######## design 1 ########
[src/rtl/fft_pkg.sv]
// Shared FFT front-end definitions: sample width, bank states and P-bit bit reversal.
package fft_pkg;

  localparam int MAX_P = 6;

  typedef enum logic [1:0] {
    BANK_EMPTY,
    BANK_FILLING,
    BANK_FULL,
    BANK_DRAINING
  } bank_state_e;

  function automatic int data_w(input int n);
    return 1 << n;
  endfunction

  // A bank that is FULL or DRAINING cannot take new samples.
  function automatic logic bank_busy(input bank_state_e s);
    return (s == BANK_FULL) || (s == BANK_DRAINING);
  endfunction

  // Reverses the low p bits of v; bits at or above p come back as zero.
  function automatic logic [MAX_P-1:0] bit_rev(input logic [MAX_P-1:0] v, input int p);
    logic [MAX_P-1:0] r;
    r = '0;
    for (int i = 0; i < MAX_P; i++)
      for (int j = 0; j < MAX_P; j++)
        if (i < p && j == p - 1 - i) r[j] = v[i];
    return r;
  endfunction

endpackage

[src/rtl/fft_pp_bank.sv]
// One ping-pong bank: single write port, two combinational read ports, 2**P words.
module fft_pp_bank import fft_pkg::*; #(
  parameter int N = 4,
  parameter int P = 3
) (
  input  logic                 clk,
  input  logic                 we_i,
  input  logic [P-1:0]         waddr_i,
  input  logic [data_w(N)-1:0] wdata_i,
  input  logic [P-1:0]         raddr_a_i,
  input  logic [P-1:0]         raddr_b_i,
  output logic [data_w(N)-1:0] rdata_a_o,
  output logic [data_w(N)-1:0] rdata_b_o
);

  localparam int W = data_w(N);

  logic [W-1:0] mem_q [2**P];

  always_ff @(posedge clk) begin
    if (we_i) mem_q[waddr_i] <= wdata_i;
  end

  // Reads are unregistered so the top's output registers are the only read stage.
  assign rdata_a_o = mem_q[raddr_a_i];
  assign rdata_b_o = mem_q[raddr_b_i];

endmodule

[src/rtl/fft_in_buf.sv]
// Ping-pong input buffer pairing samples for the first butterfly stage.
// Define FFT_IN_BUF_BITREV_EN for bit-reversed pair order; natural order otherwise.
module fft_in_buf import fft_pkg::*; #(
  parameter int N = 4,
  parameter int P = 3
) (
  input  logic                 clk,
  input  logic                 rst,
  input  logic [data_w(N)-1:0] in_data,
  input  logic                 in_valid,
  output logic                 in_ready,
  output logic [data_w(N)-1:0] a,
  output logic [data_w(N)-1:0] b,
  output logic                 out_valid,
  input  logic                 out_ready,
  output logic                 sop
);

  localparam int W     = data_w(N);
  localparam int PW    = (P > 1) ? P - 1 : 1;
  localparam int PAIRS = 1 << (P - 1);

  bank_state_e   state_q [2];
  bank_state_e   state_d [2];
  logic          wr_bank_q, wr_bank_d;
  logic [P-1:0]  wr_idx_q, wr_idx_d;
  logic          rd_bank_q, rd_bank_d;
  logic [PW-1:0] pair_q, pair_d;
  logic [W-1:0]  a_q, a_d, b_q, b_d;
  logic          sop_q, sop_d, ov_q, ov_d;

  logic          wr_en, load, last_done, ld_bank;
  logic [PW-1:0] ld_pair;
  logic [P-1:0]  nat_a, nat_b, rd_addr_a, rd_addr_b;
  logic [W-1:0]  rd_a [2];
  logic [W-1:0]  rd_b [2];

  assign in_ready = !(bank_busy(state_q[0]) && bank_busy(state_q[1]));
  assign wr_en    = in_valid && in_ready;

  genvar gi;
  for (gi = 0; gi < 2; gi++) begin : g_bank
    fft_pp_bank #(.N(N), .P(P)) u_bank (
      .clk       (clk),
      .we_i      (wr_en && (wr_bank_q == 1'(gi))),
      .waddr_i   (wr_idx_q),
      .wdata_i   (in_data),
      .raddr_a_i (rd_addr_a),
      .raddr_b_i (rd_addr_b),
      .rdata_a_o (rd_a[gi]),
      .rdata_b_o (rd_b[gi])
    );
  end

  // Decide which pair (if any) gets loaded into the output registers this edge.
  always_comb begin
    load      = 1'b0;
    last_done = 1'b0;
    ld_bank   = rd_bank_q;
    ld_pair   = '0;
    if (!ov_q) begin
      load = (state_q[rd_bank_q] == BANK_FULL);
    end else if (out_ready) begin
      if (pair_q == PW'(PAIRS - 1)) begin
        last_done = 1'b1;
        ld_bank   = ~rd_bank_q;
        load      = (state_q[~rd_bank_q] == BANK_FULL);
      end else begin
        load    = 1'b1;
        ld_pair = pair_q + PW'(1);
      end
    end
  end

  always_comb begin
    nat_a = P'({ld_pair, 1'b0});
    nat_b = P'({ld_pair, 1'b1});
`ifdef FFT_IN_BUF_BITREV_EN
    rd_addr_a = P'(bit_rev(MAX_P'(nat_a), P));
    rd_addr_b = P'(bit_rev(MAX_P'(nat_b), P));
`else
    rd_addr_a = nat_a;
    rd_addr_b = nat_b;
`endif
  end

  // Write and read sides always touch different banks, so their updates never collide.
  always_comb begin
    state_d   = state_q;
    wr_bank_d = wr_bank_q;
    wr_idx_d  = wr_idx_q;
    rd_bank_d = rd_bank_q;
    pair_d    = pair_q;
    a_d       = a_q;
    b_d       = b_q;
    sop_d     = sop_q;
    ov_d      = ov_q;
    if (wr_en) begin
      if (wr_idx_q == '1) begin
        state_d[wr_bank_q] = BANK_FULL;
        wr_bank_d          = ~wr_bank_q;
        wr_idx_d           = '0;
      end else begin
        state_d[wr_bank_q] = BANK_FILLING;
        wr_idx_d           = wr_idx_q + P'(1);
      end
    end
    if (last_done) begin
      state_d[rd_bank_q] = BANK_EMPTY;
      rd_bank_d          = ~rd_bank_q;
      sop_d              = 1'b0;
      ov_d               = 1'b0;
    end
    if (load) begin
      state_d[ld_bank] = BANK_DRAINING;
      rd_bank_d        = ld_bank;
      pair_d           = ld_pair;
      a_d              = rd_a[ld_bank];
      b_d              = rd_b[ld_bank];
      sop_d            = (ld_pair == '0);
      ov_d             = 1'b1;
    end
  end

  always_ff @(posedge clk or negedge rst) begin
    if (!rst) begin
      state_q[0] <= BANK_EMPTY;
      state_q[1] <= BANK_EMPTY;
      wr_bank_q  <= 1'b0;
      wr_idx_q   <= '0;
      rd_bank_q  <= 1'b0;
      pair_q     <= '0;
      a_q        <= '0;
      b_q        <= '0;
      sop_q      <= 1'b0;
      ov_q       <= 1'b0;
    end else begin
      state_q   <= state_d;
      wr_bank_q <= wr_bank_d;
      wr_idx_q  <= wr_idx_d;
      rd_bank_q <= rd_bank_d;
      pair_q    <= pair_d;
      a_q       <= a_d;
      b_q       <= b_d;
      sop_q     <= sop_d;
      ov_q      <= ov_d;
    end
  end

  assign a         = a_q;
  assign b         = b_q;
  assign sop       = sop_q;
  assign out_valid = ov_q;

endmodule

[config.mk]
export PLATFORM = sky130hd
export DESIGN_NAME = fft_in_buf
export DESIGN_NICKNAME = d
export VERILOG_FILES = /design/src/rtl/fft_pkg.sv /design/src/rtl/fft_pp_bank.sv /design/src/rtl/fft_in_buf.sv
export SDC_FILE = /design/constraint.sdc
export NUM_CORES = 1
export LEC_CHECK = 0
export CORE_UTILIZATION = 38
export CTS_CLUSTER_SIZE = 14
export DETAILED_ROUTE_END_ITERATION = 8
export SYNTH_ARGS = -nofsm -noshare
export SYNTH_HDL_FRONTEND = slang
export SYNTH_SLANG_ARGS = --single-unit
[constraint.sdc]
create_clock -name clk -period 4.7 [get_ports clk]
set_input_delay 0.705 -clock clk [delete_from_list [all_inputs] [get_ports clk]]
set_output_delay 0.705 -clock clk [all_outputs]
set_load 0.02 [all_outputs]
Design 1, metal layers overlaid:
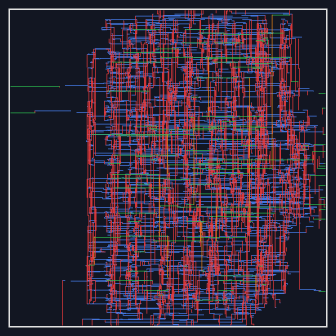
legend:
  M1:
    color: blue
    wire_length: 12200 um
  M3:
    color: green
    wire_length: 1620 um
  M4:
    color: orange
    wire_length: 408 um
  M2:
    color: red
    wire_length: 13600 um

Design 1, logic cells by family:
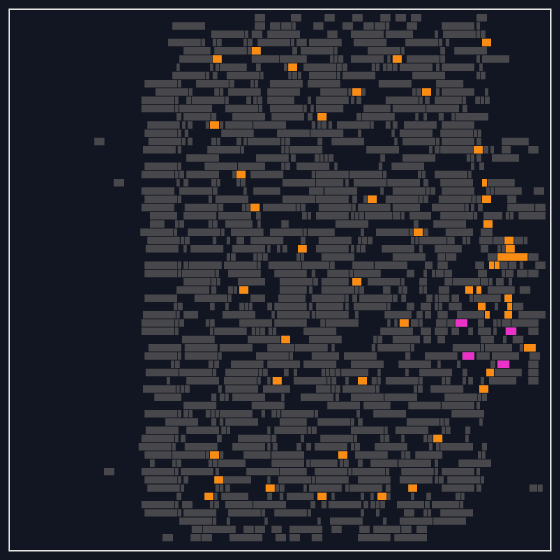
legend:
  aoi and oai cells:
    color: orange
    cells: 48
    most_used: a32oi_1
  mux cells:
    color: magenta
    cells: 4
    most_used: mux2_2

Design 1, wires at chosen ports, followed through buffers:
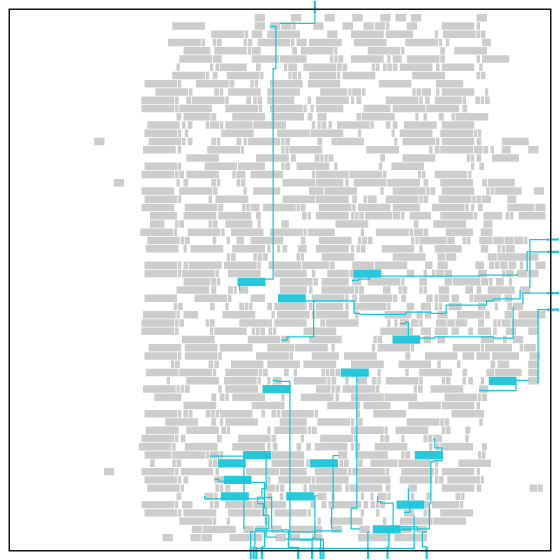
legend:
  a:
    color: cyan
    bits: 16
    direction: output
    end_cells: 16
    buffers: 16
    wire: 1000 um

-- placed cells by master (no fill, tap or decap), drive strengths merged, types with 2 or more instances in the layout --
master and n:
nand2 300, nor3 8, a21oi 3, clkdlybuf4s50 53, ha 4, edfxtp 256
nor3b 2, nand2b 4, o21bai 4, buf 25, mux2 3, clkbuf 45
dfrtp 45, bufinv 2, nor4 2, inv 5, xnor2 2, o21ai 4
nor2 12, and2b 3, nand3 164, o221ai 2, a32oi 32, clkinv 4
-- flip-flops by register name, summed over array words and instances (netlist names) --
| name | cells |
|---|---|
| out_valid | 1 |
| rd_bank_q | 1 |
| wr_idx_q | 3 |
| a | 16 |
| g_bank.u_bank.mem_q | 256 |
| wr_bank_q | 1 |
| state_q | 4 |
| sop | 1 |
| pair_q | 2 |
| b | 16 |
-- power by group through the flow --
stage	clock network, mW	registers, mW	logic, mW
2_1_floorplan	0	3.66	1.52
3_3_place_gp	0	3.60	2.55
3_5_place_dp	0	3.60	2.58
4_1_cts	2.30	3.55	2.59
5_1_grt	2.40	3.59	2.82
6_report	2.27	3.55	2.56
==> design notes <==
Setup repair after global routing left no endpoint under its margin. The run gives 942 as the synthesized netlist net count. The sequential cell count of the final layout was 301. The script extracted a total leakage power of 4.919 nW. The synthesized netlist devotes 3.583% of its cell area to compound gates. Of the total synthesized cell area, the portion taken by AND, OR, NAND and NOR gates is 18.07%. The routed design uses 1624 um of met3 wire. The flow ran to the end, and the final reports show no timing, DRC or antenna violations. The floorplan step records an initial core utilization of 38.57%. The clock power share was 27.1%. The worst pin sits at a relative slew slack of 29.29%. Summed over all instances, the cell type with the most area after synthesis is edfxtp_1. Final critical-path required period: 2623 ps.

Yosys stat counts 918 cells in the synthesized netlist. The longest incremental delay of any stage on the critical path is reported as 740 ps. The power per cell area is 609.9 nW/um^2, and the cell count after placement is 1335. The switching part of the total is 34.47%, and the width of the die is 178.0 um. The run gives 8.669% for the fraction of layout instances using a drive strength above 1. The run gives 78 for the number of non-clock buffers in the layout. Critical path's slowest cell: nor2_2. In this run, synthesis inferred 256 flip-flops with an integrated enable. The global routing report lists combined usage of all routing layers as 17.95%. Entering global routing, the biggest net connects 81 pins.

In the global route stage, met3 resource usage came out at 2.344%. The number of non-clock inverters in the layout came out at 4. The tools report the antenna violation net count after detailed routing as 0.

######## design 2 ########
Design 2, logic cells by family:
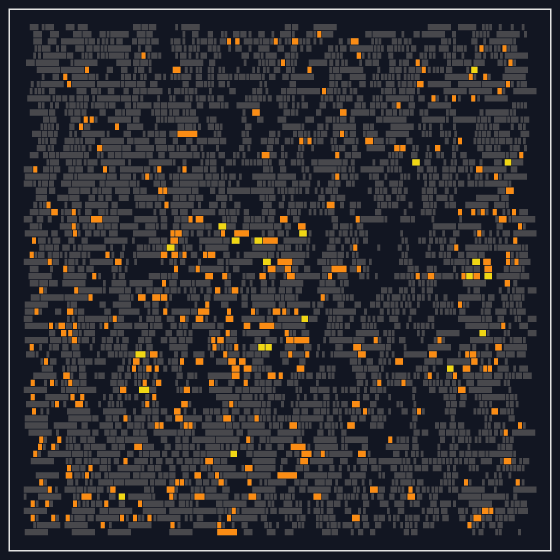
Design 2, clock wires, drivers and flops:
Bar = 50 um.
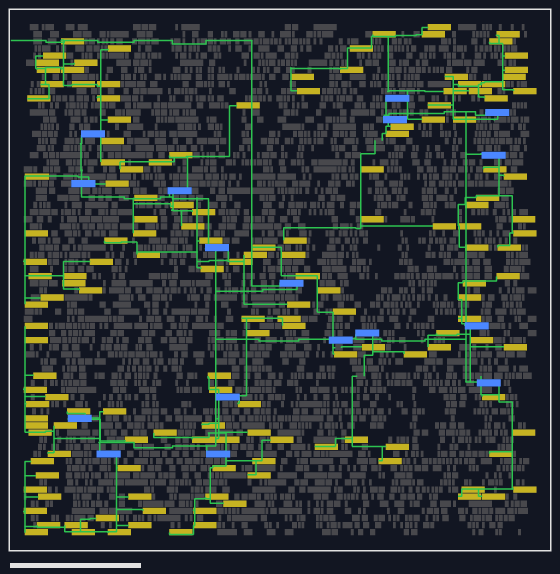
===== config.mk =====
export PLATFORM = sky130hd
export DESIGN_NAME = virtio_available_ring_scheduler_flat
export DESIGN_NICKNAME = d
export VERILOG_FILES = /design/src/rtl/virtio_available_ring_pkg.sv /design/src/rtl/virtio_available_ring_scheduler_if.sv /design/src/rtl/virtio_available_ring_scheduler_arbiter.sv /design/src/rtl/virtio_available_ring_scheduler.sv /design/src/flat_wrapper.sv
export SDC_FILE = /design/constraint.sdc
export NUM_CORES = 1
export LEC_CHECK = 0
export ABC_AREA = 1
export CELL_PAD_IN_SITES_DETAIL_PLACEMENT = 0
export CELL_PAD_IN_SITES_GLOBAL_PLACEMENT = 1
export CORE_MARGIN = 5
export CORE_UTILIZATION = 41
export DETAILED_ROUTE_END_ITERATION = 7
export HOLD_SLACK_MARGIN = 0.06
export PLACE_DENSITY_LB_ADDON = 0.1
export SLEW_MARGIN = 40
export SYNTH_ARGS = -nofsm -noshare
export SYNTH_HDL_FRONTEND = slang
export SYNTH_HIERARCHICAL = 1
export SYNTH_SLANG_ARGS = --single-unit

===== constraint.sdc =====
create_clock -name aclk -period 7.8 [get_ports aclk]
set_clock_uncertainty 0.15 [all_clocks]
set_input_delay 1.56 -clock aclk [delete_from_list [all_inputs] [get_ports aclk]]
set_output_delay 1.56 -clock aclk [all_outputs]
set_load 0.02 [all_outputs]

===== src/rtl/virtio_available_ring_pkg.sv =====
// Types shared by the available-ring scheduler and the ring monitor/reader.
// Request payload is sized for the largest supported ring (32768 entries).
package virtio_available_ring_pkg;

  typedef enum logic [1:0] {
    REQUEST_READ_RING = 2'd1
  } request_type_t;

  typedef struct packed {
    logic [14:0] offset;
    logic [14:0] length;
  } request_t;

  typedef enum logic [0:0] {
    IDLE  = 1'b0,
    ISSUE = 1'b1
  } scheduler_state_t;

endpackage


===== src/rtl/virtio_available_ring_scheduler_if.sv =====
// AXI4-Stream style request channel used between the scheduler and the ring reader.
interface logic_axi4_stream_if #(
  parameter int DATA_W = 30,
  parameter int ID_W   = 2,
  parameter int DEST_W = 2
);
  logic              tvalid;
  logic              tready;
  logic [DATA_W-1:0] tdata;
  logic [ID_W-1:0]   tid;
  logic [DEST_W-1:0] tdest;

  modport master (output tvalid, tdata, tid, tdest, input tready);
  modport slave  (input tvalid, tdata, tid, tdest, output tready);
  modport tx     (output tvalid, tdata, tid, tdest, input tready);
  modport rx     (input tvalid, tdata, tid, tdest, output tready);
endinterface


===== src/rtl/virtio_available_ring_scheduler_arbiter.sv =====
// Round-robin arbiter: scans from ptr+1 with wrap; ptr follows the grant on advance.
module virtio_available_ring_scheduler_arbiter #(
  parameter int QUEUES      = 4,
  parameter int QUEUE_WIDTH = $clog2(QUEUES)
) (
  input  logic                   aclk,
  input  logic                   areset_n,
  input  logic [QUEUES-1:0]      request,
  input  logic                   advance,
  output logic                   grant_valid,
  output logic [QUEUE_WIDTH-1:0] grant
);
  logic [QUEUE_WIDTH-1:0] ptr;
  logic [QUEUE_WIDTH-1:0] idx;

  always_comb begin
    grant_valid = 1'b0;
    grant       = ptr;
    idx         = ptr;
    for (int k = 1; k <= QUEUES; k++) begin
      idx = ptr + QUEUE_WIDTH'(k);
      if (!grant_valid && request[idx]) begin
        grant_valid = 1'b1;
        grant       = idx;
      end
    end
  end

  // Reset to the last queue so queue 0 wins the first scan.
  always_ff @(posedge aclk or negedge areset_n) begin
    if (!areset_n) begin
      ptr <= QUEUE_WIDTH'(QUEUES - 1);
    end else if (advance) begin
      ptr <= grant;
    end
  end
endmodule


===== src/rtl/virtio_available_ring_scheduler.sv =====
// Turns per-queue available-index doorbells into bounded REQUEST_READ_RING chunks.
// Optional per-queue reset: define VIRTIO_AVAILABLE_RING_SCHEDULER_QUEUE_RESET_EN.
module virtio_available_ring_scheduler
  import virtio_available_ring_pkg::*;
#(
  parameter int QUEUES                 = 4,
  parameter int QUEUE_SIZE             = 256,
  parameter int MAX_DESCRIPTOR_INDEXES = 4,
  parameter int QUEUE_WIDTH            = $clog2(QUEUES)
) (
  input  logic                   aclk,
  input  logic                   areset_n,
  input  logic                   notify_valid,
  input  logic [QUEUE_WIDTH-1:0] notify_queue,
  input  logic [15:0]            notify_index,
  output logic                   notify_ready,
`ifdef VIRTIO_AVAILABLE_RING_SCHEDULER_QUEUE_RESET_EN
  input  logic                   queue_reset_valid,
  input  logic [QUEUE_WIDTH-1:0] queue_reset_queue,
`endif
  output logic                   error,
  logic_axi4_stream_if.tx        tx
);
  // state | meaning
  // IDLE  | nothing in flight; arbitrate every cycle
  // ISSUE | tx payload held stable until tready; re-arbitrate on the handshake
  localparam logic [0:0]  ST_IDLE  = IDLE;
  localparam logic [0:0]  ST_ISSUE = ISSUE;
  localparam int          OFF_W    = $clog2(QUEUE_SIZE);
  localparam logic [16:0] QSIZE    = 17'(QUEUE_SIZE);
  localparam logic [16:0] QMAX     = 17'(MAX_DESCRIPTOR_INDEXES);

  logic [15:0]            avail_idx [QUEUES];
  logic [15:0]            last_idx  [QUEUES];
  logic [15:0]            last_eff  [QUEUES];
  logic [15:0]            pend      [QUEUES];
  logic [0:0]             state;
  logic [QUEUE_WIDTH-1:0] cur_q;
  logic                   cur_dropped;
  request_t               tdata_q;
  request_t               req_next;
  logic                   qr_valid;
  logic [QUEUE_WIDTH-1:0] qr_queue;
  logic                   handshake;
  logic                   skip_adv;
  logic                   arb_en;
  logic                   load;
  logic [QUEUES-1:0]      request;
  logic                   grant_valid;
  logic [QUEUE_WIDTH-1:0] grant;
  logic                   notify_fire;
  logic                   notify_ok;
  logic [15:0]            notify_diff;
  logic [15:0]            len_plus1;
  logic [16:0]            chunk;
  logic [16:0]            room;
  logic [OFF_W-1:0]       g_off;

`ifdef VIRTIO_AVAILABLE_RING_SCHEDULER_QUEUE_RESET_EN
  assign qr_valid     = queue_reset_valid;
  assign qr_queue     = queue_reset_queue;
  assign notify_ready = !(queue_reset_valid && (queue_reset_queue == notify_queue));
`else
  assign qr_valid     = 1'b0;
  assign qr_queue     = '0;
  assign notify_ready = 1'b1;
`endif

  assign handshake = (state == ST_ISSUE) && tx.tready;
  // A queue reset seen at any point during ISSUE suppresses the index advance.
  assign skip_adv  = cur_dropped || (qr_valid && (qr_queue == cur_q));
  assign arb_en    = (state == ST_IDLE) || handshake;
  assign load      = arb_en && grant_valid;
  assign len_plus1 = {1'b0, tdata_q.length} + 16'd1;

  // last_eff folds in the completing handshake so re-arbitration sees the remainder.
  always_comb begin
    for (int i = 0; i < QUEUES; i++) begin
      last_eff[i] = last_idx[i];
      if (handshake && !skip_adv && (cur_q == QUEUE_WIDTH'(i))) begin
        last_eff[i] = last_idx[i] + len_plus1;
      end
      pend[i]    = avail_idx[i] - last_eff[i];
      request[i] = (pend[i] != 16'd0) && !(qr_valid && (qr_queue == QUEUE_WIDTH'(i)));
    end
  end

  virtio_available_ring_scheduler_arbiter #(
    .QUEUES      (QUEUES),
    .QUEUE_WIDTH (QUEUE_WIDTH)
  ) u_arbiter (
    .aclk        (aclk),
    .areset_n    (areset_n),
    .request     (request),
    .advance     (load),
    .grant_valid (grant_valid),
    .grant       (grant)
  );

  // Chunk never crosses the ring wrap.
  always_comb begin
    g_off = last_eff[grant][OFF_W-1:0];
    room  = QSIZE - 17'(g_off);
    chunk = {1'b0, pend[grant]};
    if (chunk > QMAX) chunk = QMAX;
    if (chunk > room) chunk = room;
    req_next        = '0;
    req_next.offset = 15'(g_off);
    req_next.length = 15'(chunk - 17'd1);
  end

  assign notify_fire = notify_valid && notify_ready;
  assign notify_diff = notify_index - last_idx[notify_queue];
  assign notify_ok   = ({1'b0, notify_diff} <= QSIZE);

  always_ff @(posedge aclk or negedge areset_n) begin
    if (!areset_n) begin
      for (int i = 0; i < QUEUES; i++) begin
        avail_idx[i] <= 16'd0;
        last_idx[i]  <= 16'd0;
      end
      error <= 1'b0;
    end else begin
      for (int i = 0; i < QUEUES; i++) begin
        if (qr_valid && (qr_queue == QUEUE_WIDTH'(i))) begin
          avail_idx[i] <= 16'd0;
          last_idx[i]  <= 16'd0;
        end else begin
          last_idx[i] <= last_eff[i];
          if (notify_fire && notify_ok && (notify_queue == QUEUE_WIDTH'(i))) begin
            avail_idx[i] <= notify_index;
          end
        end
      end
      if (notify_fire && !notify_ok) error <= 1'b1;
    end
  end

  always_ff @(posedge aclk or negedge areset_n) begin
    if (!areset_n) begin
      state       <= ST_IDLE;
      cur_q       <= '0;
      cur_dropped <= 1'b0;
      tdata_q     <= '0;
    end else if (load) begin
      state       <= ST_ISSUE;
      cur_q       <= grant;
      cur_dropped <= 1'b0;
      tdata_q     <= req_next;
    end else if (handshake) begin
      state <= ST_IDLE;
    end else if ((state == ST_ISSUE) && qr_valid && (qr_queue == cur_q)) begin
      cur_dropped <= 1'b1;
    end
  end

  assign tx.tvalid = (state == ST_ISSUE);
  assign tx.tdata  = tdata_q;
  assign tx.tdest  = cur_q;
  assign tx.tid    = REQUEST_READ_RING;
endmodule


===== src/flat_wrapper.sv =====
// flat-port wrapper written by rule: the top's interface ports become plain ports
module virtio_available_ring_scheduler_flat import virtio_available_ring_pkg::*;
#(
  parameter int QUEUES                 = 4,
  parameter int QUEUE_SIZE             = 256,
  parameter int MAX_DESCRIPTOR_INDEXES = 4,
  parameter int QUEUE_WIDTH            = $clog2(QUEUES)
)
  (aclk, areset_n, notify_valid, notify_queue, notify_index, notify_ready, error, tx_tvalid, tx_tdata, tx_tid, tx_tdest, tx_tready);
  logic_axi4_stream_if #(.DATA_W($bits(request_t)), .ID_W(2), .DEST_W(2)) tx_i ();
  input  logic aclk;
  input  logic areset_n;
  input  logic notify_valid;
  input  logic [QUEUE_WIDTH-1:0] notify_queue;
  input  logic [15:0] notify_index;
  output logic notify_ready;
  output logic error;
  output wire logic [$bits(tx_i.tvalid)-1:0] tx_tvalid;
  output wire logic [$bits(tx_i.tdata)-1:0] tx_tdata;
  output wire logic [$bits(tx_i.tid)-1:0] tx_tid;
  output wire logic [$bits(tx_i.tdest)-1:0] tx_tdest;
  input wire logic [$bits(tx_i.tready)-1:0] tx_tready;
  assign tx_tvalid = tx_i.tvalid;
  assign tx_tdata = tx_i.tdata;
  assign tx_tid = tx_i.tid;
  assign tx_tdest = tx_i.tdest;
  assign tx_i.tready = tx_tready;
  virtio_available_ring_scheduler #(.QUEUES(QUEUES), .QUEUE_SIZE(QUEUE_SIZE), .MAX_DESCRIPTOR_INDEXES(MAX_DESCRIPTOR_INDEXES), .QUEUE_WIDTH(QUEUE_WIDTH)) u_core (.aclk(aclk), .areset_n(areset_n), .notify_valid(notify_valid), .notify_queue(notify_queue), .notify_index(notify_index), .notify_ready(notify_ready), .error(error), .tx(tx_i));
endmodule

==> design notes <==
The H-tree generated during clock tree synthesis spans 4 levels. The number of cell instances after yosys synthesis was 2465; the final setup slack of the worst path was -1377 ps. Per the CTS log, the root buffer master is clkbuf_16. The later pin in the worst-skew pair is clocked with a latency of 470 ps. TritonCTS built the clock tree.

The floorplan report lists the tap cell count as 518. Per the layout area report, the combinational gate area comes to 11900 um^2.

The post-synth design cell area is 15830 um^2. The layout report lists the non-clock buffer share of cell area as 23.37%. The total overflow left after global routing is 0.

In the Yosys stats the netlist draws on 59 distinct library cells. By count the netlist is led by 789 x nand2_1, 356 x inv_1, 278 x nand3_1, 155 x dfrtp_1, 136 x o21ai_0. Wire length of the first global-routing pass: 100500 um. The flow ran to the end, but the final reports show violations.

The data required time reported for the critical path is 8010 ps. The final report lists a non-filler cell total of 3677. In this design, the critical path's most frequently occurring cell is nand2_1. The run gives 30.78% as the overall routing resource usage.

Iteration tally of the first detailed-router pass: 6. The number of cells on the worst hold path is listed as 2. The run gives 0 for the initial antenna violation count. From the final report, the count of setup violators was given as 15.

In this run, the synthesized area fraction spent on adder and majority cells is recorded as 11.68%. The tools report the starting density of the core as 41.15%. The final reports fail on negative setup slack.
Notes on 'logic cells by family' of design 2 above:
legend:
  non-inverting ao/oa cells:
    color: yellow
    cells: 21
    most_used: a22o_1
  aoi and oai cells:
    color: orange
    cells: 306
    most_used: o21ai_0
    where: widely spread

Notes on 'clock wires, drivers and flops' of design 2 above:
legend:
  flip-flops:
    color: yellow
    count: 157
  clock-net drivers:
    color: blue
    count: 17
  clock wires:
    color: green
    length: 2650 um
flops lie: widely spread

[timing repair]
action / 4_1_cts / 5_1_grt
pin swaps: 55 / 124
buffers inserted: 18 / 43
resized: 75 / 264
setup endpoints to repair: 15 / 15
hold buffers: 0 / 0
cloned: 0 / 0
[per-layer routing]
layer  track usage [%]  share of wire, %  up-vias
met5                 0                 0        -
met2             50.54                46      527
met1             40.98                45     8898
li1                  -                 -     9367
met4             10.15               3.5        0
met3             5.586               5.5      126
[worst max path at each step]
stage	endpoint	slack (ps)	depth (start not counted)
after floorplan	u_core/tx.tdata[8]$_DFFE_PN0P_	-500	58
after global placement	u_core/tx.tdata[6]$_DFFE_PN0P_	-2340	62
after detailed placement	u_core/tx.tdata[6]$_DFFE_PN0P_	-2460	63
after CTS	u_core/tx.tdata[6]$_DFFE_PN0P_	-1230	67
after global routing	u_core/tx.tdata[8]$_DFFE_PN0P_	-1780	76
final	u_core/tx.tdata[8]$_DFFE_PN0P_	-1380	62
[flip-flops by register name (all words and copies together) (netlist names)]
register and flops:
u_core/tx.tdata 23, u_core/tx.tdest 2, u_core/tx.tvalid 1, u_core/avail_idx 64, u_core/last_idx 64, u_core/u_arbiter/ptr 2, u_core/error 1

######## design 3 ########
Design 3, wires at chosen ports, followed through buffers:
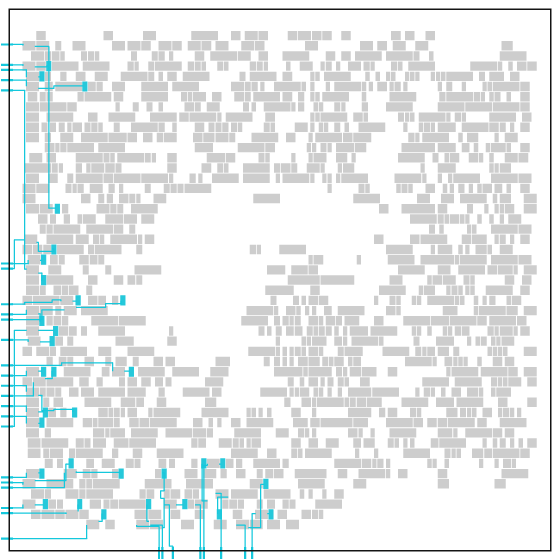
Design 3, logic cells by family:
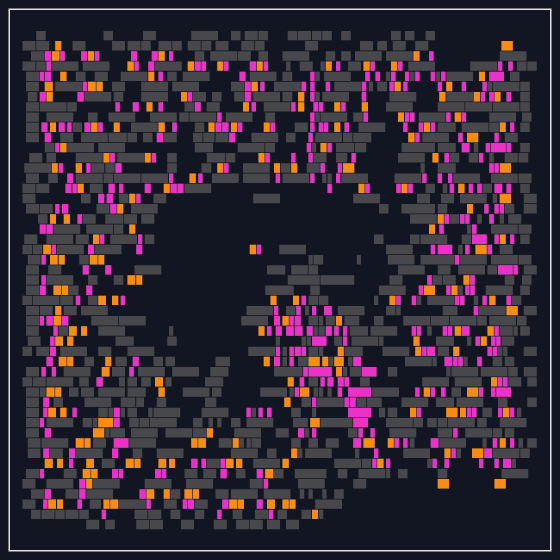
==> config.mk <==
export PLATFORM = sky130hd
export DESIGN_NAME = mem_arbiter
export DESIGN_NICKNAME = d
export VERILOG_FILES = /design/src/rtl/npc_mem_pkg.sv /design/src/rtl/rr_arb2.sv /design/src/rtl/mem_arbiter.sv
export SDC_FILE = /design/constraint.sdc
export NUM_CORES = 1
export LEC_CHECK = 0
export ABC_AREA = 1
export CAP_MARGIN = 20
export CORE_MARGIN = 3
export CORE_UTILIZATION = 32
export CTS_BUF_LIST = sky130_fd_sc_hd__clkbuf_8
export CTS_CLUSTER_DIAMETER = 50
export DETAILED_ROUTE_END_ITERATION = 16
export PLACE_DENSITY = 0.65
export SETUP_SLACK_MARGIN = 0.05
export SYNTH_ARGS = -nofsm -noshare
export SYNTH_HDL_FRONTEND = slang
export SYNTH_HIERARCHICAL = 1
export SYNTH_SLANG_ARGS = --single-unit
export TNS_END_PERCENT = 50
==> constraint.sdc <==
create_clock -name clk -period 1.65 [get_ports clk]
set_input_delay 0.33 -clock clk [delete_from_list [all_inputs] [get_ports clk]]
set_output_delay 0.33 -clock clk [all_outputs]
set_load 0.05 [all_outputs]
==> src/rtl/npc_mem_pkg.sv <==
// Shared types and default widths for the NPC core memory path.
// Latency: n/a (types and constants only).
// Backpressure: n/a.
package npc_mem_pkg;

    localparam int DEFAULT_ADDR_W = 32;
    localparam int DEFAULT_DATA_W = 32;

    typedef enum logic [1:0] {
        IDLE = 2'd0,
        REQ  = 2'd1,
        RESP = 2'd2
    } state_t;

    typedef enum logic {
        OWN_IFU = 1'b0,
        OWN_LSU = 1'b1
    } owner_t;

endpackage

==> src/rtl/rr_arb2.sv <==
// Two-way round-robin grant between IFU (bit 0) and LSU (bit 1).
// Latency: purely combinational.
// Backpressure: none; a tie is broken toward the requester not served last.
module rr_arb2
    import npc_mem_pkg::*;
(
    input  logic [1:0] req,
    input  owner_t     last_owner,
    output logic [1:0] gnt
);

    // A lone requester always wins; on a tie the last owner yields.
    always_comb begin
        gnt    = 2'b00;
        gnt[0] = req[0] && (!req[1] || (last_owner == OWN_LSU));
        gnt[1] = req[1] && (!req[0] || (last_owner == OWN_IFU));
    end

endmodule

==> src/rtl/mem_arbiter.sv <==
// Shares one memory port between IFU and LSU, one transaction in flight.
// Latency: grant->mem_req_valid 1 cycle; mem_resp_valid->owner resp 1 cycle.
// Backpressure: req_ready only in IDLE; mem_req_ready may stall REQ forever.
module mem_arbiter
    import npc_mem_pkg::*;
#(
    parameter int ADDR_W  = DEFAULT_ADDR_W,
    parameter int DATA_W  = DEFAULT_DATA_W,
    parameter int TIMEOUT = 255
) (
    input  logic                clk,
    input  logic                rst,

    input  logic                ifu_req_valid,
    output logic                ifu_req_ready,
    input  logic [ADDR_W-1:0]   ifu_addr,
    output logic                ifu_resp_valid,
    output logic [DATA_W-1:0]   ifu_rdata,
    output logic                ifu_resp_err,

    input  logic                lsu_req_valid,
    output logic                lsu_req_ready,
    input  logic                lsu_wen,
    input  logic [ADDR_W-1:0]   lsu_addr,
    input  logic [DATA_W-1:0]   lsu_wdata,
    input  logic [DATA_W/8-1:0] lsu_wmask,
    output logic                lsu_resp_valid,
    output logic [DATA_W-1:0]   lsu_rdata,
    output logic                lsu_resp_err,

    output logic                mem_req_valid,
    input  logic                mem_req_ready,
    output logic                mem_wen,
    output logic [ADDR_W-1:0]   mem_addr,
    output logic [DATA_W-1:0]   mem_wdata,
    output logic [DATA_W/8-1:0] mem_wmask,
    input  logic                mem_resp_valid,
    input  logic [DATA_W-1:0]   mem_rdata,

    output logic                busy
);

    localparam int MASK_W = DATA_W / 8;
    // Keep the timer at least one bit wide so TIMEOUT=0 still elaborates.
    localparam int TW = (TIMEOUT > 0) ? $clog2(TIMEOUT + 1) : 1;
    localparam bit TIMEOUT_EN = (TIMEOUT > 0);
    // The timer counts 0,1,.. from the first RESP cycle; the cycle holding
    // TIMEOUT-1 is the last one, so the error pulse lands at h+TIMEOUT+1.
    localparam logic [TW-1:0] T_LAST = (TIMEOUT > 0) ? TW'(TIMEOUT - 1) : '0;
    localparam logic [TW-1:0] T_MAX  = '1;

    state_t          state;
    owner_t          last_owner;   // doubles as the owner of the live transaction
    logic [TW-1:0]   timer;
    logic [1:0]      gnt;
    logic            ifu_hs;
    logic            lsu_hs;
    logic            timeout_hit;
    logic [DATA_W-1:0] resp_data;

    rr_arb2 u_rr_arb2 (
        .req        ({lsu_req_valid, ifu_req_valid}),
        .last_owner (last_owner),
        .gnt        (gnt)
    );

    // Ready is only offered while idle, and only to the arbitration winner.
    always_comb begin
        ifu_req_ready = (state == IDLE) && gnt[0];
        lsu_req_ready = (state == IDLE) && gnt[1];
        ifu_hs        = ifu_req_valid && ifu_req_ready;
        lsu_hs        = lsu_req_valid && lsu_req_ready;
        timeout_hit   = TIMEOUT_EN && (timer == T_LAST);
        resp_data     = mem_wen ? '0 : mem_rdata;
        busy          = (state != IDLE);
    end

    // Transaction FSM: payload latch, response timer and response routing.
    always_ff @(posedge clk) begin
        if (!rst) begin
            state          <= IDLE;
            last_owner     <= OWN_LSU;
            timer          <= '0;
            mem_req_valid  <= 1'b0;
            mem_wen        <= 1'b0;
            mem_addr       <= '0;
            mem_wdata      <= '0;
            mem_wmask      <= '0;
            ifu_resp_valid <= 1'b0;
            ifu_resp_err   <= 1'b0;
            ifu_rdata      <= '0;
            lsu_resp_valid <= 1'b0;
            lsu_resp_err   <= 1'b0;
            lsu_rdata      <= '0;
        end else begin
            ifu_resp_valid <= 1'b0;
            lsu_resp_valid <= 1'b0;
            case (state)
                IDLE: begin
                    if (lsu_hs) begin
                        last_owner    <= OWN_LSU;
                        mem_wen       <= lsu_wen;
                        mem_addr      <= lsu_addr;
                        mem_wdata     <= lsu_wdata;
                        mem_wmask     <= lsu_wmask;
                        mem_req_valid <= 1'b1;
                        state         <= REQ;
                    end else if (ifu_hs) begin
                        last_owner    <= OWN_IFU;
                        mem_wen       <= 1'b0;
                        mem_addr      <= ifu_addr;
                        mem_wdata     <= '0;
                        mem_wmask     <= {MASK_W{1'b1}};
                        mem_req_valid <= 1'b1;
                        state         <= REQ;
                    end
                end
                REQ: begin
                    if (mem_req_ready) begin
                        mem_req_valid <= 1'b0;
                        timer         <= '0;
                        state         <= RESP;
                    end
                end
                RESP: begin
                    // A real response beats a timeout landing in the same cycle.
                    if (mem_resp_valid || timeout_hit) begin
                        if (last_owner == OWN_IFU) begin
                            ifu_resp_valid <= 1'b1;
                            ifu_resp_err   <= !mem_resp_valid;
                            ifu_rdata      <= mem_resp_valid ? resp_data : '0;
                        end else begin
                            lsu_resp_valid <= 1'b1;
                            lsu_resp_err   <= !mem_resp_valid;
                            lsu_rdata      <= mem_resp_valid ? resp_data : '0;
                        end
                        state <= IDLE;
                    end else if (timer != T_MAX) begin
                        timer <= timer + 1'b1;
                    end
                end
                default: state <= IDLE;
            endcase
        end
    end

endmodule

==> design notes <==
The run gives 8.594 mW as the power after layout. The width of the die works out to 144.2 um. STA shows the worst min-delay path finishing at mem_addr[0]$_SDFFE_PN0P_.

Power in the clock group: 2.72 mW. Dividing the final minimum period by the clock period gives 106.9%. The insertion delay of the later-clocked pin in the worst-skew pair is 440 ps, and the final setup slack of the worst path is -113.8 ps.

Start point of the worst min-delay path: lsu_req_valid. The logs give 9055 um^2 for the cell area after placement and 3 for the count of final setup violators. The run finished, with violations left. CTS built an H-tree with a depth of 4.

The final reports fail on negative setup slack. Sorting the synthesized cells by area gives the leading types as dfxtp_1 49%, nand2_1 16%, a21oi_1 8.8%. The post-synth design cell area was 6111 um^2; the logic area was 2834 um^2. Sequential cells make up 30.49% of the cell area.

Multi-input logic gates represent a cell area share of 28.84%. The most frequent standard cell in the layout excluding fill and tap cells is nand2_1.
About 'wires at chosen ports, followed through buffers' of design 3:
legend:
  ifu_addr:
    color: cyan
    bits: 32
    direction: input
    end_cells: 32
    buffers: 32
    wire: 609 um

About 'logic cells by family' of design 3:
legend:
  aoi and oai cells:
    color: orange
    cells: 185
    most_used: a21oi_1
    where: widely spread
  nand cells:
    color: magenta
    cells: 343
    most_used: nand2_1
    where: widely spread

==> metal layers <==
| metal | track usage (%) | wire length (um) | vias up |
|---|---|---|---|
| li1 | - | - | 3318 |
| met1 | 23.47 | 8825 | 3012 |
| met2 | 31.26 | 10240 | 249 |
| met3 | 7.705 | 2138 | 23 |
| met4 | 5.007 | 342 | 0 |
| met5 | 0 | 0 | - |
==> synthesized netlist by cell type, types with 3 or more instances <==
cell and instances:
nand2_1 256, dfxtp_1 149, a21oi_1 108, nand3_1 78, nor2_1 41, o21ai_0 40, inv_1 39, a31oi_1 32
clkbuf_1 31, buf_2 11, buf_1 7, buf_6 6, buf_4 5, nand2_2 3, nor2_2 3
==> registers in the layout (all words and copies together) (netlist names) <==
register	count
ifu_rdata	32
lsu_rdata	32
mem_addr	32
mem_wdata	32
timer	8
mem_wmask	4
state	2
ifu_resp_err	1
ifu_resp_valid	1
last_owner	1
lsu_resp_err	1
lsu_resp_valid	1
mem_req_valid	1
mem_wen	1
==> kinds of logic (layout without fill, tap and decap cells) <==
family,count (synthesis),in the layout,share of synthesized area [%]
compound gates,185,185,16.09
buf+inv,104,413,7.699
fa+ha+maj,2,2,0.4094
flops,149,149,48.81
simple gates,390,390,26.99

######## design 4 ########
<file path="src/rtl/rca_pkg.sv">
// Shared types and elaboration helpers for the multi-cycle ripple-carry adder.
package rca_pkg;

  typedef enum logic [1:0] {
    IDLE = 2'd0,
    ADD  = 2'd1,
    DONE = 2'd2
  } state_t;

  // Number of chunk slices in one operand.
  function automatic int nchunk(input int width, input int chunk);
    return width / chunk;
  endfunction

  // Width of the chunk index register; never narrower than one bit.
  function automatic int idx_width(input int n);
    return (n > 1) ? $clog2(n) : 1;
  endfunction

endpackage

</file>
<file path="src/rtl/dff.sv">
// Enabled register with synchronous active-high reset to zero.
module dff #(
  parameter int W = 1
) (
  input  logic         clk,
  input  logic         rst,
  input  logic         en,
  input  logic [W-1:0] d,
  output logic [W-1:0] q
);

  // Hold q unless enabled; reset wins over the enable.
  always_ff @(posedge clk) begin
    // NOTE: sequential state uses non-blocking assignments so every flop samples pre-edge values.
    if (rst) begin
      q <= '0;
    end else if (en) begin
      q <= d;
    end
  end

endmodule

</file>
<file path="src/rtl/rca_chunk.sv">
// Combinational CHUNK-bit ripple adder built from full adders.
module rca_chunk #(
  parameter int CHUNK = 2
) (
  input  logic [CHUNK-1:0] a,
  input  logic [CHUNK-1:0] b,
  input  logic             ci,
  output logic [CHUNK-1:0] s,
  output logic             co
);

  logic [CHUNK:0] c;

  assign c[0] = ci;

  for (genvar i = 0; i < CHUNK; i++) begin : g_fa
    assign s[i]   = a[i] ^ b[i] ^ c[i];
    assign c[i+1] = (a[i] & b[i]) | (c[i] & (a[i] ^ b[i]));
  end

  assign co = c[CHUNK];

endmodule

</file>
<file path="src/rtl/rca_seq_adder.sv">
// Multi-cycle ripple-carry adder: accepts operands, adds CHUNK bits per clock
// through a registered carry, then presents sum/cout/ovf until consumed.
module rca_seq_adder
  import rca_pkg::*;
#(
  parameter int WIDTH = 8,
  parameter int CHUNK = 2
) (
  input  logic             clk,
  input  logic             rst,
  input  logic             in_valid,
  output logic             in_ready,
  input  logic [WIDTH-1:0] a,
  input  logic [WIDTH-1:0] b,
  input  logic             cin,
  output logic             out_valid,
  input  logic             out_ready,
  output logic [WIDTH-1:0] sum,
  output logic             cout,
  output logic             ovf
);

  localparam int NCHUNK = nchunk(WIDTH, CHUNK);
  localparam int IW     = idx_width(NCHUNK);
  localparam logic [IW-1:0] LAST_IDX = IW'(NCHUNK - 1);

  state_t           state;
  state_t           state_d;
  logic [IW-1:0]    idx;
  logic             carry;
  logic [WIDTH-1:0] op_a;
  logic [WIDTH-1:0] op_b;
  logic [CHUNK-1:0] chunk_a;
  logic [CHUNK-1:0] chunk_b;
  logic [CHUNK-1:0] chunk_s;
  logic             chunk_c;
  logic             accept;
  logic             step;
  logic             last_step;
  logic [WIDTH-1:0] sum_d;
  logic [1:0]       flags_d;
  logic [1:0]       flags;

  // Handshakes come straight from the state register.
  assign in_ready  = (state == IDLE);
  assign out_valid = (state == DONE);

  assign accept    = in_ready && in_valid;
  assign step      = (state == ADD);
  assign last_step = step && (idx == LAST_IDX);

  // One shared slice adder, steered by the chunk index.
  assign chunk_a = op_a[idx*CHUNK +: CHUNK];
  assign chunk_b = op_b[idx*CHUNK +: CHUNK];

  rca_chunk #(.CHUNK(CHUNK)) u_chunk (
    .a  (chunk_a),
    .b  (chunk_b),
    .ci (carry),
    .s  (chunk_s),
    .co (chunk_c)
  );

  // Next-state decode for IDLE -> ADD -> DONE -> IDLE.
  always_comb begin
    // NOTE: defaults first so every path assigns state_d and no latch is inferred.
    state_d = state;
    unique case (state)
      IDLE:    if (in_valid)  state_d = ADD;
      ADD:     if (last_step) state_d = DONE;
      DONE:    if (out_ready) state_d = IDLE;
      default: state_d = IDLE;
    endcase
  end

  // Result datapath: clear on accept, splice in one slice per ADD cycle.
  always_comb begin
    sum_d   = sum;
    flags_d = flags;
    if (accept) begin
      sum_d   = '0;
      flags_d = 2'b00;
    end else if (step) begin
      sum_d[idx*CHUNK +: CHUNK] = chunk_s;
      // Signed overflow: like-signed operands producing an opposite-signed MSB.
      flags_d = {chunk_c,
                 (op_a[WIDTH-1] == op_b[WIDTH-1]) && (chunk_s[CHUNK-1] != op_a[WIDTH-1])};
    end
  end

  // FSM state, slice index and inter-slice carry.
  always_ff @(posedge clk) begin
    if (rst) begin
      state <= IDLE;
      idx   <= '0;
      carry <= 1'b0;
    end else begin
      state <= state_d;
      if (accept) begin
        idx   <= '0;
        carry <= cin;
      end else if (step) begin
        idx   <= idx + 1'b1;
        carry <= chunk_c;
      end
    end
  end

  dff #(.W(WIDTH)) u_op_a (
    .clk (clk), .rst (rst), .en (accept), .d (a), .q (op_a)
  );

  dff #(.W(WIDTH)) u_op_b (
    .clk (clk), .rst (rst), .en (accept), .d (b), .q (op_b)
  );

  dff #(.W(WIDTH)) u_sum (
    .clk (clk), .rst (rst), .en (accept || step), .d (sum_d), .q (sum)
  );

  // cout/ovf only change on accept (clear) or on the final slice.
  dff #(.W(2)) u_flags (
    .clk (clk), .rst (rst), .en (accept || last_step), .d (flags_d), .q (flags)
  );

  assign cout = flags[1];
  assign ovf  = flags[0];

endmodule
</file>
<file path="config.mk">
export PLATFORM = sky130hd
export DESIGN_NAME = rca_seq_adder
export DESIGN_NICKNAME = d
export VERILOG_FILES = /design/src/rtl/rca_pkg.sv /design/src/rtl/dff.sv /design/src/rtl/rca_chunk.sv /design/src/rtl/rca_seq_adder.sv
export SDC_FILE = /design/constraint.sdc
export NUM_CORES = 1
export LEC_CHECK = 0
export ABC_AREA = 0
export CAP_MARGIN = 20
export CORE_MARGIN = 5
export CORE_UTILIZATION = 55
export CTS_CLUSTER_SIZE = 10
export DETAILED_ROUTE_END_ITERATION = 12
export HOLD_SLACK_MARGIN = 0.03
export PLACE_DENSITY = 0.84
export SYNTH_ARGS = -nofsm -noshare
export SYNTH_HDL_FRONTEND = slang
export SYNTH_HIERARCHICAL = 1
export SYNTH_SLANG_ARGS = --single-unit
</file>
<file path="constraint.sdc">
create_clock -name clk -period 6.7 [get_ports clk]
set_input_delay 1.34 -clock clk [delete_from_list [all_inputs] [get_ports clk]]
set_output_delay 1.34 -clock clk [all_outputs]
set_load 0.1 [all_outputs]
</file>
Design 4, wires at chosen ports, followed through buffers:
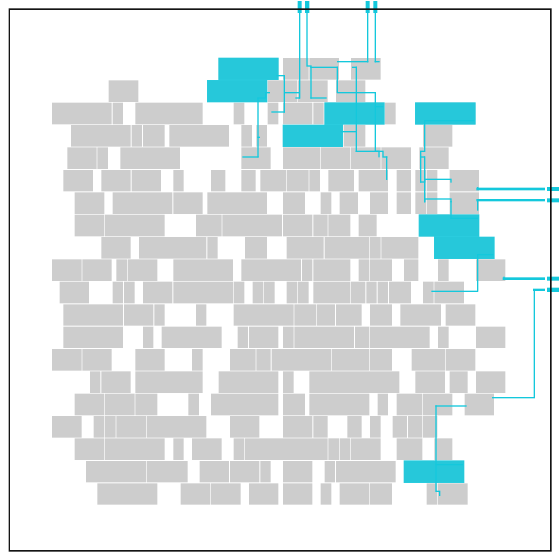
legend:
  sum:
    color: cyan
    bits: 8
    direction: output
    end_cells: 8
    buffers: 8
    wire: 205 um

Design 4, clock wires, drivers and flops:
Bar = 20 um.
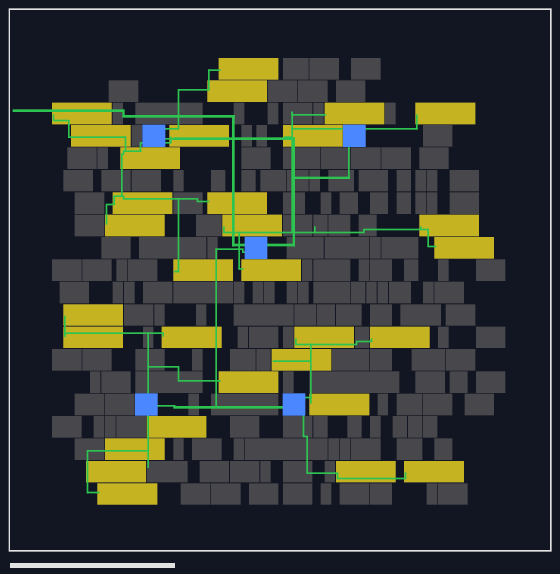
legend:
  clock wires:
    color: green
    length: 373 um
  flip-flops:
    color: yellow
    count: 31
  clock-net drivers:
    color: blue
    count: 5
flops lie: widely spread
routed clock nets: 6

==> design notes <==
The flow ran to the end, and the final reports show no timing, DRC or antenna violations. The most common flop cell mapped by yosys was dfxtp_1. The run gives 0 as the number of max-cap violations. The path with the worst hold slack has its endpoint at u_op_a/q[5]$_SDFFE_PP0P_. The power per cell area was 210.3 nW/um^2. Dominant cell type by area after synthesis: dfxtp_1. TritonRoute reported its final design rule violation total as 0.

Derived from the worst setup path, the maximum achievable clock frequency is 0.2793 GHz. The critical path is of the reg -> out type. The die is 65.62 um wide. The routed design has 3820 um of wire. Summed over the clock group, the power is 154 uW.

In this run the full chip footprint comes out at 4306 um^2. The maximum clock insertion buffer count was 2; the number of non-clock inverters in the layout was 16. Setup repair after global routing left no endpoint under its margin.

The unique cell type count in the Yosys netlist is 38, and the count of routing violations after the opening detailed-route iteration is 114. The floorplan report gives the top-level pin count as 33. The non-clock buffer area fraction after layout came out at 16.61%.

Per the timing report, the most critical flop-to-flop path originates at idx[0]$_SDFFE_PP0N_. The leakage power total was 0.8348 nW. The commonest cells after synthesis are 31 x dfxtp_1, 30 x nor2_1, 27 x mux2i_1, 15 x inv_1, 9 x nand2_1.

The run gives 34.9% for the clock power share. The run gives 0 as the number of cells upsized or downsized after cts. Cell with the most instances after synthesis: dfxtp_1. For the cell count after placement, the log shows 232.

Traced cell by cell, the critical path runs through nor2b_1, clkdlybuf4s50_1. The via total after detailed routing is 1403.
## routing by layer
metal  track usage (%)  share of wire, %  up-vias
met5                 0                 0        -
met4             6.736               1.0        0
met3             5.299               6.6        7
met2             32.42                52       60
met1             20.98                41      667
li1                  -                 -      669
## through the flow
step | utilization (%) | setup slack (ps) | power, mW
finish | 69.75 | 3119 | 0.4405
global route | 69.75 | 3026 | 0.4596
CTS | 68.83 | 3103 | 0.4396
detailed placement | 65.96 | 3469 | 0.2877
global placement | 65.96 | 3560 | 0.2843
floorplan | - | 3521 | 0.2658
## state kept, by name (all words and copies together) (netlist names)
| register | flops |
|---|---|
| u_op_a/q | 8 |
| u_op_b/q | 8 |
| u_sum/q | 8 |
| idx | 2 |
| state | 2 |
| u_flags/q | 2 |
| carry | 1 |
## cells by family (layout without fill, tap and decap cells)
family	after synthesis	count (layout)
AND/OR/NAND/NOR	62	62
multiplexers	31	31
flip-flops	31	31
buffers and inverters	26	57
AND-OR/OR-AND	18	18
adder cells (fa/ha/maj)	8	8
XOR/XNOR	1	1
## tightest hold or removal path: stages (launching register included)
cell	delay, ps
dfxtp_1	340
mux2i_1	60
nor2_1	80

######## design 5 ########
`config.mk`:
```
export PLATFORM = sky130hd
export DESIGN_NAME = ipsxe_floating_point_seg_carry_resolve_v1_0
export DESIGN_NICKNAME = d
export VERILOG_FILES = /design/src/rtl/ipsxe_floating_point_segcr_pkg.sv /design/src/rtl/ipsxe_floating_point_pipe_reg_v1_0.sv /design/src/rtl/ipsxe_floating_point_seg_carry_resolve_v1_0.sv
export SDC_FILE = /design/constraint.sdc
export NUM_CORES = 1
export LEC_CHECK = 0
export ABC_CLOCK_PERIOD_IN_PS = 7500
export CORE_UTILIZATION = 48
export DETAILED_ROUTE_END_ITERATION = 8
export PLACE_DENSITY = 0.83
export SLEW_MARGIN = 20
export SYNTH_ARGS = -nofsm -noshare
export SYNTH_HDL_FRONTEND = slang
export SYNTH_SLANG_ARGS = --single-unit
```
`constraint.sdc`:
```
create_clock -name i_clk -period 7.5 [get_ports i_clk]
set_input_delay 2.25 -clock i_clk [delete_from_list [all_inputs] [get_ports i_clk]]
set_output_delay 2.25 -clock i_clk [all_outputs]
set_load 0.02 [all_outputs]
```
`src/rtl/ipsxe_floating_point_segcr_pkg.sv`:
```
// Shared constants for the segment carry-resolve stage: adder split point and
// which pipeline stages exist for each supported latency.
package ipsxe_floating_point_segcr_pkg;

    localparam int LATENCY_MAX = 3;

    // Bit n of each mask says whether that stage is registered when LATENCY == n.
    localparam logic [LATENCY_MAX:0] STG_IN_EN  = 4'b1110;
    localparam logic [LATENCY_MAX:0] STG_MID_EN = 4'b1000;
    localparam logic [LATENCY_MAX:0] STG_OUT_EN = 4'b1100;

    function automatic int split_w(input int hi_w);
        return (hi_w / 2 < 1) ? 1 : hi_w / 2;
    endfunction

endpackage

```
`src/rtl/ipsxe_floating_point_pipe_reg_v1_0.sv`:
```
// Clock-enabled pipeline register with async active-low clear.
// When EN=0 it collapses to a plain wire, so a stage can be dropped by parameter.
module ipsxe_floating_point_pipe_reg_v1_0 #(
    parameter int WIDTH = 1,
    parameter bit EN    = 1'b1
) (
    input  logic             i_clk,
    input  logic             i_rst_n,
    input  logic             i_ce,
    input  logic [WIDTH-1:0] i_d,
    output logic [WIDTH-1:0] o_q
);

    generate
        if (EN) begin : g_reg
            logic [WIDTH-1:0] data_d;
            logic [WIDTH-1:0] data_q;

            always_comb begin
                data_d = data_q;
                if (i_ce) data_d = i_d;
            end

            always_ff @(posedge i_clk or negedge i_rst_n) begin
                if (!i_rst_n) data_q <= '0;
                else          data_q <= data_d;
            end

            assign o_q = data_q;
        end else begin : g_wire
            logic unused_ctrl;
            assign unused_ctrl = ^{i_clk, i_rst_n, i_ce};
            assign o_q         = i_d;
        end
    endgenerate

endmodule

```
`src/rtl/ipsxe_floating_point_seg_carry_resolve_v1_0.sv`:
```
// Resolves a signed carry/borrow word into an unsigned high mantissa segment.
// Optional sign output: define IPSXE_FLOATING_POINT_SEGCR_NEG_FLAG_EN.
module ipsxe_floating_point_seg_carry_resolve_v1_0
    import ipsxe_floating_point_segcr_pkg::*;
#(
    parameter int HI_W    = 9,
    parameter int CIN_W   = 2,
    parameter int LATENCY = 1
) (
    input  logic            i_clk,
    input  logic            i_rst_n,
    input  logic            i_ce,
    input  logic            i_valid,
    input  logic            i_sub,
    input  logic [CIN_W-1:0] i_cin,
    input  logic [HI_W-1:0] i_hi,
    output logic            o_valid,
`ifdef IPSXE_FLOATING_POINT_SEGCR_NEG_FLAG_EN
    output logic            o_neg,
`endif
    output logic [HI_W:0]   o_sum
);

    localparam int SUM_W = HI_W + 1;
`ifdef IPSXE_FLOATING_POINT_SEGCR_NEG_FLAG_EN
    localparam int EXT_W = HI_W + 2;  // one extra bit holds the exact sign
`else
    localparam int EXT_W = HI_W + 1;
`endif
    localparam int LO_W  = split_w(HI_W);
    localparam int UP_W  = EXT_W - LO_W;
    localparam int IN_W  = 2 + CIN_W + HI_W;
    localparam int MID_W = 2 + LO_W + 2 * UP_W;
    localparam int OUT_W = 1 + EXT_W;

    localparam bit LAT_OK = (LATENCY >= 0) && (LATENCY <= LATENCY_MAX);
    localparam bit IN_EN  = LAT_OK ? STG_IN_EN[LATENCY]  : 1'b0;
    localparam bit MID_EN = LAT_OK ? STG_MID_EN[LATENCY] : 1'b0;
    localparam bit OUT_EN = LAT_OK ? STG_OUT_EN[LATENCY] : 1'b0;

    generate
        if (!LAT_OK || CIN_W < 1 || CIN_W > HI_W || HI_W < 2) begin : g_bad_param
            $error("seg_carry_resolve: illegal parameters HI_W=%0d CIN_W=%0d LATENCY=%0d",
                   HI_W, CIN_W, LATENCY);
        end
    endgenerate

    logic [IN_W-1:0]  in_q;
    logic             s1_valid;
    logic             s1_sub;
    logic [CIN_W-1:0] s1_cin;
    logic [HI_W-1:0]  s1_hi;

    ipsxe_floating_point_pipe_reg_v1_0 #(.WIDTH(IN_W), .EN(IN_EN)) u_stg_in (
        .i_clk   (i_clk),
        .i_rst_n (i_rst_n),
        .i_ce    (i_ce),
        .i_d     ({i_valid, i_sub, i_cin, i_hi}),
        .o_q     (in_q)
    );

    assign s1_valid = in_q[IN_W-1];
    assign s1_sub   = in_q[IN_W-2];
    assign s1_cin   = in_q[HI_W +: CIN_W];
    assign s1_hi    = in_q[HI_W-1:0];

    // Subtraction is add of ~sext(cin) with a carry-in of one into the low half.
    logic [EXT_W-1:0] op_a;
    logic [EXT_W-1:0] op_b;
    logic [LO_W:0]    lo_sum;

    always_comb begin
        op_a             = '0;
        op_a[HI_W-1:0]   = s1_hi;
        op_b             = {{(EXT_W-CIN_W){s1_cin[CIN_W-1]}}, s1_cin};
        if (s1_sub) op_b = ~op_b;
        lo_sum = {1'b0, op_a[LO_W-1:0]} + {1'b0, op_b[LO_W-1:0]} + {{LO_W{1'b0}}, s1_sub};
    end

    logic [MID_W-1:0] mid_q;
    logic             s2_valid;
    logic             s2_carry;
    logic [LO_W-1:0]  s2_lo;
    logic [UP_W-1:0]  s2_a_up;
    logic [UP_W-1:0]  s2_b_up;
    logic [UP_W-1:0]  up_sum;

    ipsxe_floating_point_pipe_reg_v1_0 #(.WIDTH(MID_W), .EN(MID_EN)) u_stg_mid (
        .i_clk   (i_clk),
        .i_rst_n (i_rst_n),
        .i_ce    (i_ce),
        .i_d     ({s1_valid, lo_sum, op_a[EXT_W-1:LO_W], op_b[EXT_W-1:LO_W]}),
        .o_q     (mid_q)
    );

    assign s2_valid = mid_q[MID_W-1];
    assign s2_carry = mid_q[MID_W-2];
    assign s2_lo    = mid_q[2*UP_W +: LO_W];
    assign s2_a_up  = mid_q[UP_W +: UP_W];
    assign s2_b_up  = mid_q[UP_W-1:0];
    assign up_sum   = s2_a_up + s2_b_up + {{(UP_W-1){1'b0}}, s2_carry};

    logic [OUT_W-1:0] out_q;

    ipsxe_floating_point_pipe_reg_v1_0 #(.WIDTH(OUT_W), .EN(OUT_EN)) u_stg_out (
        .i_clk   (i_clk),
        .i_rst_n (i_rst_n),
        .i_ce    (i_ce),
        .i_d     ({s2_valid, up_sum, s2_lo}),
        .o_q     (out_q)
    );

    assign o_valid = out_q[EXT_W];
    assign o_sum   = out_q[SUM_W-1:0];
`ifdef IPSXE_FLOATING_POINT_SEGCR_NEG_FLAG_EN
    assign o_neg   = out_q[EXT_W-1];
`endif

endmodule

```
Design 5, clock wires, drivers and flops:
Bar = 10 um.
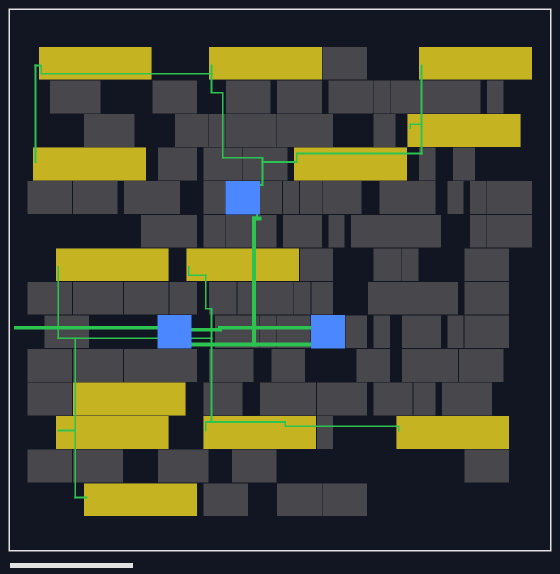
legend:
  clock-net drivers:
    color: blue
    count: 3
  clock wires:
    color: green
    length: 178 um
  flip-flops:
    color: yellow
    count: 13
flops lie: widely spread
routed clock nets: 4

==> design notes <==
The run finished, with violations left. The checks that failed: design-rule violations. For the synthesized netlist net count, the log shows 101.

In this run the top signal layer used is met4. For this design the static power due to leakage is 0.5126 nW. For this design, the sink count on the clock tree is 13.

With the full die area at 1915 um^2, the number of standard-cell rows in the floorplan is 14. The number of buffers and inverters on the critical path is 4. After synthesis, the cell types taking the most area are dfrtp_1 39%, mux2_2 13%, ha_1 10%. The combined flip-flop and latch cell area is 325.3 um^2. The number of remaining DRC errors is 2. In the power breakdown, the internal column shows 192.6 uW. In the final run the clock tree shows a worst skew of 0 ps.

The via count of the first global-routing pass came out at 725. At the floorplan stage, the core utilization is reported as 53.69%. The worst setup path is captured at a primary output.

The cell-mix breakdown from Yosys lists the simple-gate area share as 4.036%. For the routed wire length, the log shows 1610 um.
[worst min-delay path by stage]
stage | to | slack (ps) | depth (start not counted)
finish | u_stg_in.o_q[12]$_DFFE_PN0P_ | 510 | 1
global route | u_stg_in.o_q[12]$_DFFE_PN0P_ | 540 | 1
CTS | u_stg_in.o_q[12]$_DFFE_PN0P_ | 510 | 1
detailed placement | u_stg_in.o_q[12]$_DFFE_PN0P_ | 500 | 1
global placement | u_stg_in.o_q[12]$_DFFE_PN0P_ | 490 | 1
floorplan | u_stg_in.o_q[7]$_DFFE_PN0P_ | 490 | 1
[through the flow]
| step | setup slack [ps] | total power, mW | hold WS, ps | instance area [um^2] | utilization, % |
|---|---|---|---|---|---|
| floorplan | 2219 | 0.1941 | 487.4 | 837.1 | - |
| global placement | 1650 | 0.2661 | 490.6 | 1107 | 71.03 |
| detailed placement | 1526 | 0.2732 | 496.1 | 1107 | 71.03 |
| CTS | 1206 | 0.3178 | 515.0 | 1134 | 72.71 |
| global route | 978.6 | 0.3361 | 540.7 | 1134 | 72.71 |
| finish | 1225 | 0.3148 | 511.4 | 1134 | 72.71 |

######## design 6 ########
File: src/rtl/cmul_pkg.sv
// rtl/cmul_pkg.sv - shared types and constants for the complex-multiply sequencer
package cmul_pkg;

    localparam int W_DEF = 24;
    localparam int ACC_W = W_DEF + 2;

    typedef enum logic [1:0] {
        IDLE  = 2'd0,
        ISSUE = 2'd1,
        DRAIN = 2'd2,
        DONE  = 2'd3
    } state_t;

    // Product order through the shared multiplier; bit 1 set means imaginary part
    localparam logic [1:0] P_RR = 2'd0;
    localparam logic [1:0] P_II = 2'd1;
    localparam logic [1:0] P_RI = 2'd2;
    localparam logic [1:0] P_IR = 2'd3;

    // Clamp limits for the default width: [-2^23, 2^23-1]
    localparam logic signed [ACC_W-1:0] SAT_MAX = {3'b000, {(W_DEF-1){1'b1}}};
    localparam logic signed [ACC_W-1:0] SAT_MIN = {3'b111, {(W_DEF-1){1'b0}}};

    // Tag that follows each issued product until its mul_c returns
    typedef struct packed {
        logic       vld;
        logic       neg;
        logic [1:0] idx;
    } tag_t;

endpackage

File: src/rtl/cmul_vedic_seq_if.sv
// rtl/cmul_vedic_seq_if.sv - operand/result handshake and multiplier bus of the sequencer
interface cmul_vedic_seq_if
    import cmul_pkg::*;
#(
    parameter int W = W_DEF
);
    logic         in_valid;
    logic         in_ready;
    logic [W-1:0] ar;
    logic [W-1:0] ai;
    logic [W-1:0] br;
    logic [W-1:0] bi;
    logic [W-1:0] mul_a;
    logic [W-1:0] mul_b;
    logic [W-1:0] mul_c;
    logic         out_valid;
    logic         out_ready;
    logic [W-1:0] yr;
    logic [W-1:0] yi;
    logic         ovf;

    modport master (
        output in_valid, ar, ai, br, bi, mul_c, out_ready,
        input  in_ready, mul_a, mul_b, out_valid, yr, yi, ovf
    );

    modport slave (
        input  in_valid, ar, ai, br, bi, mul_c, out_ready,
        output in_ready, mul_a, mul_b, out_valid, yr, yi, ovf
    );
endinterface

File: src/rtl/cmul_mag_split.sv
// rtl/cmul_mag_split.sv - signed two's complement to sign + unsigned magnitude
module cmul_mag_split
    import cmul_pkg::*;
#(
    parameter int W = W_DEF
) (
    input  logic [W-1:0] val,
    output logic         sign,
    output logic [W-1:0] mag
);
    // The most negative value maps to 100..0, which is its exact magnitude
    assign sign = val[W-1];
    assign mag  = sign ? (~val + 1'b1) : val;
endmodule

File: src/rtl/cmul_vedic_seq.sv
// rtl/cmul_vedic_seq.sv - complex-multiply sequencer over one shared unsigned multiplier; CMUL_SAT_EN selects clamping
module cmul_vedic_seq
    import cmul_pkg::*;
#(
    parameter int W       = W_DEF,
    parameter int MUL_LAT = 1
) (
    input  logic            clk,
    input  logic            rst_n,
    cmul_vedic_seq_if.slave bus
);
    localparam int AW = W + 2;

    state_t               state, state_nxt;
    logic [W-1:0]         op_ar, op_ai, op_br, op_bi;
    logic [W-1:0]         mul_a, mul_b;
    logic [W-1:0]         sel_a, sel_b, mag_a, mag_b;
    logic                 sgn_a, sgn_b;
    tag_t                 iss;
    tag_t                 pipe [MUL_LAT];
    tag_t                 tail;
    logic                 hs, issue, busy, form, neg_eff;
    logic signed [AW-1:0] acc_re, acc_im, acc_re_nxt, acc_im_nxt, mag_ext, term;
    logic [W-1:0]         yr, yi, res_re, res_im;
    logic                 ovf, res_ovf;

    assign bus.in_ready  = (state == IDLE);
    assign bus.out_valid = (state == DONE);
    assign bus.mul_a     = mul_a;
    assign bus.mul_b     = mul_b;
    assign bus.yr        = yr;
    assign bus.yi        = yi;
    assign bus.ovf       = ovf;

    assign hs    = bus.in_valid && (state == IDLE);
    assign issue = hs || ((state == ISSUE) && (iss.idx != P_IR));
    assign form  = (state == DRAIN) && !busy;

    // Pick the operand pair for the next issue: live inputs on accept, latched ones after
    always_comb begin
        sel_a = bus.ar;
        sel_b = bus.br;
        if (state != IDLE) begin
            case (iss.idx)
                P_RR:    begin sel_a = op_ai; sel_b = op_bi; end
                P_II:    begin sel_a = op_ar; sel_b = op_bi; end
                default: begin sel_a = op_ai; sel_b = op_br; end
            endcase
        end
    end

    cmul_mag_split #(.W(W)) u_split_a (.val(sel_a), .sign(sgn_a), .mag(mag_a));
    cmul_mag_split #(.W(W)) u_split_b (.val(sel_b), .sign(sgn_b), .mag(mag_b));

    // Busy while any product is still ahead of the last tag stage
    always_comb begin
        busy = iss.vld;
        for (int k = 0; k < MUL_LAT - 1; k++) begin
            busy = busy | pipe[k].vld;
        end
    end

    // Fold the returning product into real or imaginary; ai*bi enters real negated
    always_comb begin
        tail       = pipe[MUL_LAT-1];
        neg_eff    = tail.neg ^ (tail.idx == P_II);
        mag_ext    = {2'b00, bus.mul_c};
        term       = neg_eff ? -mag_ext : mag_ext;
        acc_re_nxt = acc_re;
        acc_im_nxt = acc_im;
        if (tail.vld) begin
            if (tail.idx[1]) acc_im_nxt = acc_im + term;
            else             acc_re_nxt = acc_re + term;
        end
    end

`ifdef CMUL_SAT_EN
    localparam logic signed [AW-1:0] SAT_HI = {3'b000, {(W-1){1'b1}}};
    localparam logic signed [AW-1:0] SAT_LO = {3'b111, {(W-1){1'b0}}};
`endif

    // Reduce the final accumulators to W bits
    always_comb begin
        res_re  = acc_re_nxt[W-1:0];
        res_im  = acc_im_nxt[W-1:0];
        res_ovf = 1'b0;
`ifdef CMUL_SAT_EN
        if (acc_re_nxt > SAT_HI) begin
            res_re = SAT_HI[W-1:0]; res_ovf = 1'b1;
        end else if (acc_re_nxt < SAT_LO) begin
            res_re = SAT_LO[W-1:0]; res_ovf = 1'b1;
        end
        if (acc_im_nxt > SAT_HI) begin
            res_im = SAT_HI[W-1:0]; res_ovf = 1'b1;
        end else if (acc_im_nxt < SAT_LO) begin
            res_im = SAT_LO[W-1:0]; res_ovf = 1'b1;
        end
`else
        res_ovf = 1'b0;
`endif
    end

    // Sequencing state register
    always_ff @(posedge clk or negedge rst_n) begin
        if (!rst_n) state <= IDLE;
        else        state <= state_nxt;
    end

    // Next-state: accept, four issues, drain the tag pipe, hold until taken
    always_comb begin
        state_nxt = state;
        case (state)
            IDLE:    if (hs) state_nxt = ISSUE;
            ISSUE:   if (iss.idx == P_IR) state_nxt = DRAIN;
            DRAIN:   if (!busy) state_nxt = DONE;
            DONE:    if (bus.out_ready) state_nxt = IDLE;
            default: state_nxt = IDLE;
        endcase
    end

    // Operand latch, multiplier drive, tag pipe, accumulators and result registers
    always_ff @(posedge clk or negedge rst_n) begin
        if (!rst_n) begin
            op_ar  <= '0;
            op_ai  <= '0;
            op_br  <= '0;
            op_bi  <= '0;
            mul_a  <= '0;
            mul_b  <= '0;
            iss    <= '0;
            for (int k = 0; k < MUL_LAT; k++) pipe[k] <= '0;
            acc_re <= '0;
            acc_im <= '0;
            yr     <= '0;
            yi     <= '0;
            ovf    <= 1'b0;
        end else begin
            if (hs) begin
                op_ar <= bus.ar;
                op_ai <= bus.ai;
                op_br <= bus.br;
                op_bi <= bus.bi;
            end
            mul_a   <= issue ? mag_a : '0;
            mul_b   <= issue ? mag_b : '0;
            iss.vld <= issue;
            iss.neg <= sgn_a ^ sgn_b;
            iss.idx <= hs ? P_RR : (issue ? iss.idx + 2'd1 : iss.idx);
            pipe[0] <= iss;
            for (int k = 1; k < MUL_LAT; k++) pipe[k] <= pipe[k-1];
            if (hs) begin
                acc_re <= '0;
                acc_im <= '0;
            end else begin
                acc_re <= acc_re_nxt;
                acc_im <= acc_im_nxt;
            end
            if (form) begin
                yr  <= res_re;
                yi  <= res_im;
                ovf <= res_ovf;
            end
        end
    end
endmodule

File: src/flat_wrapper.sv
// flat-port wrapper written by rule: the top's interface ports become plain ports
module cmul_vedic_seq_flat import cmul_pkg::*;
#(
    parameter int W       = W_DEF,
    parameter int MUL_LAT = 1
)
  (clk, rst_n, bus_in_valid, bus_ar, bus_ai, bus_br, bus_bi, bus_mul_c, bus_out_ready, bus_in_ready, bus_mul_a, bus_mul_b, bus_out_valid, bus_yr, bus_yi, bus_ovf);
  cmul_vedic_seq_if #(.W(W)) bus_i ();
  input  logic clk;
  input  logic rst_n;
  input wire logic [$bits(bus_i.in_valid)-1:0] bus_in_valid;
  input wire logic [$bits(bus_i.ar)-1:0] bus_ar;
  input wire logic [$bits(bus_i.ai)-1:0] bus_ai;
  input wire logic [$bits(bus_i.br)-1:0] bus_br;
  input wire logic [$bits(bus_i.bi)-1:0] bus_bi;
  input wire logic [$bits(bus_i.mul_c)-1:0] bus_mul_c;
  input wire logic [$bits(bus_i.out_ready)-1:0] bus_out_ready;
  output wire logic [$bits(bus_i.in_ready)-1:0] bus_in_ready;
  output wire logic [$bits(bus_i.mul_a)-1:0] bus_mul_a;
  output wire logic [$bits(bus_i.mul_b)-1:0] bus_mul_b;
  output wire logic [$bits(bus_i.out_valid)-1:0] bus_out_valid;
  output wire logic [$bits(bus_i.yr)-1:0] bus_yr;
  output wire logic [$bits(bus_i.yi)-1:0] bus_yi;
  output wire logic [$bits(bus_i.ovf)-1:0] bus_ovf;
  assign bus_i.in_valid = bus_in_valid;
  assign bus_i.ar = bus_ar;
  assign bus_i.ai = bus_ai;
  assign bus_i.br = bus_br;
  assign bus_i.bi = bus_bi;
  assign bus_i.mul_c = bus_mul_c;
  assign bus_i.out_ready = bus_out_ready;
  assign bus_in_ready = bus_i.in_ready;
  assign bus_mul_a = bus_i.mul_a;
  assign bus_mul_b = bus_i.mul_b;
  assign bus_out_valid = bus_i.out_valid;
  assign bus_yr = bus_i.yr;
  assign bus_yi = bus_i.yi;
  assign bus_ovf = bus_i.ovf;
  cmul_vedic_seq #(.W(W), .MUL_LAT(MUL_LAT)) u_core (.clk(clk), .rst_n(rst_n), .bus(bus_i));
endmodule
File: config.mk
export PLATFORM = sky130hd
export DESIGN_NAME = cmul_vedic_seq_flat
export DESIGN_NICKNAME = d
export VERILOG_FILES = /design/src/rtl/cmul_pkg.sv /design/src/rtl/cmul_vedic_seq_if.sv /design/src/rtl/cmul_mag_split.sv /design/src/rtl/cmul_vedic_seq.sv /design/src/flat_wrapper.sv
export SDC_FILE = /design/constraint.sdc
export NUM_CORES = 1
export LEC_CHECK = 0
export ABC_AREA = 1
export CAP_MARGIN = 20
export CORE_ASPECT_RATIO = 0.75
export CORE_MARGIN = 4
export CORE_UTILIZATION = 37
export DETAILED_ROUTE_END_ITERATION = 7
export GPL_ROUTABILITY_DRIVEN = 0
export GPL_TIMING_DRIVEN = 0
export PLACE_DENSITY_LB_ADDON = 0.1
export REMOVE_ABC_BUFFERS = 1
export SETUP_SLACK_MARGIN = 0.05
export SLEW_MARGIN = 20
export SYNTH_ARGS = -nofsm -noshare
export SYNTH_HDL_FRONTEND = slang
export SYNTH_SLANG_ARGS = --single-unit
File: constraint.sdc
create_clock -name clk -period 3.2 [get_ports clk]
set_input_delay 0.32 -clock clk [delete_from_list [all_inputs] [get_ports clk]]
set_output_delay 0.32 -clock clk [all_outputs]
set_load 0.005 [all_outputs]
Design 6, clock routing:
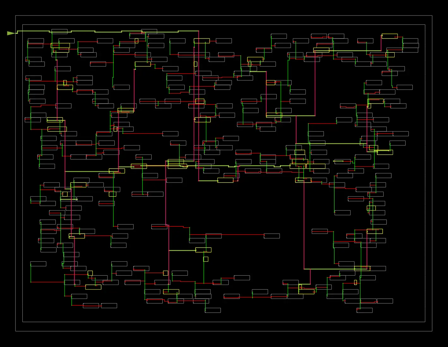
CLK BUF: 34
clock sinks: 250
power in the clock group: 3.48 mW
flip-flops: 250
CTS buffer count: 28

==> synthesized netlist by cell type, types with 26 or more instances <==
library cell | count | area [um^2]
inv_1 | 213 | 799.5
nand4_1 | 27 | 168.9
dfrtp_1 | 250 | 6256
nand2_1 | 806 | 3025
o21ai_0 | 125 | 625.6
a21oi_1 | 90 | 450.4
nand3_1 | 125 | 625.6
nor3_1 | 26 | 130.1
nor2_1 | 181 | 679.4
ha_1 | 70 | 875.8
clkbuf_1 | 48 | 180.2
==> registers in the layout, summed over array words and instances (netlist names), 24 cells and up <==
register and cells:
u_core.op_ar 24, u_core.bus.yr 24, u_core.bus.mul_b 24, u_core.op_ai 24, u_core.acc_re 24, u_core.op_br 24, u_core.bus.mul_a 24, u_core.bus.yi 24
u_core.op_bi 24, u_core.acc_im 24
==> final cells by class <==
type | count | area [um^2] | area share [%]
multi-input combinational | 1619 | 8838 | 43.46
tap | 561 | 701.9 | 3.451
clock inverter | 17 | 212.7 | 1.046
inverter | 219 | 865.8 | 4.257
timing repair buffer | 259 | 2684 | 13.20
clock buffer | 34 | 773.2 | 3.802
timing repair inverter | 1 | 5.005 | 0.02461
sequential | 250 | 6256 | 30.76
==> design notes <==
The residual overflow from global routing is 0. Looking at the clock tree report, the maximum root-to-sink buffer count equals 3. Timing would allow up to 0.3223 GHz. The synthesized instance count is 2165.

Power per cell area: 1243 nW/um^2. The tree is rooted in a clkbuf_16. The final timing report counts setup violations totalling 0. In this run the number of cells on the critical path is 22. The clock network accounts for 13.8% of the total power.

The report lists the number of cells resized after CTS as 58. The run gives 1 for the number of H-tree levels. STA classifies the critical path endpoint as a register.

The library cells used most frequently in the layout, excluding fill and tap cells, are 764 x nand2_1, 250 x dfrtp_1, 213 x clkdlybuf4s50_1, 200 x inv_1, 162 x nor2_1. Summing over the stages, the warning tally comes to 45. Sequential cells consume a total of 5.26 mW. The class of the worst hold path is in -> reg. The antenna violation net count after detailed routing was 0; the width of the die was 243.8 um. The number of standard-cell rows in the floorplan was 64; the async set-or-reset flop fraction in the synthesized netlist was 100.0%. The run finished with clean final reports. The switching power is 12.43 mW. Cells fill 49.60% of the core in the end. On met2, the global router reports a usage of 29.12%. The run gives 130 ps as the register-to-register setup slack.

Global route summary, busiest routing layer listed as met1. Along the worst hold path, the cell count comes to 4. After routing the design area is 20340 um^2.

Per the final report, max-transition violations number 0.

######## design 7 ########
Design 7, logic cells by family:
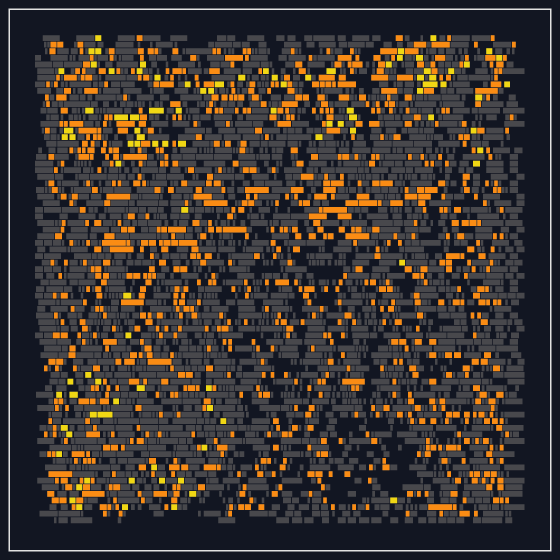
Design 7, wires at chosen ports, followed through buffers:
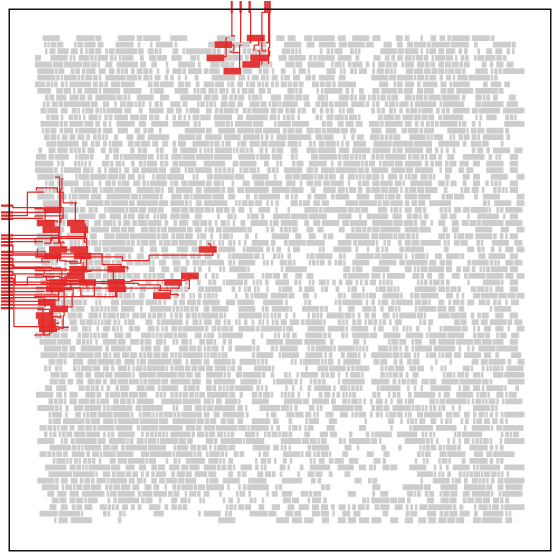
<file path="src/rtl/muldiv_unit.sv">
// Iterative MULT/MULTU/DIV/DIVU sequencer owning HI/LO, one bit per cycle.
// Optional MULDIV_EARLY_OUT_EN: multiplies finish once the multiplier is exhausted.
module muldiv_unit #(
    parameter int WIDTH = 32
) (
    input  logic             clock,
    input  logic             reset,
    input  logic             start,
    input  logic [1:0]       op,
    input  logic [WIDTH-1:0] rs_val,
    input  logic [WIDTH-1:0] rt_val,
    input  logic             rd_hilo,
    output logic             busy,
    output logic             done,
    output logic             stall,
    output logic [WIDTH-1:0] hi,
    output logic [WIDTH-1:0] lo
);
    localparam int CW = $clog2(WIDTH);

    typedef enum logic [1:0] {
        S_IDLE,
        S_RUN,
        S_FIN
    } state_t;

    state_t             r_state;
    state_t             w_next;
    logic               r_div;
    logic               r_sa;
    logic               r_sb;
    logic [WIDTH-1:0]   r_rs;
    logic [WIDTH-1:0]   r_b;
    logic [CW-1:0]      r_cnt;
    logic [2*WIDTH-1:0] r_prod;
    logic [2*WIDTH-1:0] r_mcand;
    logic [WIDTH-1:0]   r_q;
    logic [WIDTH-1:0]   r_rem;
    logic [WIDTH-1:0]   r_hi;
    logic [WIDTH-1:0]   r_lo;
    logic               r_done;

    logic               w_sa;
    logic               w_sb;
    logic [WIDTH-1:0]   w_abs_a;
    logic [WIDTH-1:0]   w_abs_b;
    logic               w_early;
    logic               w_last;
    logic [WIDTH:0]     w_sh;
    logic               w_ge;
    logic [WIDTH-1:0]   w_diff;
    logic               w_neg;
    logic [2*WIDTH-1:0] w_prod_s;
    logic [WIDTH-1:0]   w_hi;
    logic [WIDTH-1:0]   w_lo;

    // Unsigned ops latch raw operands: sign bits forced to zero.
    assign w_sa    = ~op[0] & rs_val[WIDTH-1];
    assign w_sb    = ~op[0] & rt_val[WIDTH-1];
    assign w_abs_a = w_sa ? -rs_val : rs_val;
    assign w_abs_b = w_sb ? -rt_val : rt_val;

`ifdef MULDIV_EARLY_OUT_EN
    assign w_early = ~r_div & (r_b[WIDTH-1:1] == '0);
`else
    assign w_early = 1'b0;
`endif
    assign w_last  = (r_cnt == CW'(WIDTH - 1)) | w_early;

    // Restoring divide step on the shifted partial remainder.
    assign w_sh    = {r_rem, r_q[WIDTH-1]};
    assign w_ge    = w_sh >= {1'b0, r_b};
    assign w_diff  = w_sh[WIDTH-1:0] - r_b;

    assign w_neg    = r_sa ^ r_sb;
    assign w_prod_s = w_neg ? -r_prod : r_prod;

    always_comb begin
        w_hi = '0;
        w_lo = '0;
        if (!r_div) begin
            {w_hi, w_lo} = w_prod_s;
        end else if (r_b == '0) begin
            w_hi = r_rs;
            w_lo = '1;
        end else begin
            w_lo = w_neg ? -r_q : r_q;
            w_hi = r_sa ? -r_rem : r_rem;
        end
    end

    always_ff @(posedge clock) begin
        if (reset) r_state <= S_IDLE;
        else       r_state <= w_next;
    end

    always_comb begin
        w_next = r_state;
        unique case (r_state)
            S_IDLE:  if (start) w_next = S_RUN;
            S_RUN:   if (w_last) w_next = S_FIN;
            S_FIN:   w_next = S_IDLE;
            default: w_next = S_IDLE;
        endcase
    end

    always_comb begin
        busy  = r_state != S_IDLE;
        stall = busy & rd_hilo;
        done  = r_done;
        hi    = r_hi;
        lo    = r_lo;
    end

    always_ff @(posedge clock) begin
        if (reset) begin
            r_div   <= 1'b0;
            r_sa    <= 1'b0;
            r_sb    <= 1'b0;
            r_rs    <= '0;
            r_b     <= '0;
            r_cnt   <= '0;
            r_prod  <= '0;
            r_mcand <= '0;
            r_q     <= '0;
            r_rem   <= '0;
            r_hi    <= '0;
            r_lo    <= '0;
            r_done  <= 1'b0;
        end else begin
            r_done <= (r_state == S_FIN);
            unique case (r_state)
                S_IDLE: begin
                    if (start) begin
                        r_div   <= op[1];
                        r_sa    <= w_sa;
                        r_sb    <= w_sb;
                        r_rs    <= rs_val;
                        r_b     <= w_abs_b;
                        r_cnt   <= '0;
                        r_prod  <= '0;
                        r_mcand <= {{WIDTH{1'b0}}, w_abs_a};
                        r_q     <= w_abs_a;
                        r_rem   <= '0;
                    end
                end
                S_RUN: begin
                    r_cnt <= r_cnt + CW'(1);
                    if (!r_div) begin
                        if (r_b[0]) r_prod <= r_prod + r_mcand;
                        r_mcand <= r_mcand << 1;
                        r_b     <= r_b >> 1;
                    end else begin
                        r_rem <= w_ge ? w_diff : w_sh[WIDTH-1:0];
                        r_q   <= {r_q[WIDTH-2:0], w_ge};
                    end
                end
                S_FIN: begin
                    r_hi <= w_hi;
                    r_lo <= w_lo;
                end
                default: ;
            endcase
        end
    end
endmodule

</file>
<file path="config.mk">
export PLATFORM = sky130hd
export DESIGN_NAME = muldiv_unit
export DESIGN_NICKNAME = d
export VERILOG_FILES = /design/src/rtl/muldiv_unit.sv
export SDC_FILE = /design/constraint.sdc
export NUM_CORES = 1
export LEC_CHECK = 0
export CAP_MARGIN = 20
export CORE_MARGIN = 10
export CORE_UTILIZATION = 55
export CTS_CLUSTER_SIZE = 14
export DETAILED_ROUTE_END_ITERATION = 8
export GPL_TIMING_DRIVEN = 0
export PLACE_DENSITY = 0.82
export SETUP_SLACK_MARGIN = 0.15
export SYNTH_ARGS = -nofsm -noshare
export SYNTH_HDL_FRONTEND = slang
export SYNTH_SLANG_ARGS = --single-unit
</file>
<file path="constraint.sdc">
create_clock -name clock -period 2.8 [get_ports clock]
set_input_delay 0.42 -clock clock [delete_from_list [all_inputs] [get_ports clock]]
set_output_delay 0.42 -clock clock [all_outputs]
set_load 0.02 [all_outputs]
</file>
==> design notes <==
The report lists the cells along the critical path as ha_1, a21oi_1, o21bai_1, a41oi_1, a21oi_1, o22ai_2, a21boi_2, or4_1, and3_1, a211o_1. The average instance area after synthesis is 7.355 um^2. Walking the critical path from launch to capture passes 10 cell instances. The capture point of the critical path was reported as r_prod[63]$_SDFFE_PP0P_.

The tools report the combined flip-flop and latch cell area as 6860 um^2. The script reports the combined buffer and inverter count of the critical path as 0. The power attributed to sequential cells is 5.22 mW, and the diode insertion count for antenna repair is 2. The design draws 13.66 mW. The run gives 222.4 um for the width of the die.

Per the timing report, the most critical flop-to-flop path finishes at r_prod[63]$_SDFFE_PP0P_. Combinational cells consume a total of 3.27 mW. Routed signal wires occupy layers up through met4.

The routed design has 99970 um of wire. Looking at the group totals, the largest power group turns out to be sequential cells. Worst reg2reg path startpoint: r_prod[40]$_SDFFE_PP0P_. With the final setup slack of the worst path at -302.6 ps, the relative area of clock buffers and inverters in the final design is 4.045%. The run gives 3062 as the number of cell instances after yosys synthesis. The run finished, with violations left. The report puts the cell count of the worst reg-to-reg path at 10.

The global routing report lists met2 layer usage as 57.10%. The wire length of the first global-routing pass came out at 145800 um. The switching part of the total was 33.25%.

The run gives 34.89% for the area overhead of the layout relative to synthesis. The final reports fail on negative setup slack. The run gives 95 for the count of final setup violators. The die covers 49440 um^2.
About 'logic cells by family' of design 7:
legend:
  aoi and oai cells:
    color: orange
    cells: 889
    most_used: a21oi_1
    where: widely spread
  non-inverting ao/oa cells:
    color: yellow
    cells: 95
    most_used: a21o_1
    where: widely spread

About 'wires at chosen ports, followed through buffers' of design 7:
legend:
  hi:
    color: red
    bits: 32
    direction: output
    end_cells: 32
    buffers: 32
    wire: 1480 um

## Yosys cell counts (7+ instances only)
cell / number / area, um^2
nor3_1: 71 / 355.3
o31ai_1: 29 / 217.7
or4_4: 8 / 90.09
a211oi_1: 64 / 480.5
or4_1: 13 / 97.59
nor2b_1: 16 / 100.1
o21a_1: 7 / 52.55
nand4_1: 30 / 187.7
buf_1: 15 / 56.30
nand3b_1: 7 / 52.55
nand3_1: 63 / 315.3
clkbuf_1: 186 / 698.2
and3_1: 10 / 62.56
inv_1: 74 / 277.8
o41ai_1: 21 / 183.9
a31oi_1: 23 / 143.9
a21o_1: 60 / 450.4
dfxtp_1: 331 / 6626
xnor2_1: 138 / 1209
a21oi_1: 376 / 1882
o221ai_1: 34 / 297.8
xor2_1: 121 / 1060
nor2_1: 347 / 1303
o211ai_1: 37 / 277.8
or3_1: 23 / 143.9
nor4_1: 29 / 181.4
o21bai_1: 16 / 120.1
nand2_1: 400 / 1501
o21ai_0: 197 / 986.0
nand2b_1: 22 / 137.6
mux2i_1: 18 / 180.2
nor3b_1: 11 / 82.58
and2_1: 11 / 68.82
ha_1: 102 / 1276
a221oi_1: 23 / 201.4
a22oi_1: 43 / 322.8

######## design 8 ########
<file path="config.mk">
export PLATFORM = sky130hd
export DESIGN_NAME = tpu_test_ctrl
export DESIGN_NICKNAME = d
export VERILOG_FILES = /design/src/rtl/tpu_test_ctrl.sv
export SDC_FILE = /design/constraint.sdc
export NUM_CORES = 1
export LEC_CHECK = 0
export ABC_CLOCK_PERIOD_IN_PS = 3600
export CAP_MARGIN = 10
export CORE_AREA = 2 2 628 630
export DETAILED_ROUTE_END_ITERATION = 10
export DIE_AREA = 0 0 630 632
export GPL_TIMING_DRIVEN = 1
export MAX_ROUTING_LAYER = met4
export PLACE_DENSITY = 0.32
export SETUP_SLACK_MARGIN = 0.3
export SLEW_MARGIN = 25
export SYNTH_ARGS = -nofsm -noshare
export SYNTH_HDL_FRONTEND = slang
export SYNTH_SLANG_ARGS = --single-unit
</file>
<file path="constraint.sdc">
create_clock -name clk -period 3.6 [get_ports clk]
set_input_delay 0.36 -clock clk [delete_from_list [all_inputs] [get_ports clk]]
set_output_delay 0.36 -clock clk [all_outputs]
set_load 0.02 [all_outputs]
</file>
<file path="src/rtl/tpu_test_ctrl.sv">
// Test controller for a matrix-multiply unit: streams k stimulus beats into the unit,
// then compares m result beats against a golden memory and reports pass/fail.
module tpu_test_ctrl #(
    parameter int DATA_W  = 256,
    parameter int DIM_W   = 5,
    parameter int ADDR_W  = 10,
    parameter int CNT_W   = 16,
    parameter int MAX_CYC = 4096
) (
    input  logic              clk,
    input  logic              rst_n,
    input  logic              start,
    input  logic [DIM_W-1:0]  cfg_m,
    input  logic [DIM_W-1:0]  cfg_n,
    input  logic [DIM_W-1:0]  cfg_k,
    input  logic [DATA_W-1:0] src_a,
    input  logic [DATA_W-1:0] src_b,
    input  logic [DATA_W-1:0] gold_data,
    output logic [ADDR_W-1:0] src_addr,
    output logic [ADDR_W-1:0] gold_addr,
    output logic              in_valid,
    output logic [DATA_W-1:0] gbuff_a,
    output logic [DATA_W-1:0] gbuff_b,
    output logic [DIM_W-1:0]  m,
    output logic [DIM_W-1:0]  n,
    output logic [DIM_W-1:0]  k,
    input  logic [DATA_W-1:0] gbuff_out,
    input  logic              out_valid,
    output logic              busy,
    output logic              done,
    output logic              pass,
    output logic              timeout,
    output logic              spurious,
    output logic [CNT_W-1:0]  err_cnt,
    output logic [CNT_W-1:0]  cyc_cnt
);

    localparam int WAIT_W = $clog2(MAX_CYC + 1);

    typedef enum logic [1:0] {
        IDLE = 2'd0,
        LOAD = 2'd1,
        WAIT = 2'd2,
        DONE = 2'd3
    } state_t;

    state_t              state_q, state_d;
    logic [DIM_W-1:0]    m_q, m_d, n_q, n_d, k_q, k_d;
    logic [DIM_W-1:0]    beat_q, beat_d;
    logic [DIM_W-1:0]    rcv_q, rcv_d;
    logic [WAIT_W-1:0]   wait_q, wait_d;
    logic [ADDR_W-1:0]   src_addr_q, src_addr_d;
    logic [ADDR_W-1:0]   gold_addr_q, gold_addr_d;
    logic                in_valid_q, in_valid_d;
    logic [DATA_W-1:0]   gbuff_a_q, gbuff_a_d, gbuff_b_q, gbuff_b_d;
    logic                pass_q, pass_d;
    logic                timeout_q, timeout_d;
    logic                spurious_q, spurious_d;
    logic [CNT_W-1:0]    err_q, err_d;
    logic [CNT_W-1:0]    cyc_q, cyc_d;

    function automatic logic [CNT_W-1:0] sat_inc(input logic [CNT_W-1:0] v);
        return (&v) ? v : v + CNT_W'(1);
    endfunction

    always_comb begin
        // NOTE: every variable gets its hold value first so no path through the case infers a latch.
        state_d     = state_q;
        m_d         = m_q;
        n_d         = n_q;
        k_d         = k_q;
        beat_d      = beat_q;
        rcv_d       = rcv_q;
        wait_d      = wait_q;
        src_addr_d  = src_addr_q;
        gold_addr_d = gold_addr_q;
        in_valid_d  = in_valid_q;
        gbuff_a_d   = gbuff_a_q;
        gbuff_b_d   = gbuff_b_q;
        pass_d      = pass_q;
        timeout_d   = timeout_q;
        spurious_d  = spurious_q;
        err_d       = err_q;
        cyc_d       = cyc_q;

        unique case (state_q)
            IDLE, DONE: begin
                if (out_valid) begin
                    spurious_d = 1'b1;
                end
                if (start) begin
                    m_d         = cfg_m;
                    n_d         = cfg_n;
                    k_d         = cfg_k;
                    src_addr_d  = '0;
                    gold_addr_d = '0;
                    err_d       = '0;
                    cyc_d       = '0;
                    timeout_d   = 1'b0;
                    spurious_d  = 1'b0;
                    pass_d      = 1'b0;
                    beat_d      = '0;
                    rcv_d       = '0;
                    wait_d      = '0;
                    if (cfg_k == '0 || cfg_m == '0) begin
                        state_d = DONE;
                    end else begin
                        // The read index presents word 0 outside a run, so the
                        // accepting edge already captures the first beat.
                        state_d    = LOAD;
                        gbuff_a_d  = src_a;
                        gbuff_b_d  = src_b;
                        in_valid_d = 1'b1;
                        src_addr_d = ADDR_W'(1);
                        beat_d     = DIM_W'(1);
                    end
                end
            end

            LOAD: begin
                cyc_d = sat_inc(cyc_q);
                if (out_valid) begin
                    spurious_d = 1'b1;
                end
                if (beat_q == k_q) begin
                    in_valid_d = 1'b0;
                    state_d    = WAIT;
                end else begin
                    gbuff_a_d  = src_a;
                    gbuff_b_d  = src_b;
                    src_addr_d = src_addr_q + ADDR_W'(1);
                    beat_d     = beat_q + DIM_W'(1);
                end
            end

            WAIT: begin
                cyc_d  = sat_inc(cyc_q);
                wait_d = wait_q + WAIT_W'(1);
                if (out_valid) begin
                    if (gbuff_out != gold_data) begin
                        err_d = sat_inc(err_q);
                    end
                    gold_addr_d = gold_addr_q + ADDR_W'(1);
                    rcv_d       = rcv_q + DIM_W'(1);
                    if (rcv_d == m_q) begin
                        state_d = DONE;
                        pass_d  = (err_d == '0) && !timeout_q && !spurious_q;
                    end
                end
                // The final result beat wins over a timeout landing in the same cycle.
                if (state_d != DONE && wait_q == WAIT_W'(MAX_CYC - 1)) begin
                    timeout_d = 1'b1;
                    pass_d    = 1'b0;
                    state_d   = DONE;
                end
            end

            default: state_d = IDLE;
        endcase
    end

    // NOTE: sequential state uses non-blocking assignments so every register samples pre-edge values.
    always_ff @(posedge clk or negedge rst_n) begin
        if (!rst_n) begin
            state_q     <= IDLE;
            m_q         <= '0;
            n_q         <= '0;
            k_q         <= '0;
            beat_q      <= '0;
            rcv_q       <= '0;
            wait_q      <= '0;
            src_addr_q  <= '0;
            gold_addr_q <= '0;
            in_valid_q  <= 1'b0;
            gbuff_a_q   <= '0;
            gbuff_b_q   <= '0;
            pass_q      <= 1'b0;
            timeout_q   <= 1'b0;
            spurious_q  <= 1'b0;
            err_q       <= '0;
            cyc_q       <= '0;
        end else begin
            state_q     <= state_d;
            m_q         <= m_d;
            n_q         <= n_d;
            k_q         <= k_d;
            beat_q      <= beat_d;
            rcv_q       <= rcv_d;
            wait_q      <= wait_d;
            src_addr_q  <= src_addr_d;
            gold_addr_q <= gold_addr_d;
            in_valid_q  <= in_valid_d;
            gbuff_a_q   <= gbuff_a_d;
            gbuff_b_q   <= gbuff_b_d;
            pass_q      <= pass_d;
            timeout_q   <= timeout_d;
            spurious_q  <= spurious_d;
            err_q       <= err_d;
            cyc_q       <= cyc_d;
        end
    end

    assign busy      = (state_q == LOAD) || (state_q == WAIT);
    assign done      = (state_q == DONE);
    assign src_addr  = busy ? src_addr_q : '0;
    assign gold_addr = gold_addr_q;
    assign in_valid  = in_valid_q;
    assign gbuff_a   = gbuff_a_q;
    assign gbuff_b   = gbuff_b_q;
    assign m         = m_q;
    assign n         = n_q;
    assign k         = k_q;
    assign pass      = pass_q;
    assign timeout   = timeout_q;
    assign spurious  = spurious_q;
    assign err_cnt   = err_q;
    assign cyc_cnt   = cyc_q;

endmodule

</file>
Design 8, clock wires, drivers and flops:
Bar = 200 um.
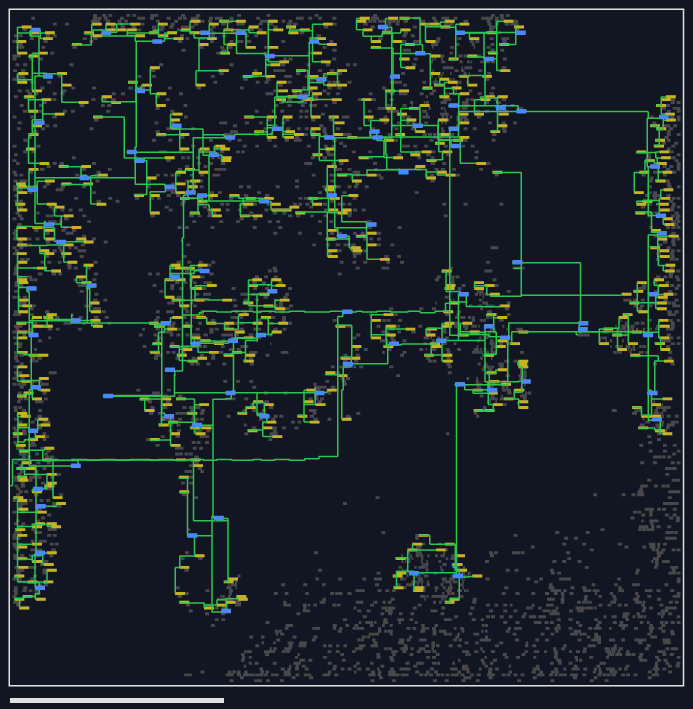
legend:
  flip-flops:
    color: yellow
    count: 608
  clock-net drivers:
    color: blue
    count: 96
  clock wires:
    color: green
    length: 15000 um
routed clock nets: 97

Design 8, clock routing:
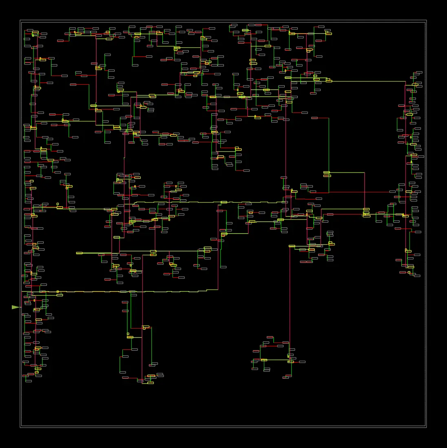
flip-flops: 608
clock sinks: 608
Layout Skew: 70.49 ps
power in the clock group: 9.90 mW
CTS buffer count: 96

==> design notes <==
The final critical path takes up 87.98% of the cycle. After clock tree synthesis, the repair step resized 0 gates. The synthesized netlist devotes 6.779% of its cell area to simple gates.

The first global-routing pass estimated 366100 um of wire. The critical path contains buffers and inverters numbering 5 combined. The adder and majority gate portion of the synthesized area came out at 0.4688%. The overall routing resource usage was 15.20%.

Setup repair after global routing left no endpoint under its margin. The sequential area share after synthesis was 57.01%; the fraction of area in registers was 28.12%. The run gives 230 as the number of standard-cell rows in the floorplan. The average instance area after synthesis works out to 13.41 um^2. The run finished with clean final reports. Across all setup checks in the final design, the least slack found is 432.8 ps.

STA shows the worst reg2reg path with a cell count of 8. Top achievable clock speed: 0.3157 GHz.
worst max-delay path by stage:
stage          cells after the start                   start                        to
2_1_floorplan                      9  state_q[0]$_DFFE_PN0P_  gbuff_a[100]$_DFFE_PN0P_
3_3_place_gp                      14            gold_data[8]          pass$_DFFE_PN0P_
3_5_place_dp                      13          gold_data[193]          pass$_DFFE_PN0P_
4_1_cts                            6  state_q[0]$_DFFE_PN0P_                      busy
5_1_grt                            6  state_q[0]$_DFFE_PN0P_                      busy
6_report                           6  state_q[0]$_DFFE_PN0P_                      busy
flip-flops by register name, summed over array words and instances, names as in the netlist:
signal      count
gbuff_a       256
gbuff_b       256
cyc_cnt        16
err_cnt        16
wait_q         13
gold_addr      10
src_addr_q     10
beat_q          5
k               5
m               5
n               5
rcv_q           5
state_q         2
in_valid        1
pass            1
spurious        1
timeout         1
cells by family (layout without fill, tap and decap cells):
kind of cell               Yosys count  count (layout)
DFF                                608             608
muxes                              517             517
and+or+nand+nor                    345             345
xor gates and xnor gates           300             300
AOI/OAI and AO/OA                  119             119
buffers and inverters               91            1924
adders and majority gates           10              10
other                                0             208

######## design 9 ########
Design 9, metal layers overlaid:
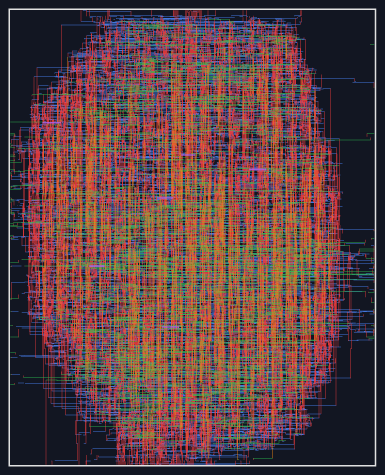
Design 9, clock routing:
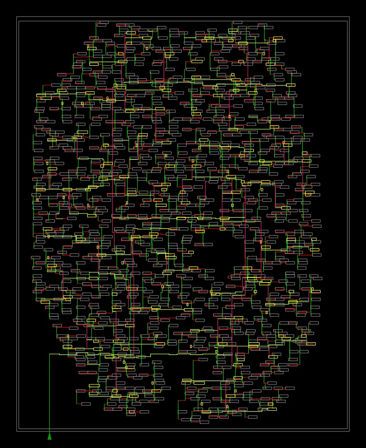
## config.mk

```make
export PLATFORM = sky130hd
export DESIGN_NAME = grf_mp
export DESIGN_NICKNAME = d
export VERILOG_FILES = /design/src/rtl/grf_mp_pkg.sv /design/src/rtl/grf_scoreboard.sv /design/src/rtl/grf_mp.sv
export SDC_FILE = /design/constraint.sdc
export NUM_CORES = 2
export LEC_CHECK = 0
export CAP_MARGIN = 10
export CORE_ASPECT_RATIO = 1.25
export CORE_MARGIN = 2
export CORE_UTILIZATION = 45
export DETAILED_ROUTE_END_ITERATION = 6
export PLACE_DENSITY = 0.63
export SLEW_MARGIN = 15
export SYNTH_ARGS = -nofsm -noshare
export SYNTH_HDL_FRONTEND = slang
export SYNTH_SLANG_ARGS = --single-unit
```

## constraint.sdc

```tcl
create_clock -name clk -period 6.2 [get_ports clk]
set_input_delay 1.24 -clock clk [delete_from_list [all_inputs] [get_ports clk]]
set_output_delay 1.24 -clock clk [all_outputs]
set_load 0.05 [all_outputs]
```

## src/rtl/grf_mp_pkg.sv

```systemverilog
// Shared CPU register-file definitions: default widths, the hardwired-zero
// register index and the packed-port slicing helper.
package grf_mp_pkg;

  localparam int unsigned DEF_DATA_W = 32;
  localparam int unsigned DEF_ADDR_W = 5;
  localparam int unsigned REG_ZERO   = 0;

  // LSB of port k inside a packed vector of ports that are w bits wide each.
  function automatic int unsigned port_lsb(input int unsigned k, input int unsigned w);
    return k * w;
  endfunction

endpackage

```

## src/rtl/grf_scoreboard.sv

```systemverilog
// Per-register busy bits: a claim marks a register owned by a long-latency
// producer, and that producer's writeback with rel1 releases it.
module grf_scoreboard
  import grf_mp_pkg::*;
#(
  parameter int unsigned ADDR_W   = DEF_ADDR_W,
  parameter bit          ZERO_REG = 1'b1
) (
  input  logic                 clk,
  input  logic                 reset,
  input  logic                 claim_en,
  input  logic [ADDR_W-1:0]    claim_addr,
  input  logic                 we1,
  input  logic                 rel1,
  input  logic [ADDR_W-1:0]    wa1,
  output logic [2**ADDR_W-1:0] busy_vec
);

  localparam int unsigned DEPTH = 2 ** ADDR_W;

  logic [DEPTH-1:0] busy_q, busy_d;

  // The claim is applied after the release so a new producer keeps ownership.
  always_comb begin
    busy_d = busy_q;
    if (we1 && rel1) busy_d[wa1] = 1'b0;
    if (claim_en) busy_d[claim_addr] = 1'b1;
    if (ZERO_REG) busy_d[REG_ZERO] = 1'b0;
  end

  always_ff @(posedge clk or negedge reset) begin
    if (!reset) begin
      busy_q <= '0;
    end else begin
      busy_q <= busy_d;
    end
  end

  assign busy_vec = busy_q;

endmodule

```

## src/rtl/grf_mp.sv

```systemverilog
// Multi-port general register file: two prioritised write ports, NUM_RD
// combinational read ports with optional write bypass, and a busy scoreboard.
module grf_mp
  import grf_mp_pkg::*;
#(
  parameter int unsigned DATA_W   = DEF_DATA_W,
  parameter int unsigned ADDR_W   = DEF_ADDR_W,
  parameter int unsigned NUM_RD   = 2,
  parameter bit          BYPASS   = 1'b1,
  parameter bit          ZERO_REG = 1'b1
) (
  input  logic                     clk,
  input  logic                     reset,
  input  logic [NUM_RD*ADDR_W-1:0] rd_addr,
  output logic [NUM_RD*DATA_W-1:0] rd_data,
  output logic [NUM_RD-1:0]        rd_busy,
  input  logic                     we0,
  input  logic [ADDR_W-1:0]        wa0,
  input  logic [DATA_W-1:0]        wd0,
  input  logic                     we1,
  input  logic [ADDR_W-1:0]        wa1,
  input  logic [DATA_W-1:0]        wd1,
  input  logic                     rel1,
  input  logic                     claim_en,
  input  logic [ADDR_W-1:0]        claim_addr,
  output logic [2**ADDR_W-1:0]     busy_vec
);

  localparam int unsigned       DEPTH     = 2 ** ADDR_W;
  localparam logic [ADDR_W-1:0] ZERO_ADDR = ADDR_W'(REG_ZERO);

  logic [DATA_W-1:0] mem_q [DEPTH];
  logic [DATA_W-1:0] mem_d [DEPTH];
  logic              wr0_ok, wr1_ok;

  assign wr0_ok = we0 && !(ZERO_REG && (wa0 == ZERO_ADDR));
  assign wr1_ok = we1 && !(ZERO_REG && (wa1 == ZERO_ADDR));

  // Port 1 is applied last so it wins an address collision.
  always_comb begin
    mem_d = mem_q;
    if (wr0_ok) mem_d[wa0] = wd0;
    if (wr1_ok) mem_d[wa1] = wd1;
  end

  always_ff @(posedge clk or negedge reset) begin
    if (!reset) begin
      for (int i = 0; i < DEPTH; i++) begin
        mem_q[i] <= '0;
      end
    end else begin
      mem_q <= mem_d;
    end
  end

  for (genvar k = 0; k < NUM_RD; k++) begin : g_rd
    logic [ADDR_W-1:0] addr;
    logic [DATA_W-1:0] data;

    assign addr = rd_addr[port_lsb(k, ADDR_W) +: ADDR_W];

    always_comb begin
      data = mem_q[addr];
      if (ZERO_REG && (addr == ZERO_ADDR)) begin
        data = '0;
      end else if (BYPASS && we1 && (wa1 == addr)) begin
        data = wd1;
      end else if (BYPASS && we0 && (wa0 == addr)) begin
        data = wd0;
      end
    end

    assign rd_data[port_lsb(k, DATA_W) +: DATA_W] = data;
    // Busy is registered state only; a same-cycle release is not forwarded.
    assign rd_busy[k] = busy_vec[addr];
  end

  grf_scoreboard #(
    .ADDR_W   (ADDR_W),
    .ZERO_REG (ZERO_REG)
  ) u_scoreboard (
    .clk        (clk),
    .reset      (reset),
    .claim_en   (claim_en),
    .claim_addr (claim_addr),
    .we1        (we1),
    .rel1       (rel1),
    .wa1        (wa1),
    .busy_vec   (busy_vec)
  );

endmodule

```

==> design notes <==
The flow ran to the end, and the final reports show no timing, DRC or antenna violations. Looking at the group totals, the largest power group turns out to be sequential cells. Via count of the first global-routing pass: 54110. The critical path's slowest cell was buf_4.

For this run, global-route usage on met1 was measured as 45.39%. Per report_power, the clock group accounts for 30.0% of the total. STA classifies the critical path endpoint as a primary output. The post-synth design cell area is 65850 um^2.

With the wire length of the first global-routing pass at 398200 um, the number of remaining DRC errors is 0. By instance count, the cell type seen most on the critical path is buf_4. In this run the tightest slew margin relative to its limit is 13.27%. The repair_antennas step left the layout with diodes totalling 5. The run gives 0 as the number of max-cap violations. The share of synthesized cell area in and-or and or-and compound cells works out to 13.27%.
About 'metal layers overlaid' of design 9:
legend:
  M1:
    color: blue
    wire_length: 97.7 mm
  M2:
    color: red
    wire_length: 121 mm
  M3:
    color: green
    wire_length: 35.9 mm
  M4:
    color: orange
    wire_length: 25.2 mm
  M5:
    color: purple
    wire_length: 83.7 um

About 'clock routing' of design 9:
flip-flops: 1055
clock sinks: 1055
Layout Skew: 0 ps
power in the clock group: 7.27 mW
clock latency on the worst-skew pair: 780 ps

## synthesized netlist by cell type, types with 4 or more instances
cell type	instances	area [um^2]
nor2_1	742	2785
dfrtp_1	1055	26400
buf_2	174	870.8
a22oi_1	132	991.0
a32o_1	4	40.04
a211oi_1	40	300.3
nand2b_1	10	62.56
a32oi_1	63	551.8
nor2b_1	16	100.1
xnor2_1	6	52.55
nand3b_1	9	67.56
mux4_2	458	10310
mux2_2	6	67.56
or3b_2	4	35.03
buf_4	39	292.8
clkbuf_1	524	1967
buf_1	69	259.0
buf_6	4	45.04
or3_1	6	37.54
o22ai_1	89	556.8
o21ai_0	473	2367
mux2i_1	1094	10950
o21ai_1	7	35.03
nand4_1	8	50.05
xor2_1	14	122.6
o221ai_1	31	271.5
and2_1	7	43.79
nand3_1	102	510.5
nand2_1	495	1858
and3_1	6	37.54
a21oi_1	714	3573
## metrics by stage
stage	total power [mW]	cell area, um^2	hold slack (ps)	setup WS [ps]
2_1_floorplan	14.51	65850	441.3	1350
3_5_place_dp	16.89	69840	382.0	508.1
3_3_place_gp	16.63	69840	376.3	331.7
5_1_grt	25.13	73740	407.2	399.0
6_report	24.21	73750	394.7	295.5
4_1_cts	24.07	73730	397.2	506.7

######## design 10 ########
Design 10, logic cells by family:
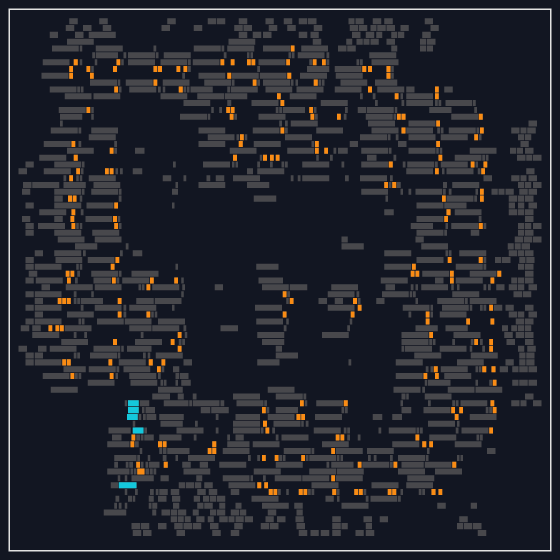
Design 10, metal layers overlaid:
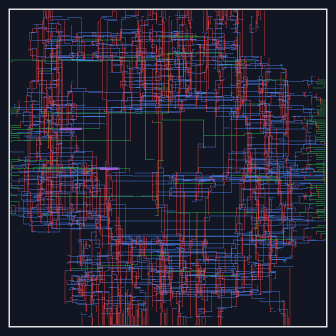
Design 10, clock wires, drivers and flops:
Bar = 50 um.
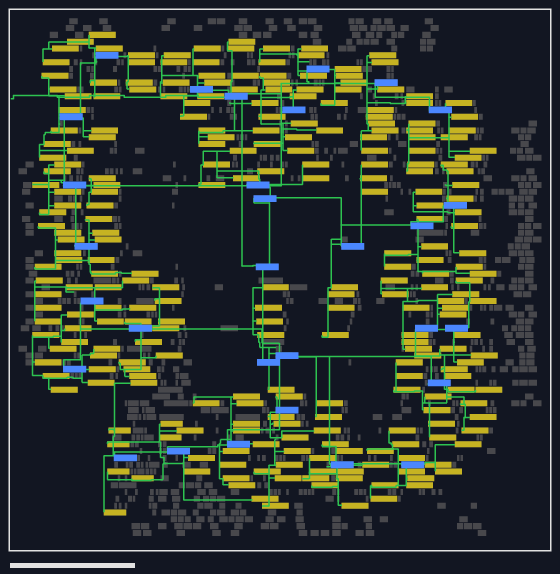
--- config.mk ---
export PLATFORM = sky130hd
export DESIGN_NAME = ir_queue_flat
export DESIGN_NICKNAME = d
export VERILOG_FILES = /design/src/rtl/ir_queue_if.sv /design/src/rtl/ir_queue.sv /design/src/flat_wrapper.sv
export SDC_FILE = /design/constraint.sdc
export NUM_CORES = 1
export LEC_CHECK = 0
export ABC_AREA = 1
export CAP_MARGIN = 40
export CORE_MARGIN = 3
export CORE_UTILIZATION = 25
export DETAILED_ROUTE_END_ITERATION = 12
export GPL_TIMING_DRIVEN = 0
export PLACE_DENSITY = 0.49
export SYNTH_ARGS = -nofsm -noshare
export SYNTH_HDL_FRONTEND = slang
export SYNTH_SLANG_ARGS = --single-unit
--- constraint.sdc ---
create_clock -name CLK -period 3.9 [get_ports CLK]
set_clock_uncertainty 0.15 [all_clocks]
set_input_delay 0.39 -clock CLK [delete_from_list [all_inputs] [get_ports CLK]]
set_output_delay 0.39 -clock CLK [all_outputs]
set_load 0.02 [all_outputs]
--- src/rtl/ir_queue_if.sv ---
// rtl/ir_queue_if.sv - fetch/decode handshake bundle for the instruction queue
interface ir_queue_if #(
  parameter int DEPTH    = 4,
  parameter int PC_WIDTH = 32
);
  localparam int CW = $clog2(DEPTH) + 1;

  logic                IRWre;
  logic [31:0]         IDataOut;
  logic [PC_WIDTH-1:0] PCIn;
  logic                ready;
  logic                pop;
  logic                flush;
  logic                ExtSel;
  logic                valid;
  logic                full;
  logic [CW-1:0]       count;
  logic [5:0]          op;
  logic [4:0]          rs;
  logic [4:0]          rt;
  logic [4:0]          rd;
  logic [4:0]          sa;
  logic [5:0]          funct;
  logic [15:0]         immediate;
  logic [31:0]         ext_imm;
  logic [25:0]         jaddr;
  logic [PC_WIDTH-1:0] PCOut;

  modport master (
    output IRWre, IDataOut, PCIn, pop, flush, ExtSel,
    input  ready, valid, full, count, op, rs, rt, rd, sa, funct,
           immediate, ext_imm, jaddr, PCOut
  );

  modport slave (
    input  IRWre, IDataOut, PCIn, pop, flush, ExtSel,
    output ready, valid, full, count, op, rs, rt, rd, sa, funct,
           immediate, ext_imm, jaddr, PCOut
  );
endinterface

--- src/rtl/ir_queue.sv ---
// rtl/ir_queue.sv - DEPTH-entry instruction FIFO with PC tags and pre-decoded head fields
module ir_queue #(
  parameter int DEPTH    = 4,
  parameter int PC_WIDTH = 32
) (
  input logic     CLK,
  input logic     RST,
  ir_queue_if.slave q
);
  localparam int AW = $clog2(DEPTH);
  localparam int CW = AW + 1;

  logic [31:0]         word_mem [DEPTH];
  logic [PC_WIDTH-1:0] pc_mem   [DEPTH];

  logic [AW-1:0] wr_ptr_q, wr_ptr_d;
  logic [AW-1:0] rd_ptr_q, rd_ptr_d;
  logic [CW-1:0] count_q,  count_d;

  logic                valid;
  logic                full;
  logic                do_push;
  logic                do_pop;
  logic [31:0]         head_word;
  logic [PC_WIDTH-1:0] head_pc;

  assign valid   = (count_q != '0);
  assign full    = (count_q == CW'(DEPTH));
  // A pop frees the head slot this cycle, so a full queue can still take a word.
  assign q.ready = !full || q.pop;
  assign do_push = q.IRWre && q.ready && !q.flush;
  assign do_pop  = q.pop && valid && !q.flush;

  always_comb begin
    wr_ptr_d = wr_ptr_q;
    rd_ptr_d = rd_ptr_q;
    count_d  = count_q;
    if (q.flush) begin
      wr_ptr_d = '0;
      rd_ptr_d = '0;
      count_d  = '0;
    end else begin
      if (do_push) wr_ptr_d = wr_ptr_q + AW'(1);
      if (do_pop)  rd_ptr_d = rd_ptr_q + AW'(1);
      case ({do_push, do_pop})
        2'b10:   count_d = count_q + CW'(1);
        2'b01:   count_d = count_q - CW'(1);
        default: count_d = count_q;
      endcase
    end
  end

  always_ff @(posedge CLK or negedge RST) begin
    if (!RST) begin
      wr_ptr_q <= '0;
      rd_ptr_q <= '0;
      count_q  <= '0;
    end else begin
      wr_ptr_q <= wr_ptr_d;
      rd_ptr_q <= rd_ptr_d;
      count_q  <= count_d;
    end
  end

  always_ff @(posedge CLK) begin
    if (do_push) begin
      word_mem[wr_ptr_q] <= q.IDataOut;
      pc_mem[wr_ptr_q]   <= q.PCIn;
    end
  end

  // Storage is never cleared, so gate the head with valid to keep stale words off the outputs.
  assign head_word = valid ? word_mem[rd_ptr_q] : '0;
  assign head_pc   = valid ? pc_mem[rd_ptr_q]   : '0;

  assign q.valid     = valid;
  assign q.full      = full;
  assign q.count     = count_q;
  assign q.op        = head_word[31:26];
  assign q.rs        = head_word[25:21];
  assign q.rt        = head_word[20:16];
  assign q.rd        = head_word[15:11];
  assign q.sa        = head_word[10:6];
  assign q.funct     = head_word[5:0];
  assign q.immediate = head_word[15:0];
  assign q.jaddr     = head_word[25:0];
  assign q.PCOut     = head_pc;
  assign q.ext_imm   = q.ExtSel ? {{16{head_word[15]}}, head_word[15:0]}
                                : {16'b0, head_word[15:0]};
endmodule

--- src/flat_wrapper.sv ---
// flat-port wrapper written by rule: the top's interface ports become plain ports
module ir_queue_flat 
#(
  parameter int DEPTH    = 4,
  parameter int PC_WIDTH = 32
)
  (CLK, RST, q_IRWre, q_IDataOut, q_PCIn, q_pop, q_flush, q_ExtSel, q_ready, q_valid, q_full, q_count, q_op, q_rs, q_rt, q_rd, q_sa, q_funct, q_immediate, q_ext_imm, q_jaddr, q_PCOut);
  ir_queue_if #(.DEPTH(DEPTH), .PC_WIDTH(PC_WIDTH)) q_i ();
  input logic CLK;
  input logic RST;
  input wire logic [$bits(q_i.IRWre)-1:0] q_IRWre;
  input wire logic [$bits(q_i.IDataOut)-1:0] q_IDataOut;
  input wire logic [$bits(q_i.PCIn)-1:0] q_PCIn;
  input wire logic [$bits(q_i.pop)-1:0] q_pop;
  input wire logic [$bits(q_i.flush)-1:0] q_flush;
  input wire logic [$bits(q_i.ExtSel)-1:0] q_ExtSel;
  output wire logic [$bits(q_i.ready)-1:0] q_ready;
  output wire logic [$bits(q_i.valid)-1:0] q_valid;
  output wire logic [$bits(q_i.full)-1:0] q_full;
  output wire logic [$bits(q_i.count)-1:0] q_count;
  output wire logic [$bits(q_i.op)-1:0] q_op;
  output wire logic [$bits(q_i.rs)-1:0] q_rs;
  output wire logic [$bits(q_i.rt)-1:0] q_rt;
  output wire logic [$bits(q_i.rd)-1:0] q_rd;
  output wire logic [$bits(q_i.sa)-1:0] q_sa;
  output wire logic [$bits(q_i.funct)-1:0] q_funct;
  output wire logic [$bits(q_i.immediate)-1:0] q_immediate;
  output wire logic [$bits(q_i.ext_imm)-1:0] q_ext_imm;
  output wire logic [$bits(q_i.jaddr)-1:0] q_jaddr;
  output wire logic [$bits(q_i.PCOut)-1:0] q_PCOut;
  assign q_i.IRWre = q_IRWre;
  assign q_i.IDataOut = q_IDataOut;
  assign q_i.PCIn = q_PCIn;
  assign q_i.pop = q_pop;
  assign q_i.flush = q_flush;
  assign q_i.ExtSel = q_ExtSel;
  assign q_ready = q_i.ready;
  assign q_valid = q_i.valid;
  assign q_full = q_i.full;
  assign q_count = q_i.count;
  assign q_op = q_i.op;
  assign q_rs = q_i.rs;
  assign q_rt = q_i.rt;
  assign q_rd = q_i.rd;
  assign q_sa = q_i.sa;
  assign q_funct = q_i.funct;
  assign q_immediate = q_i.immediate;
  assign q_ext_imm = q_i.ext_imm;
  assign q_jaddr = q_i.jaddr;
  assign q_PCOut = q_i.PCOut;
  ir_queue #(.DEPTH(DEPTH), .PC_WIDTH(PC_WIDTH)) u_core (.CLK(CLK), .RST(RST), .q(q_i));
endmodule
==> design notes <==
The run gives 37.48% for the area overhead of the layout relative to synthesis. Of the available clock period, the critical path in the final layout requires 92.65%. The routed wire length was 29770 um. The pre-antenna-repair detailed-routing pass consisted of 5 iterations. The flow ran to the end, and the final reports show no timing, DRC or antenna violations.

Of the total power, registers draw 38.1%. With the setup total negative slack at 0 ps, the sequential area share after synthesis is 71.81%. Per the detail_route report, the via count comes to 7344. The topmost layer with routed signal wires is met5. The internal portion of total power came out at 5.888 mW.

Looking at the hold checks, the worst path lands on u_core.word_mem[0][3]$_DFFE_PP_. In this run, the combinational gates consume 31.3% of the power. The run gives 561.9 nW/um^2 for the power per cell area.

In the synthesized netlist, the number of instances is 893. The run gives 10.14% for the simple-gate area share of the yosys netlist. Critical path startpoint: u_core.rd_ptr_q[0]$_DFFE_PN0P_. The fraction of cell area in multi-input combinational cells is reported as 14.75%. Looking at the reg2reg group, the worst path starts from u_core.q.count[0]$_DFFE_PN0P_. The width of the die was 215.3 um; the number of buffers added to fix hold violations after cts was 1.

In this run the number of cells on the critical path is 7. In this run, the number of DRC markers left after iteration 0 of detailed routing was 363. Pin placement for this block handled 214 I/O pins. After detailed placement, the design holds a cell count of 1702. With the register bit total from synthesis at 263, the top fanout value on the critical path is 10.
About 'logic cells by family' of design 10:
legend:
  aoi and oai cells:
    color: orange
    cells: 199
    most_used: o21ai_0
    where: widely spread
  fa/ha/maj cells:
    color: cyan
    cells: 5
    most_used: ha_1
    where: bottom left

About 'metal layers overlaid' of design 10:
legend:
  M1:
    color: blue
    wire_length: 13500 um
  M2:
    color: red
    wire_length: 14100 um
  M5:
    color: purple
    wire_length: 24.8 um
  M3:
    color: green
    wire_length: 1750 um
  M4:
    color: orange
    wire_length: 405 um

About 'clock wires, drivers and flops' of design 10:
legend:
  flip-flops:
    color: yellow
    count: 263
  clock-net drivers:
    color: blue
    count: 30
  clock wires:
    color: green
    length: 3410 um
routed clock nets: 31
flops lie: widely spread

==> power groups by stage <==
stage	registers, mW	clock network (mW)	logic (mW)
finish	3.22	2.59	2.65
global placement	3.29	0	2.66
CTS	3.22	2.67	2.71
global route	3.23	2.80	2.86
detailed placement	3.28	0	2.70
floorplan	3.29	0	1.42
==> synth_stat cells <==
cell / count / share of area [%]
nand3_1: 8 / 0.37
fa_1: 1 / 0.18
nand2_2: 1 / 0.057
ha_1: 4 / 0.46
xnor2_1: 1 / 0.080
nand4_2: 1 / 0.11
buf_4: 76 / 5.2
o21ai_0: 129 / 5.9
a21oi_1: 66 / 3.0
nand2_1: 12 / 0.41
clkbuf_1: 20 / 0.69
inv_2: 3 / 0.10
buf_6: 12 / 1.2
nor2_2: 1 / 0.057
nor2_1: 262 / 9.0
and2_1: 1 / 0.057
buf_1: 5 / 0.17
edfxtp_1: 256 / 70
nor3_1: 2 / 0.091
o21ai_1: 3 / 0.14
inv_1: 14 / 0.48
a21oi_2: 1 / 0.080
buf_2: 7 / 0.32
dfrtp_1: 7 / 1.6


==> notes/layouts.md <==
Pictures saved along the way, in no particular order.

Clock wires, drivers and flops.
shot_01.png
Bar = 50 um.
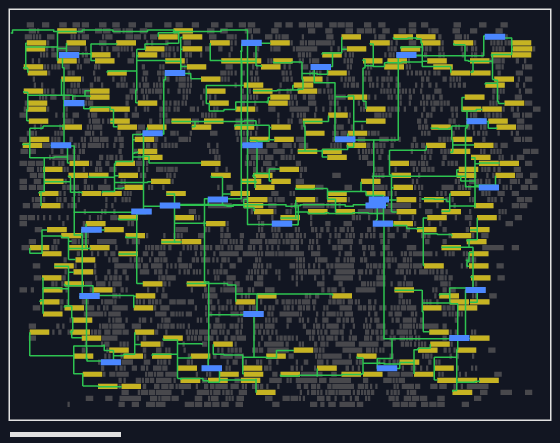
shot_02.png
Bar = 50 um.
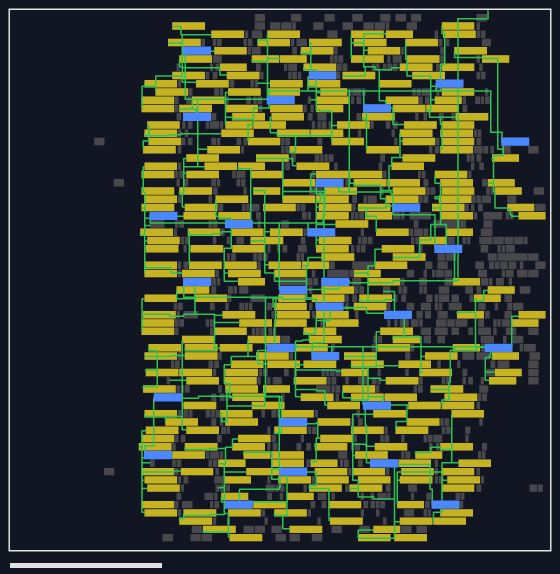
shot_03.png
Bar = 50 um.
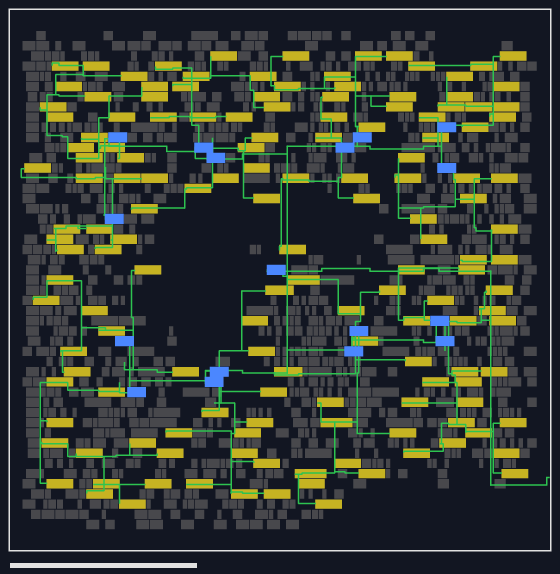
shot_04.png
Bar = 100 um.
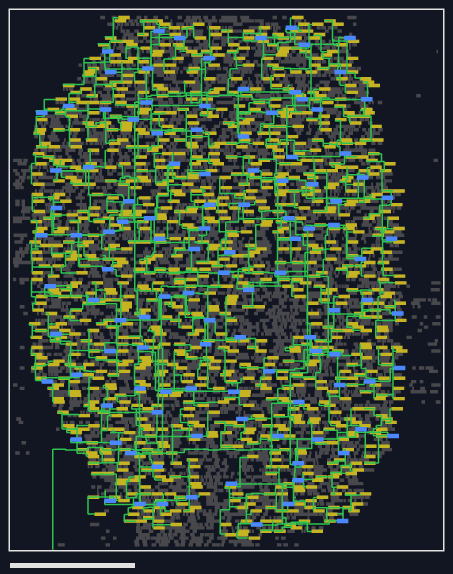
shot_05.png
Bar = 50 um.
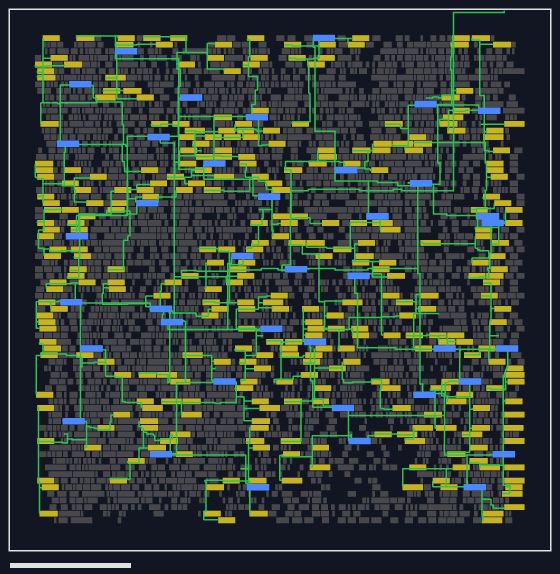
- smallest die: shot_03.png
- largest die: shot_04.png
shot_03.png -> design 3
shot_01.png -> design 6
shot_04.png -> design 9
shot_02.png -> design 1
shot_05.png -> design 7

Key to shot_05.png:
legend:
  flip-flops:
    color: yellow
    count: 331
  clock-net drivers:
    color: blue
    count: 39
  clock wires:
    color: green
    length: 5030 um
flops lie: widely spread


## Gallery

Clock routing.
(a)
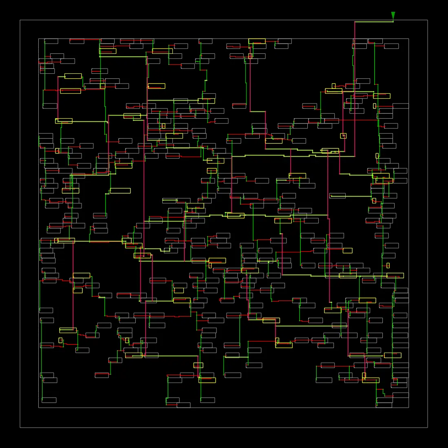
(b)
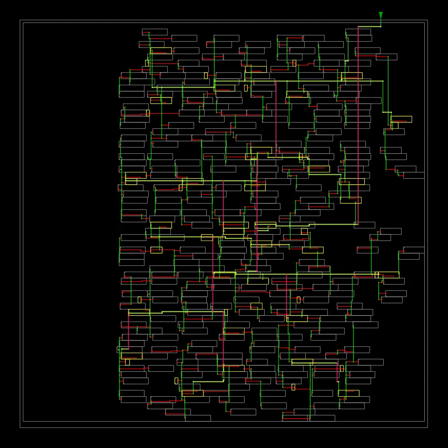
(c)
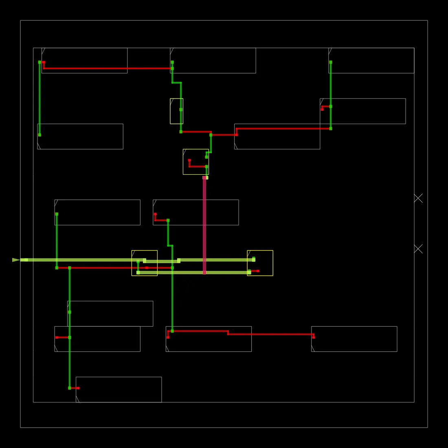
(d)
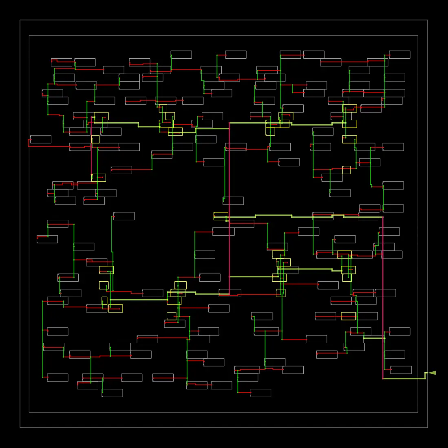
(e)
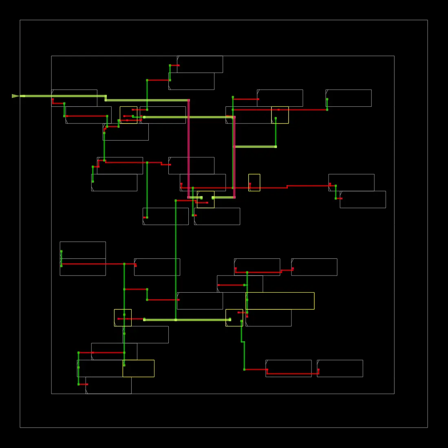
(f)
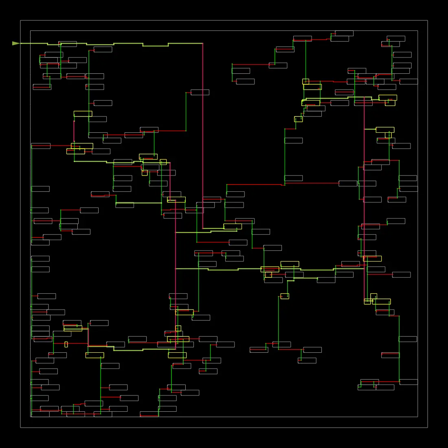
| from | picture |
|---|---|
| design 4 | (e) |
| design 5 | (c) |
| design 2 | (f) |
| design 7 | (a) |
| design 1 | (b) |
| design 3 | (d) |

Power and IR drop assume default switching activity.
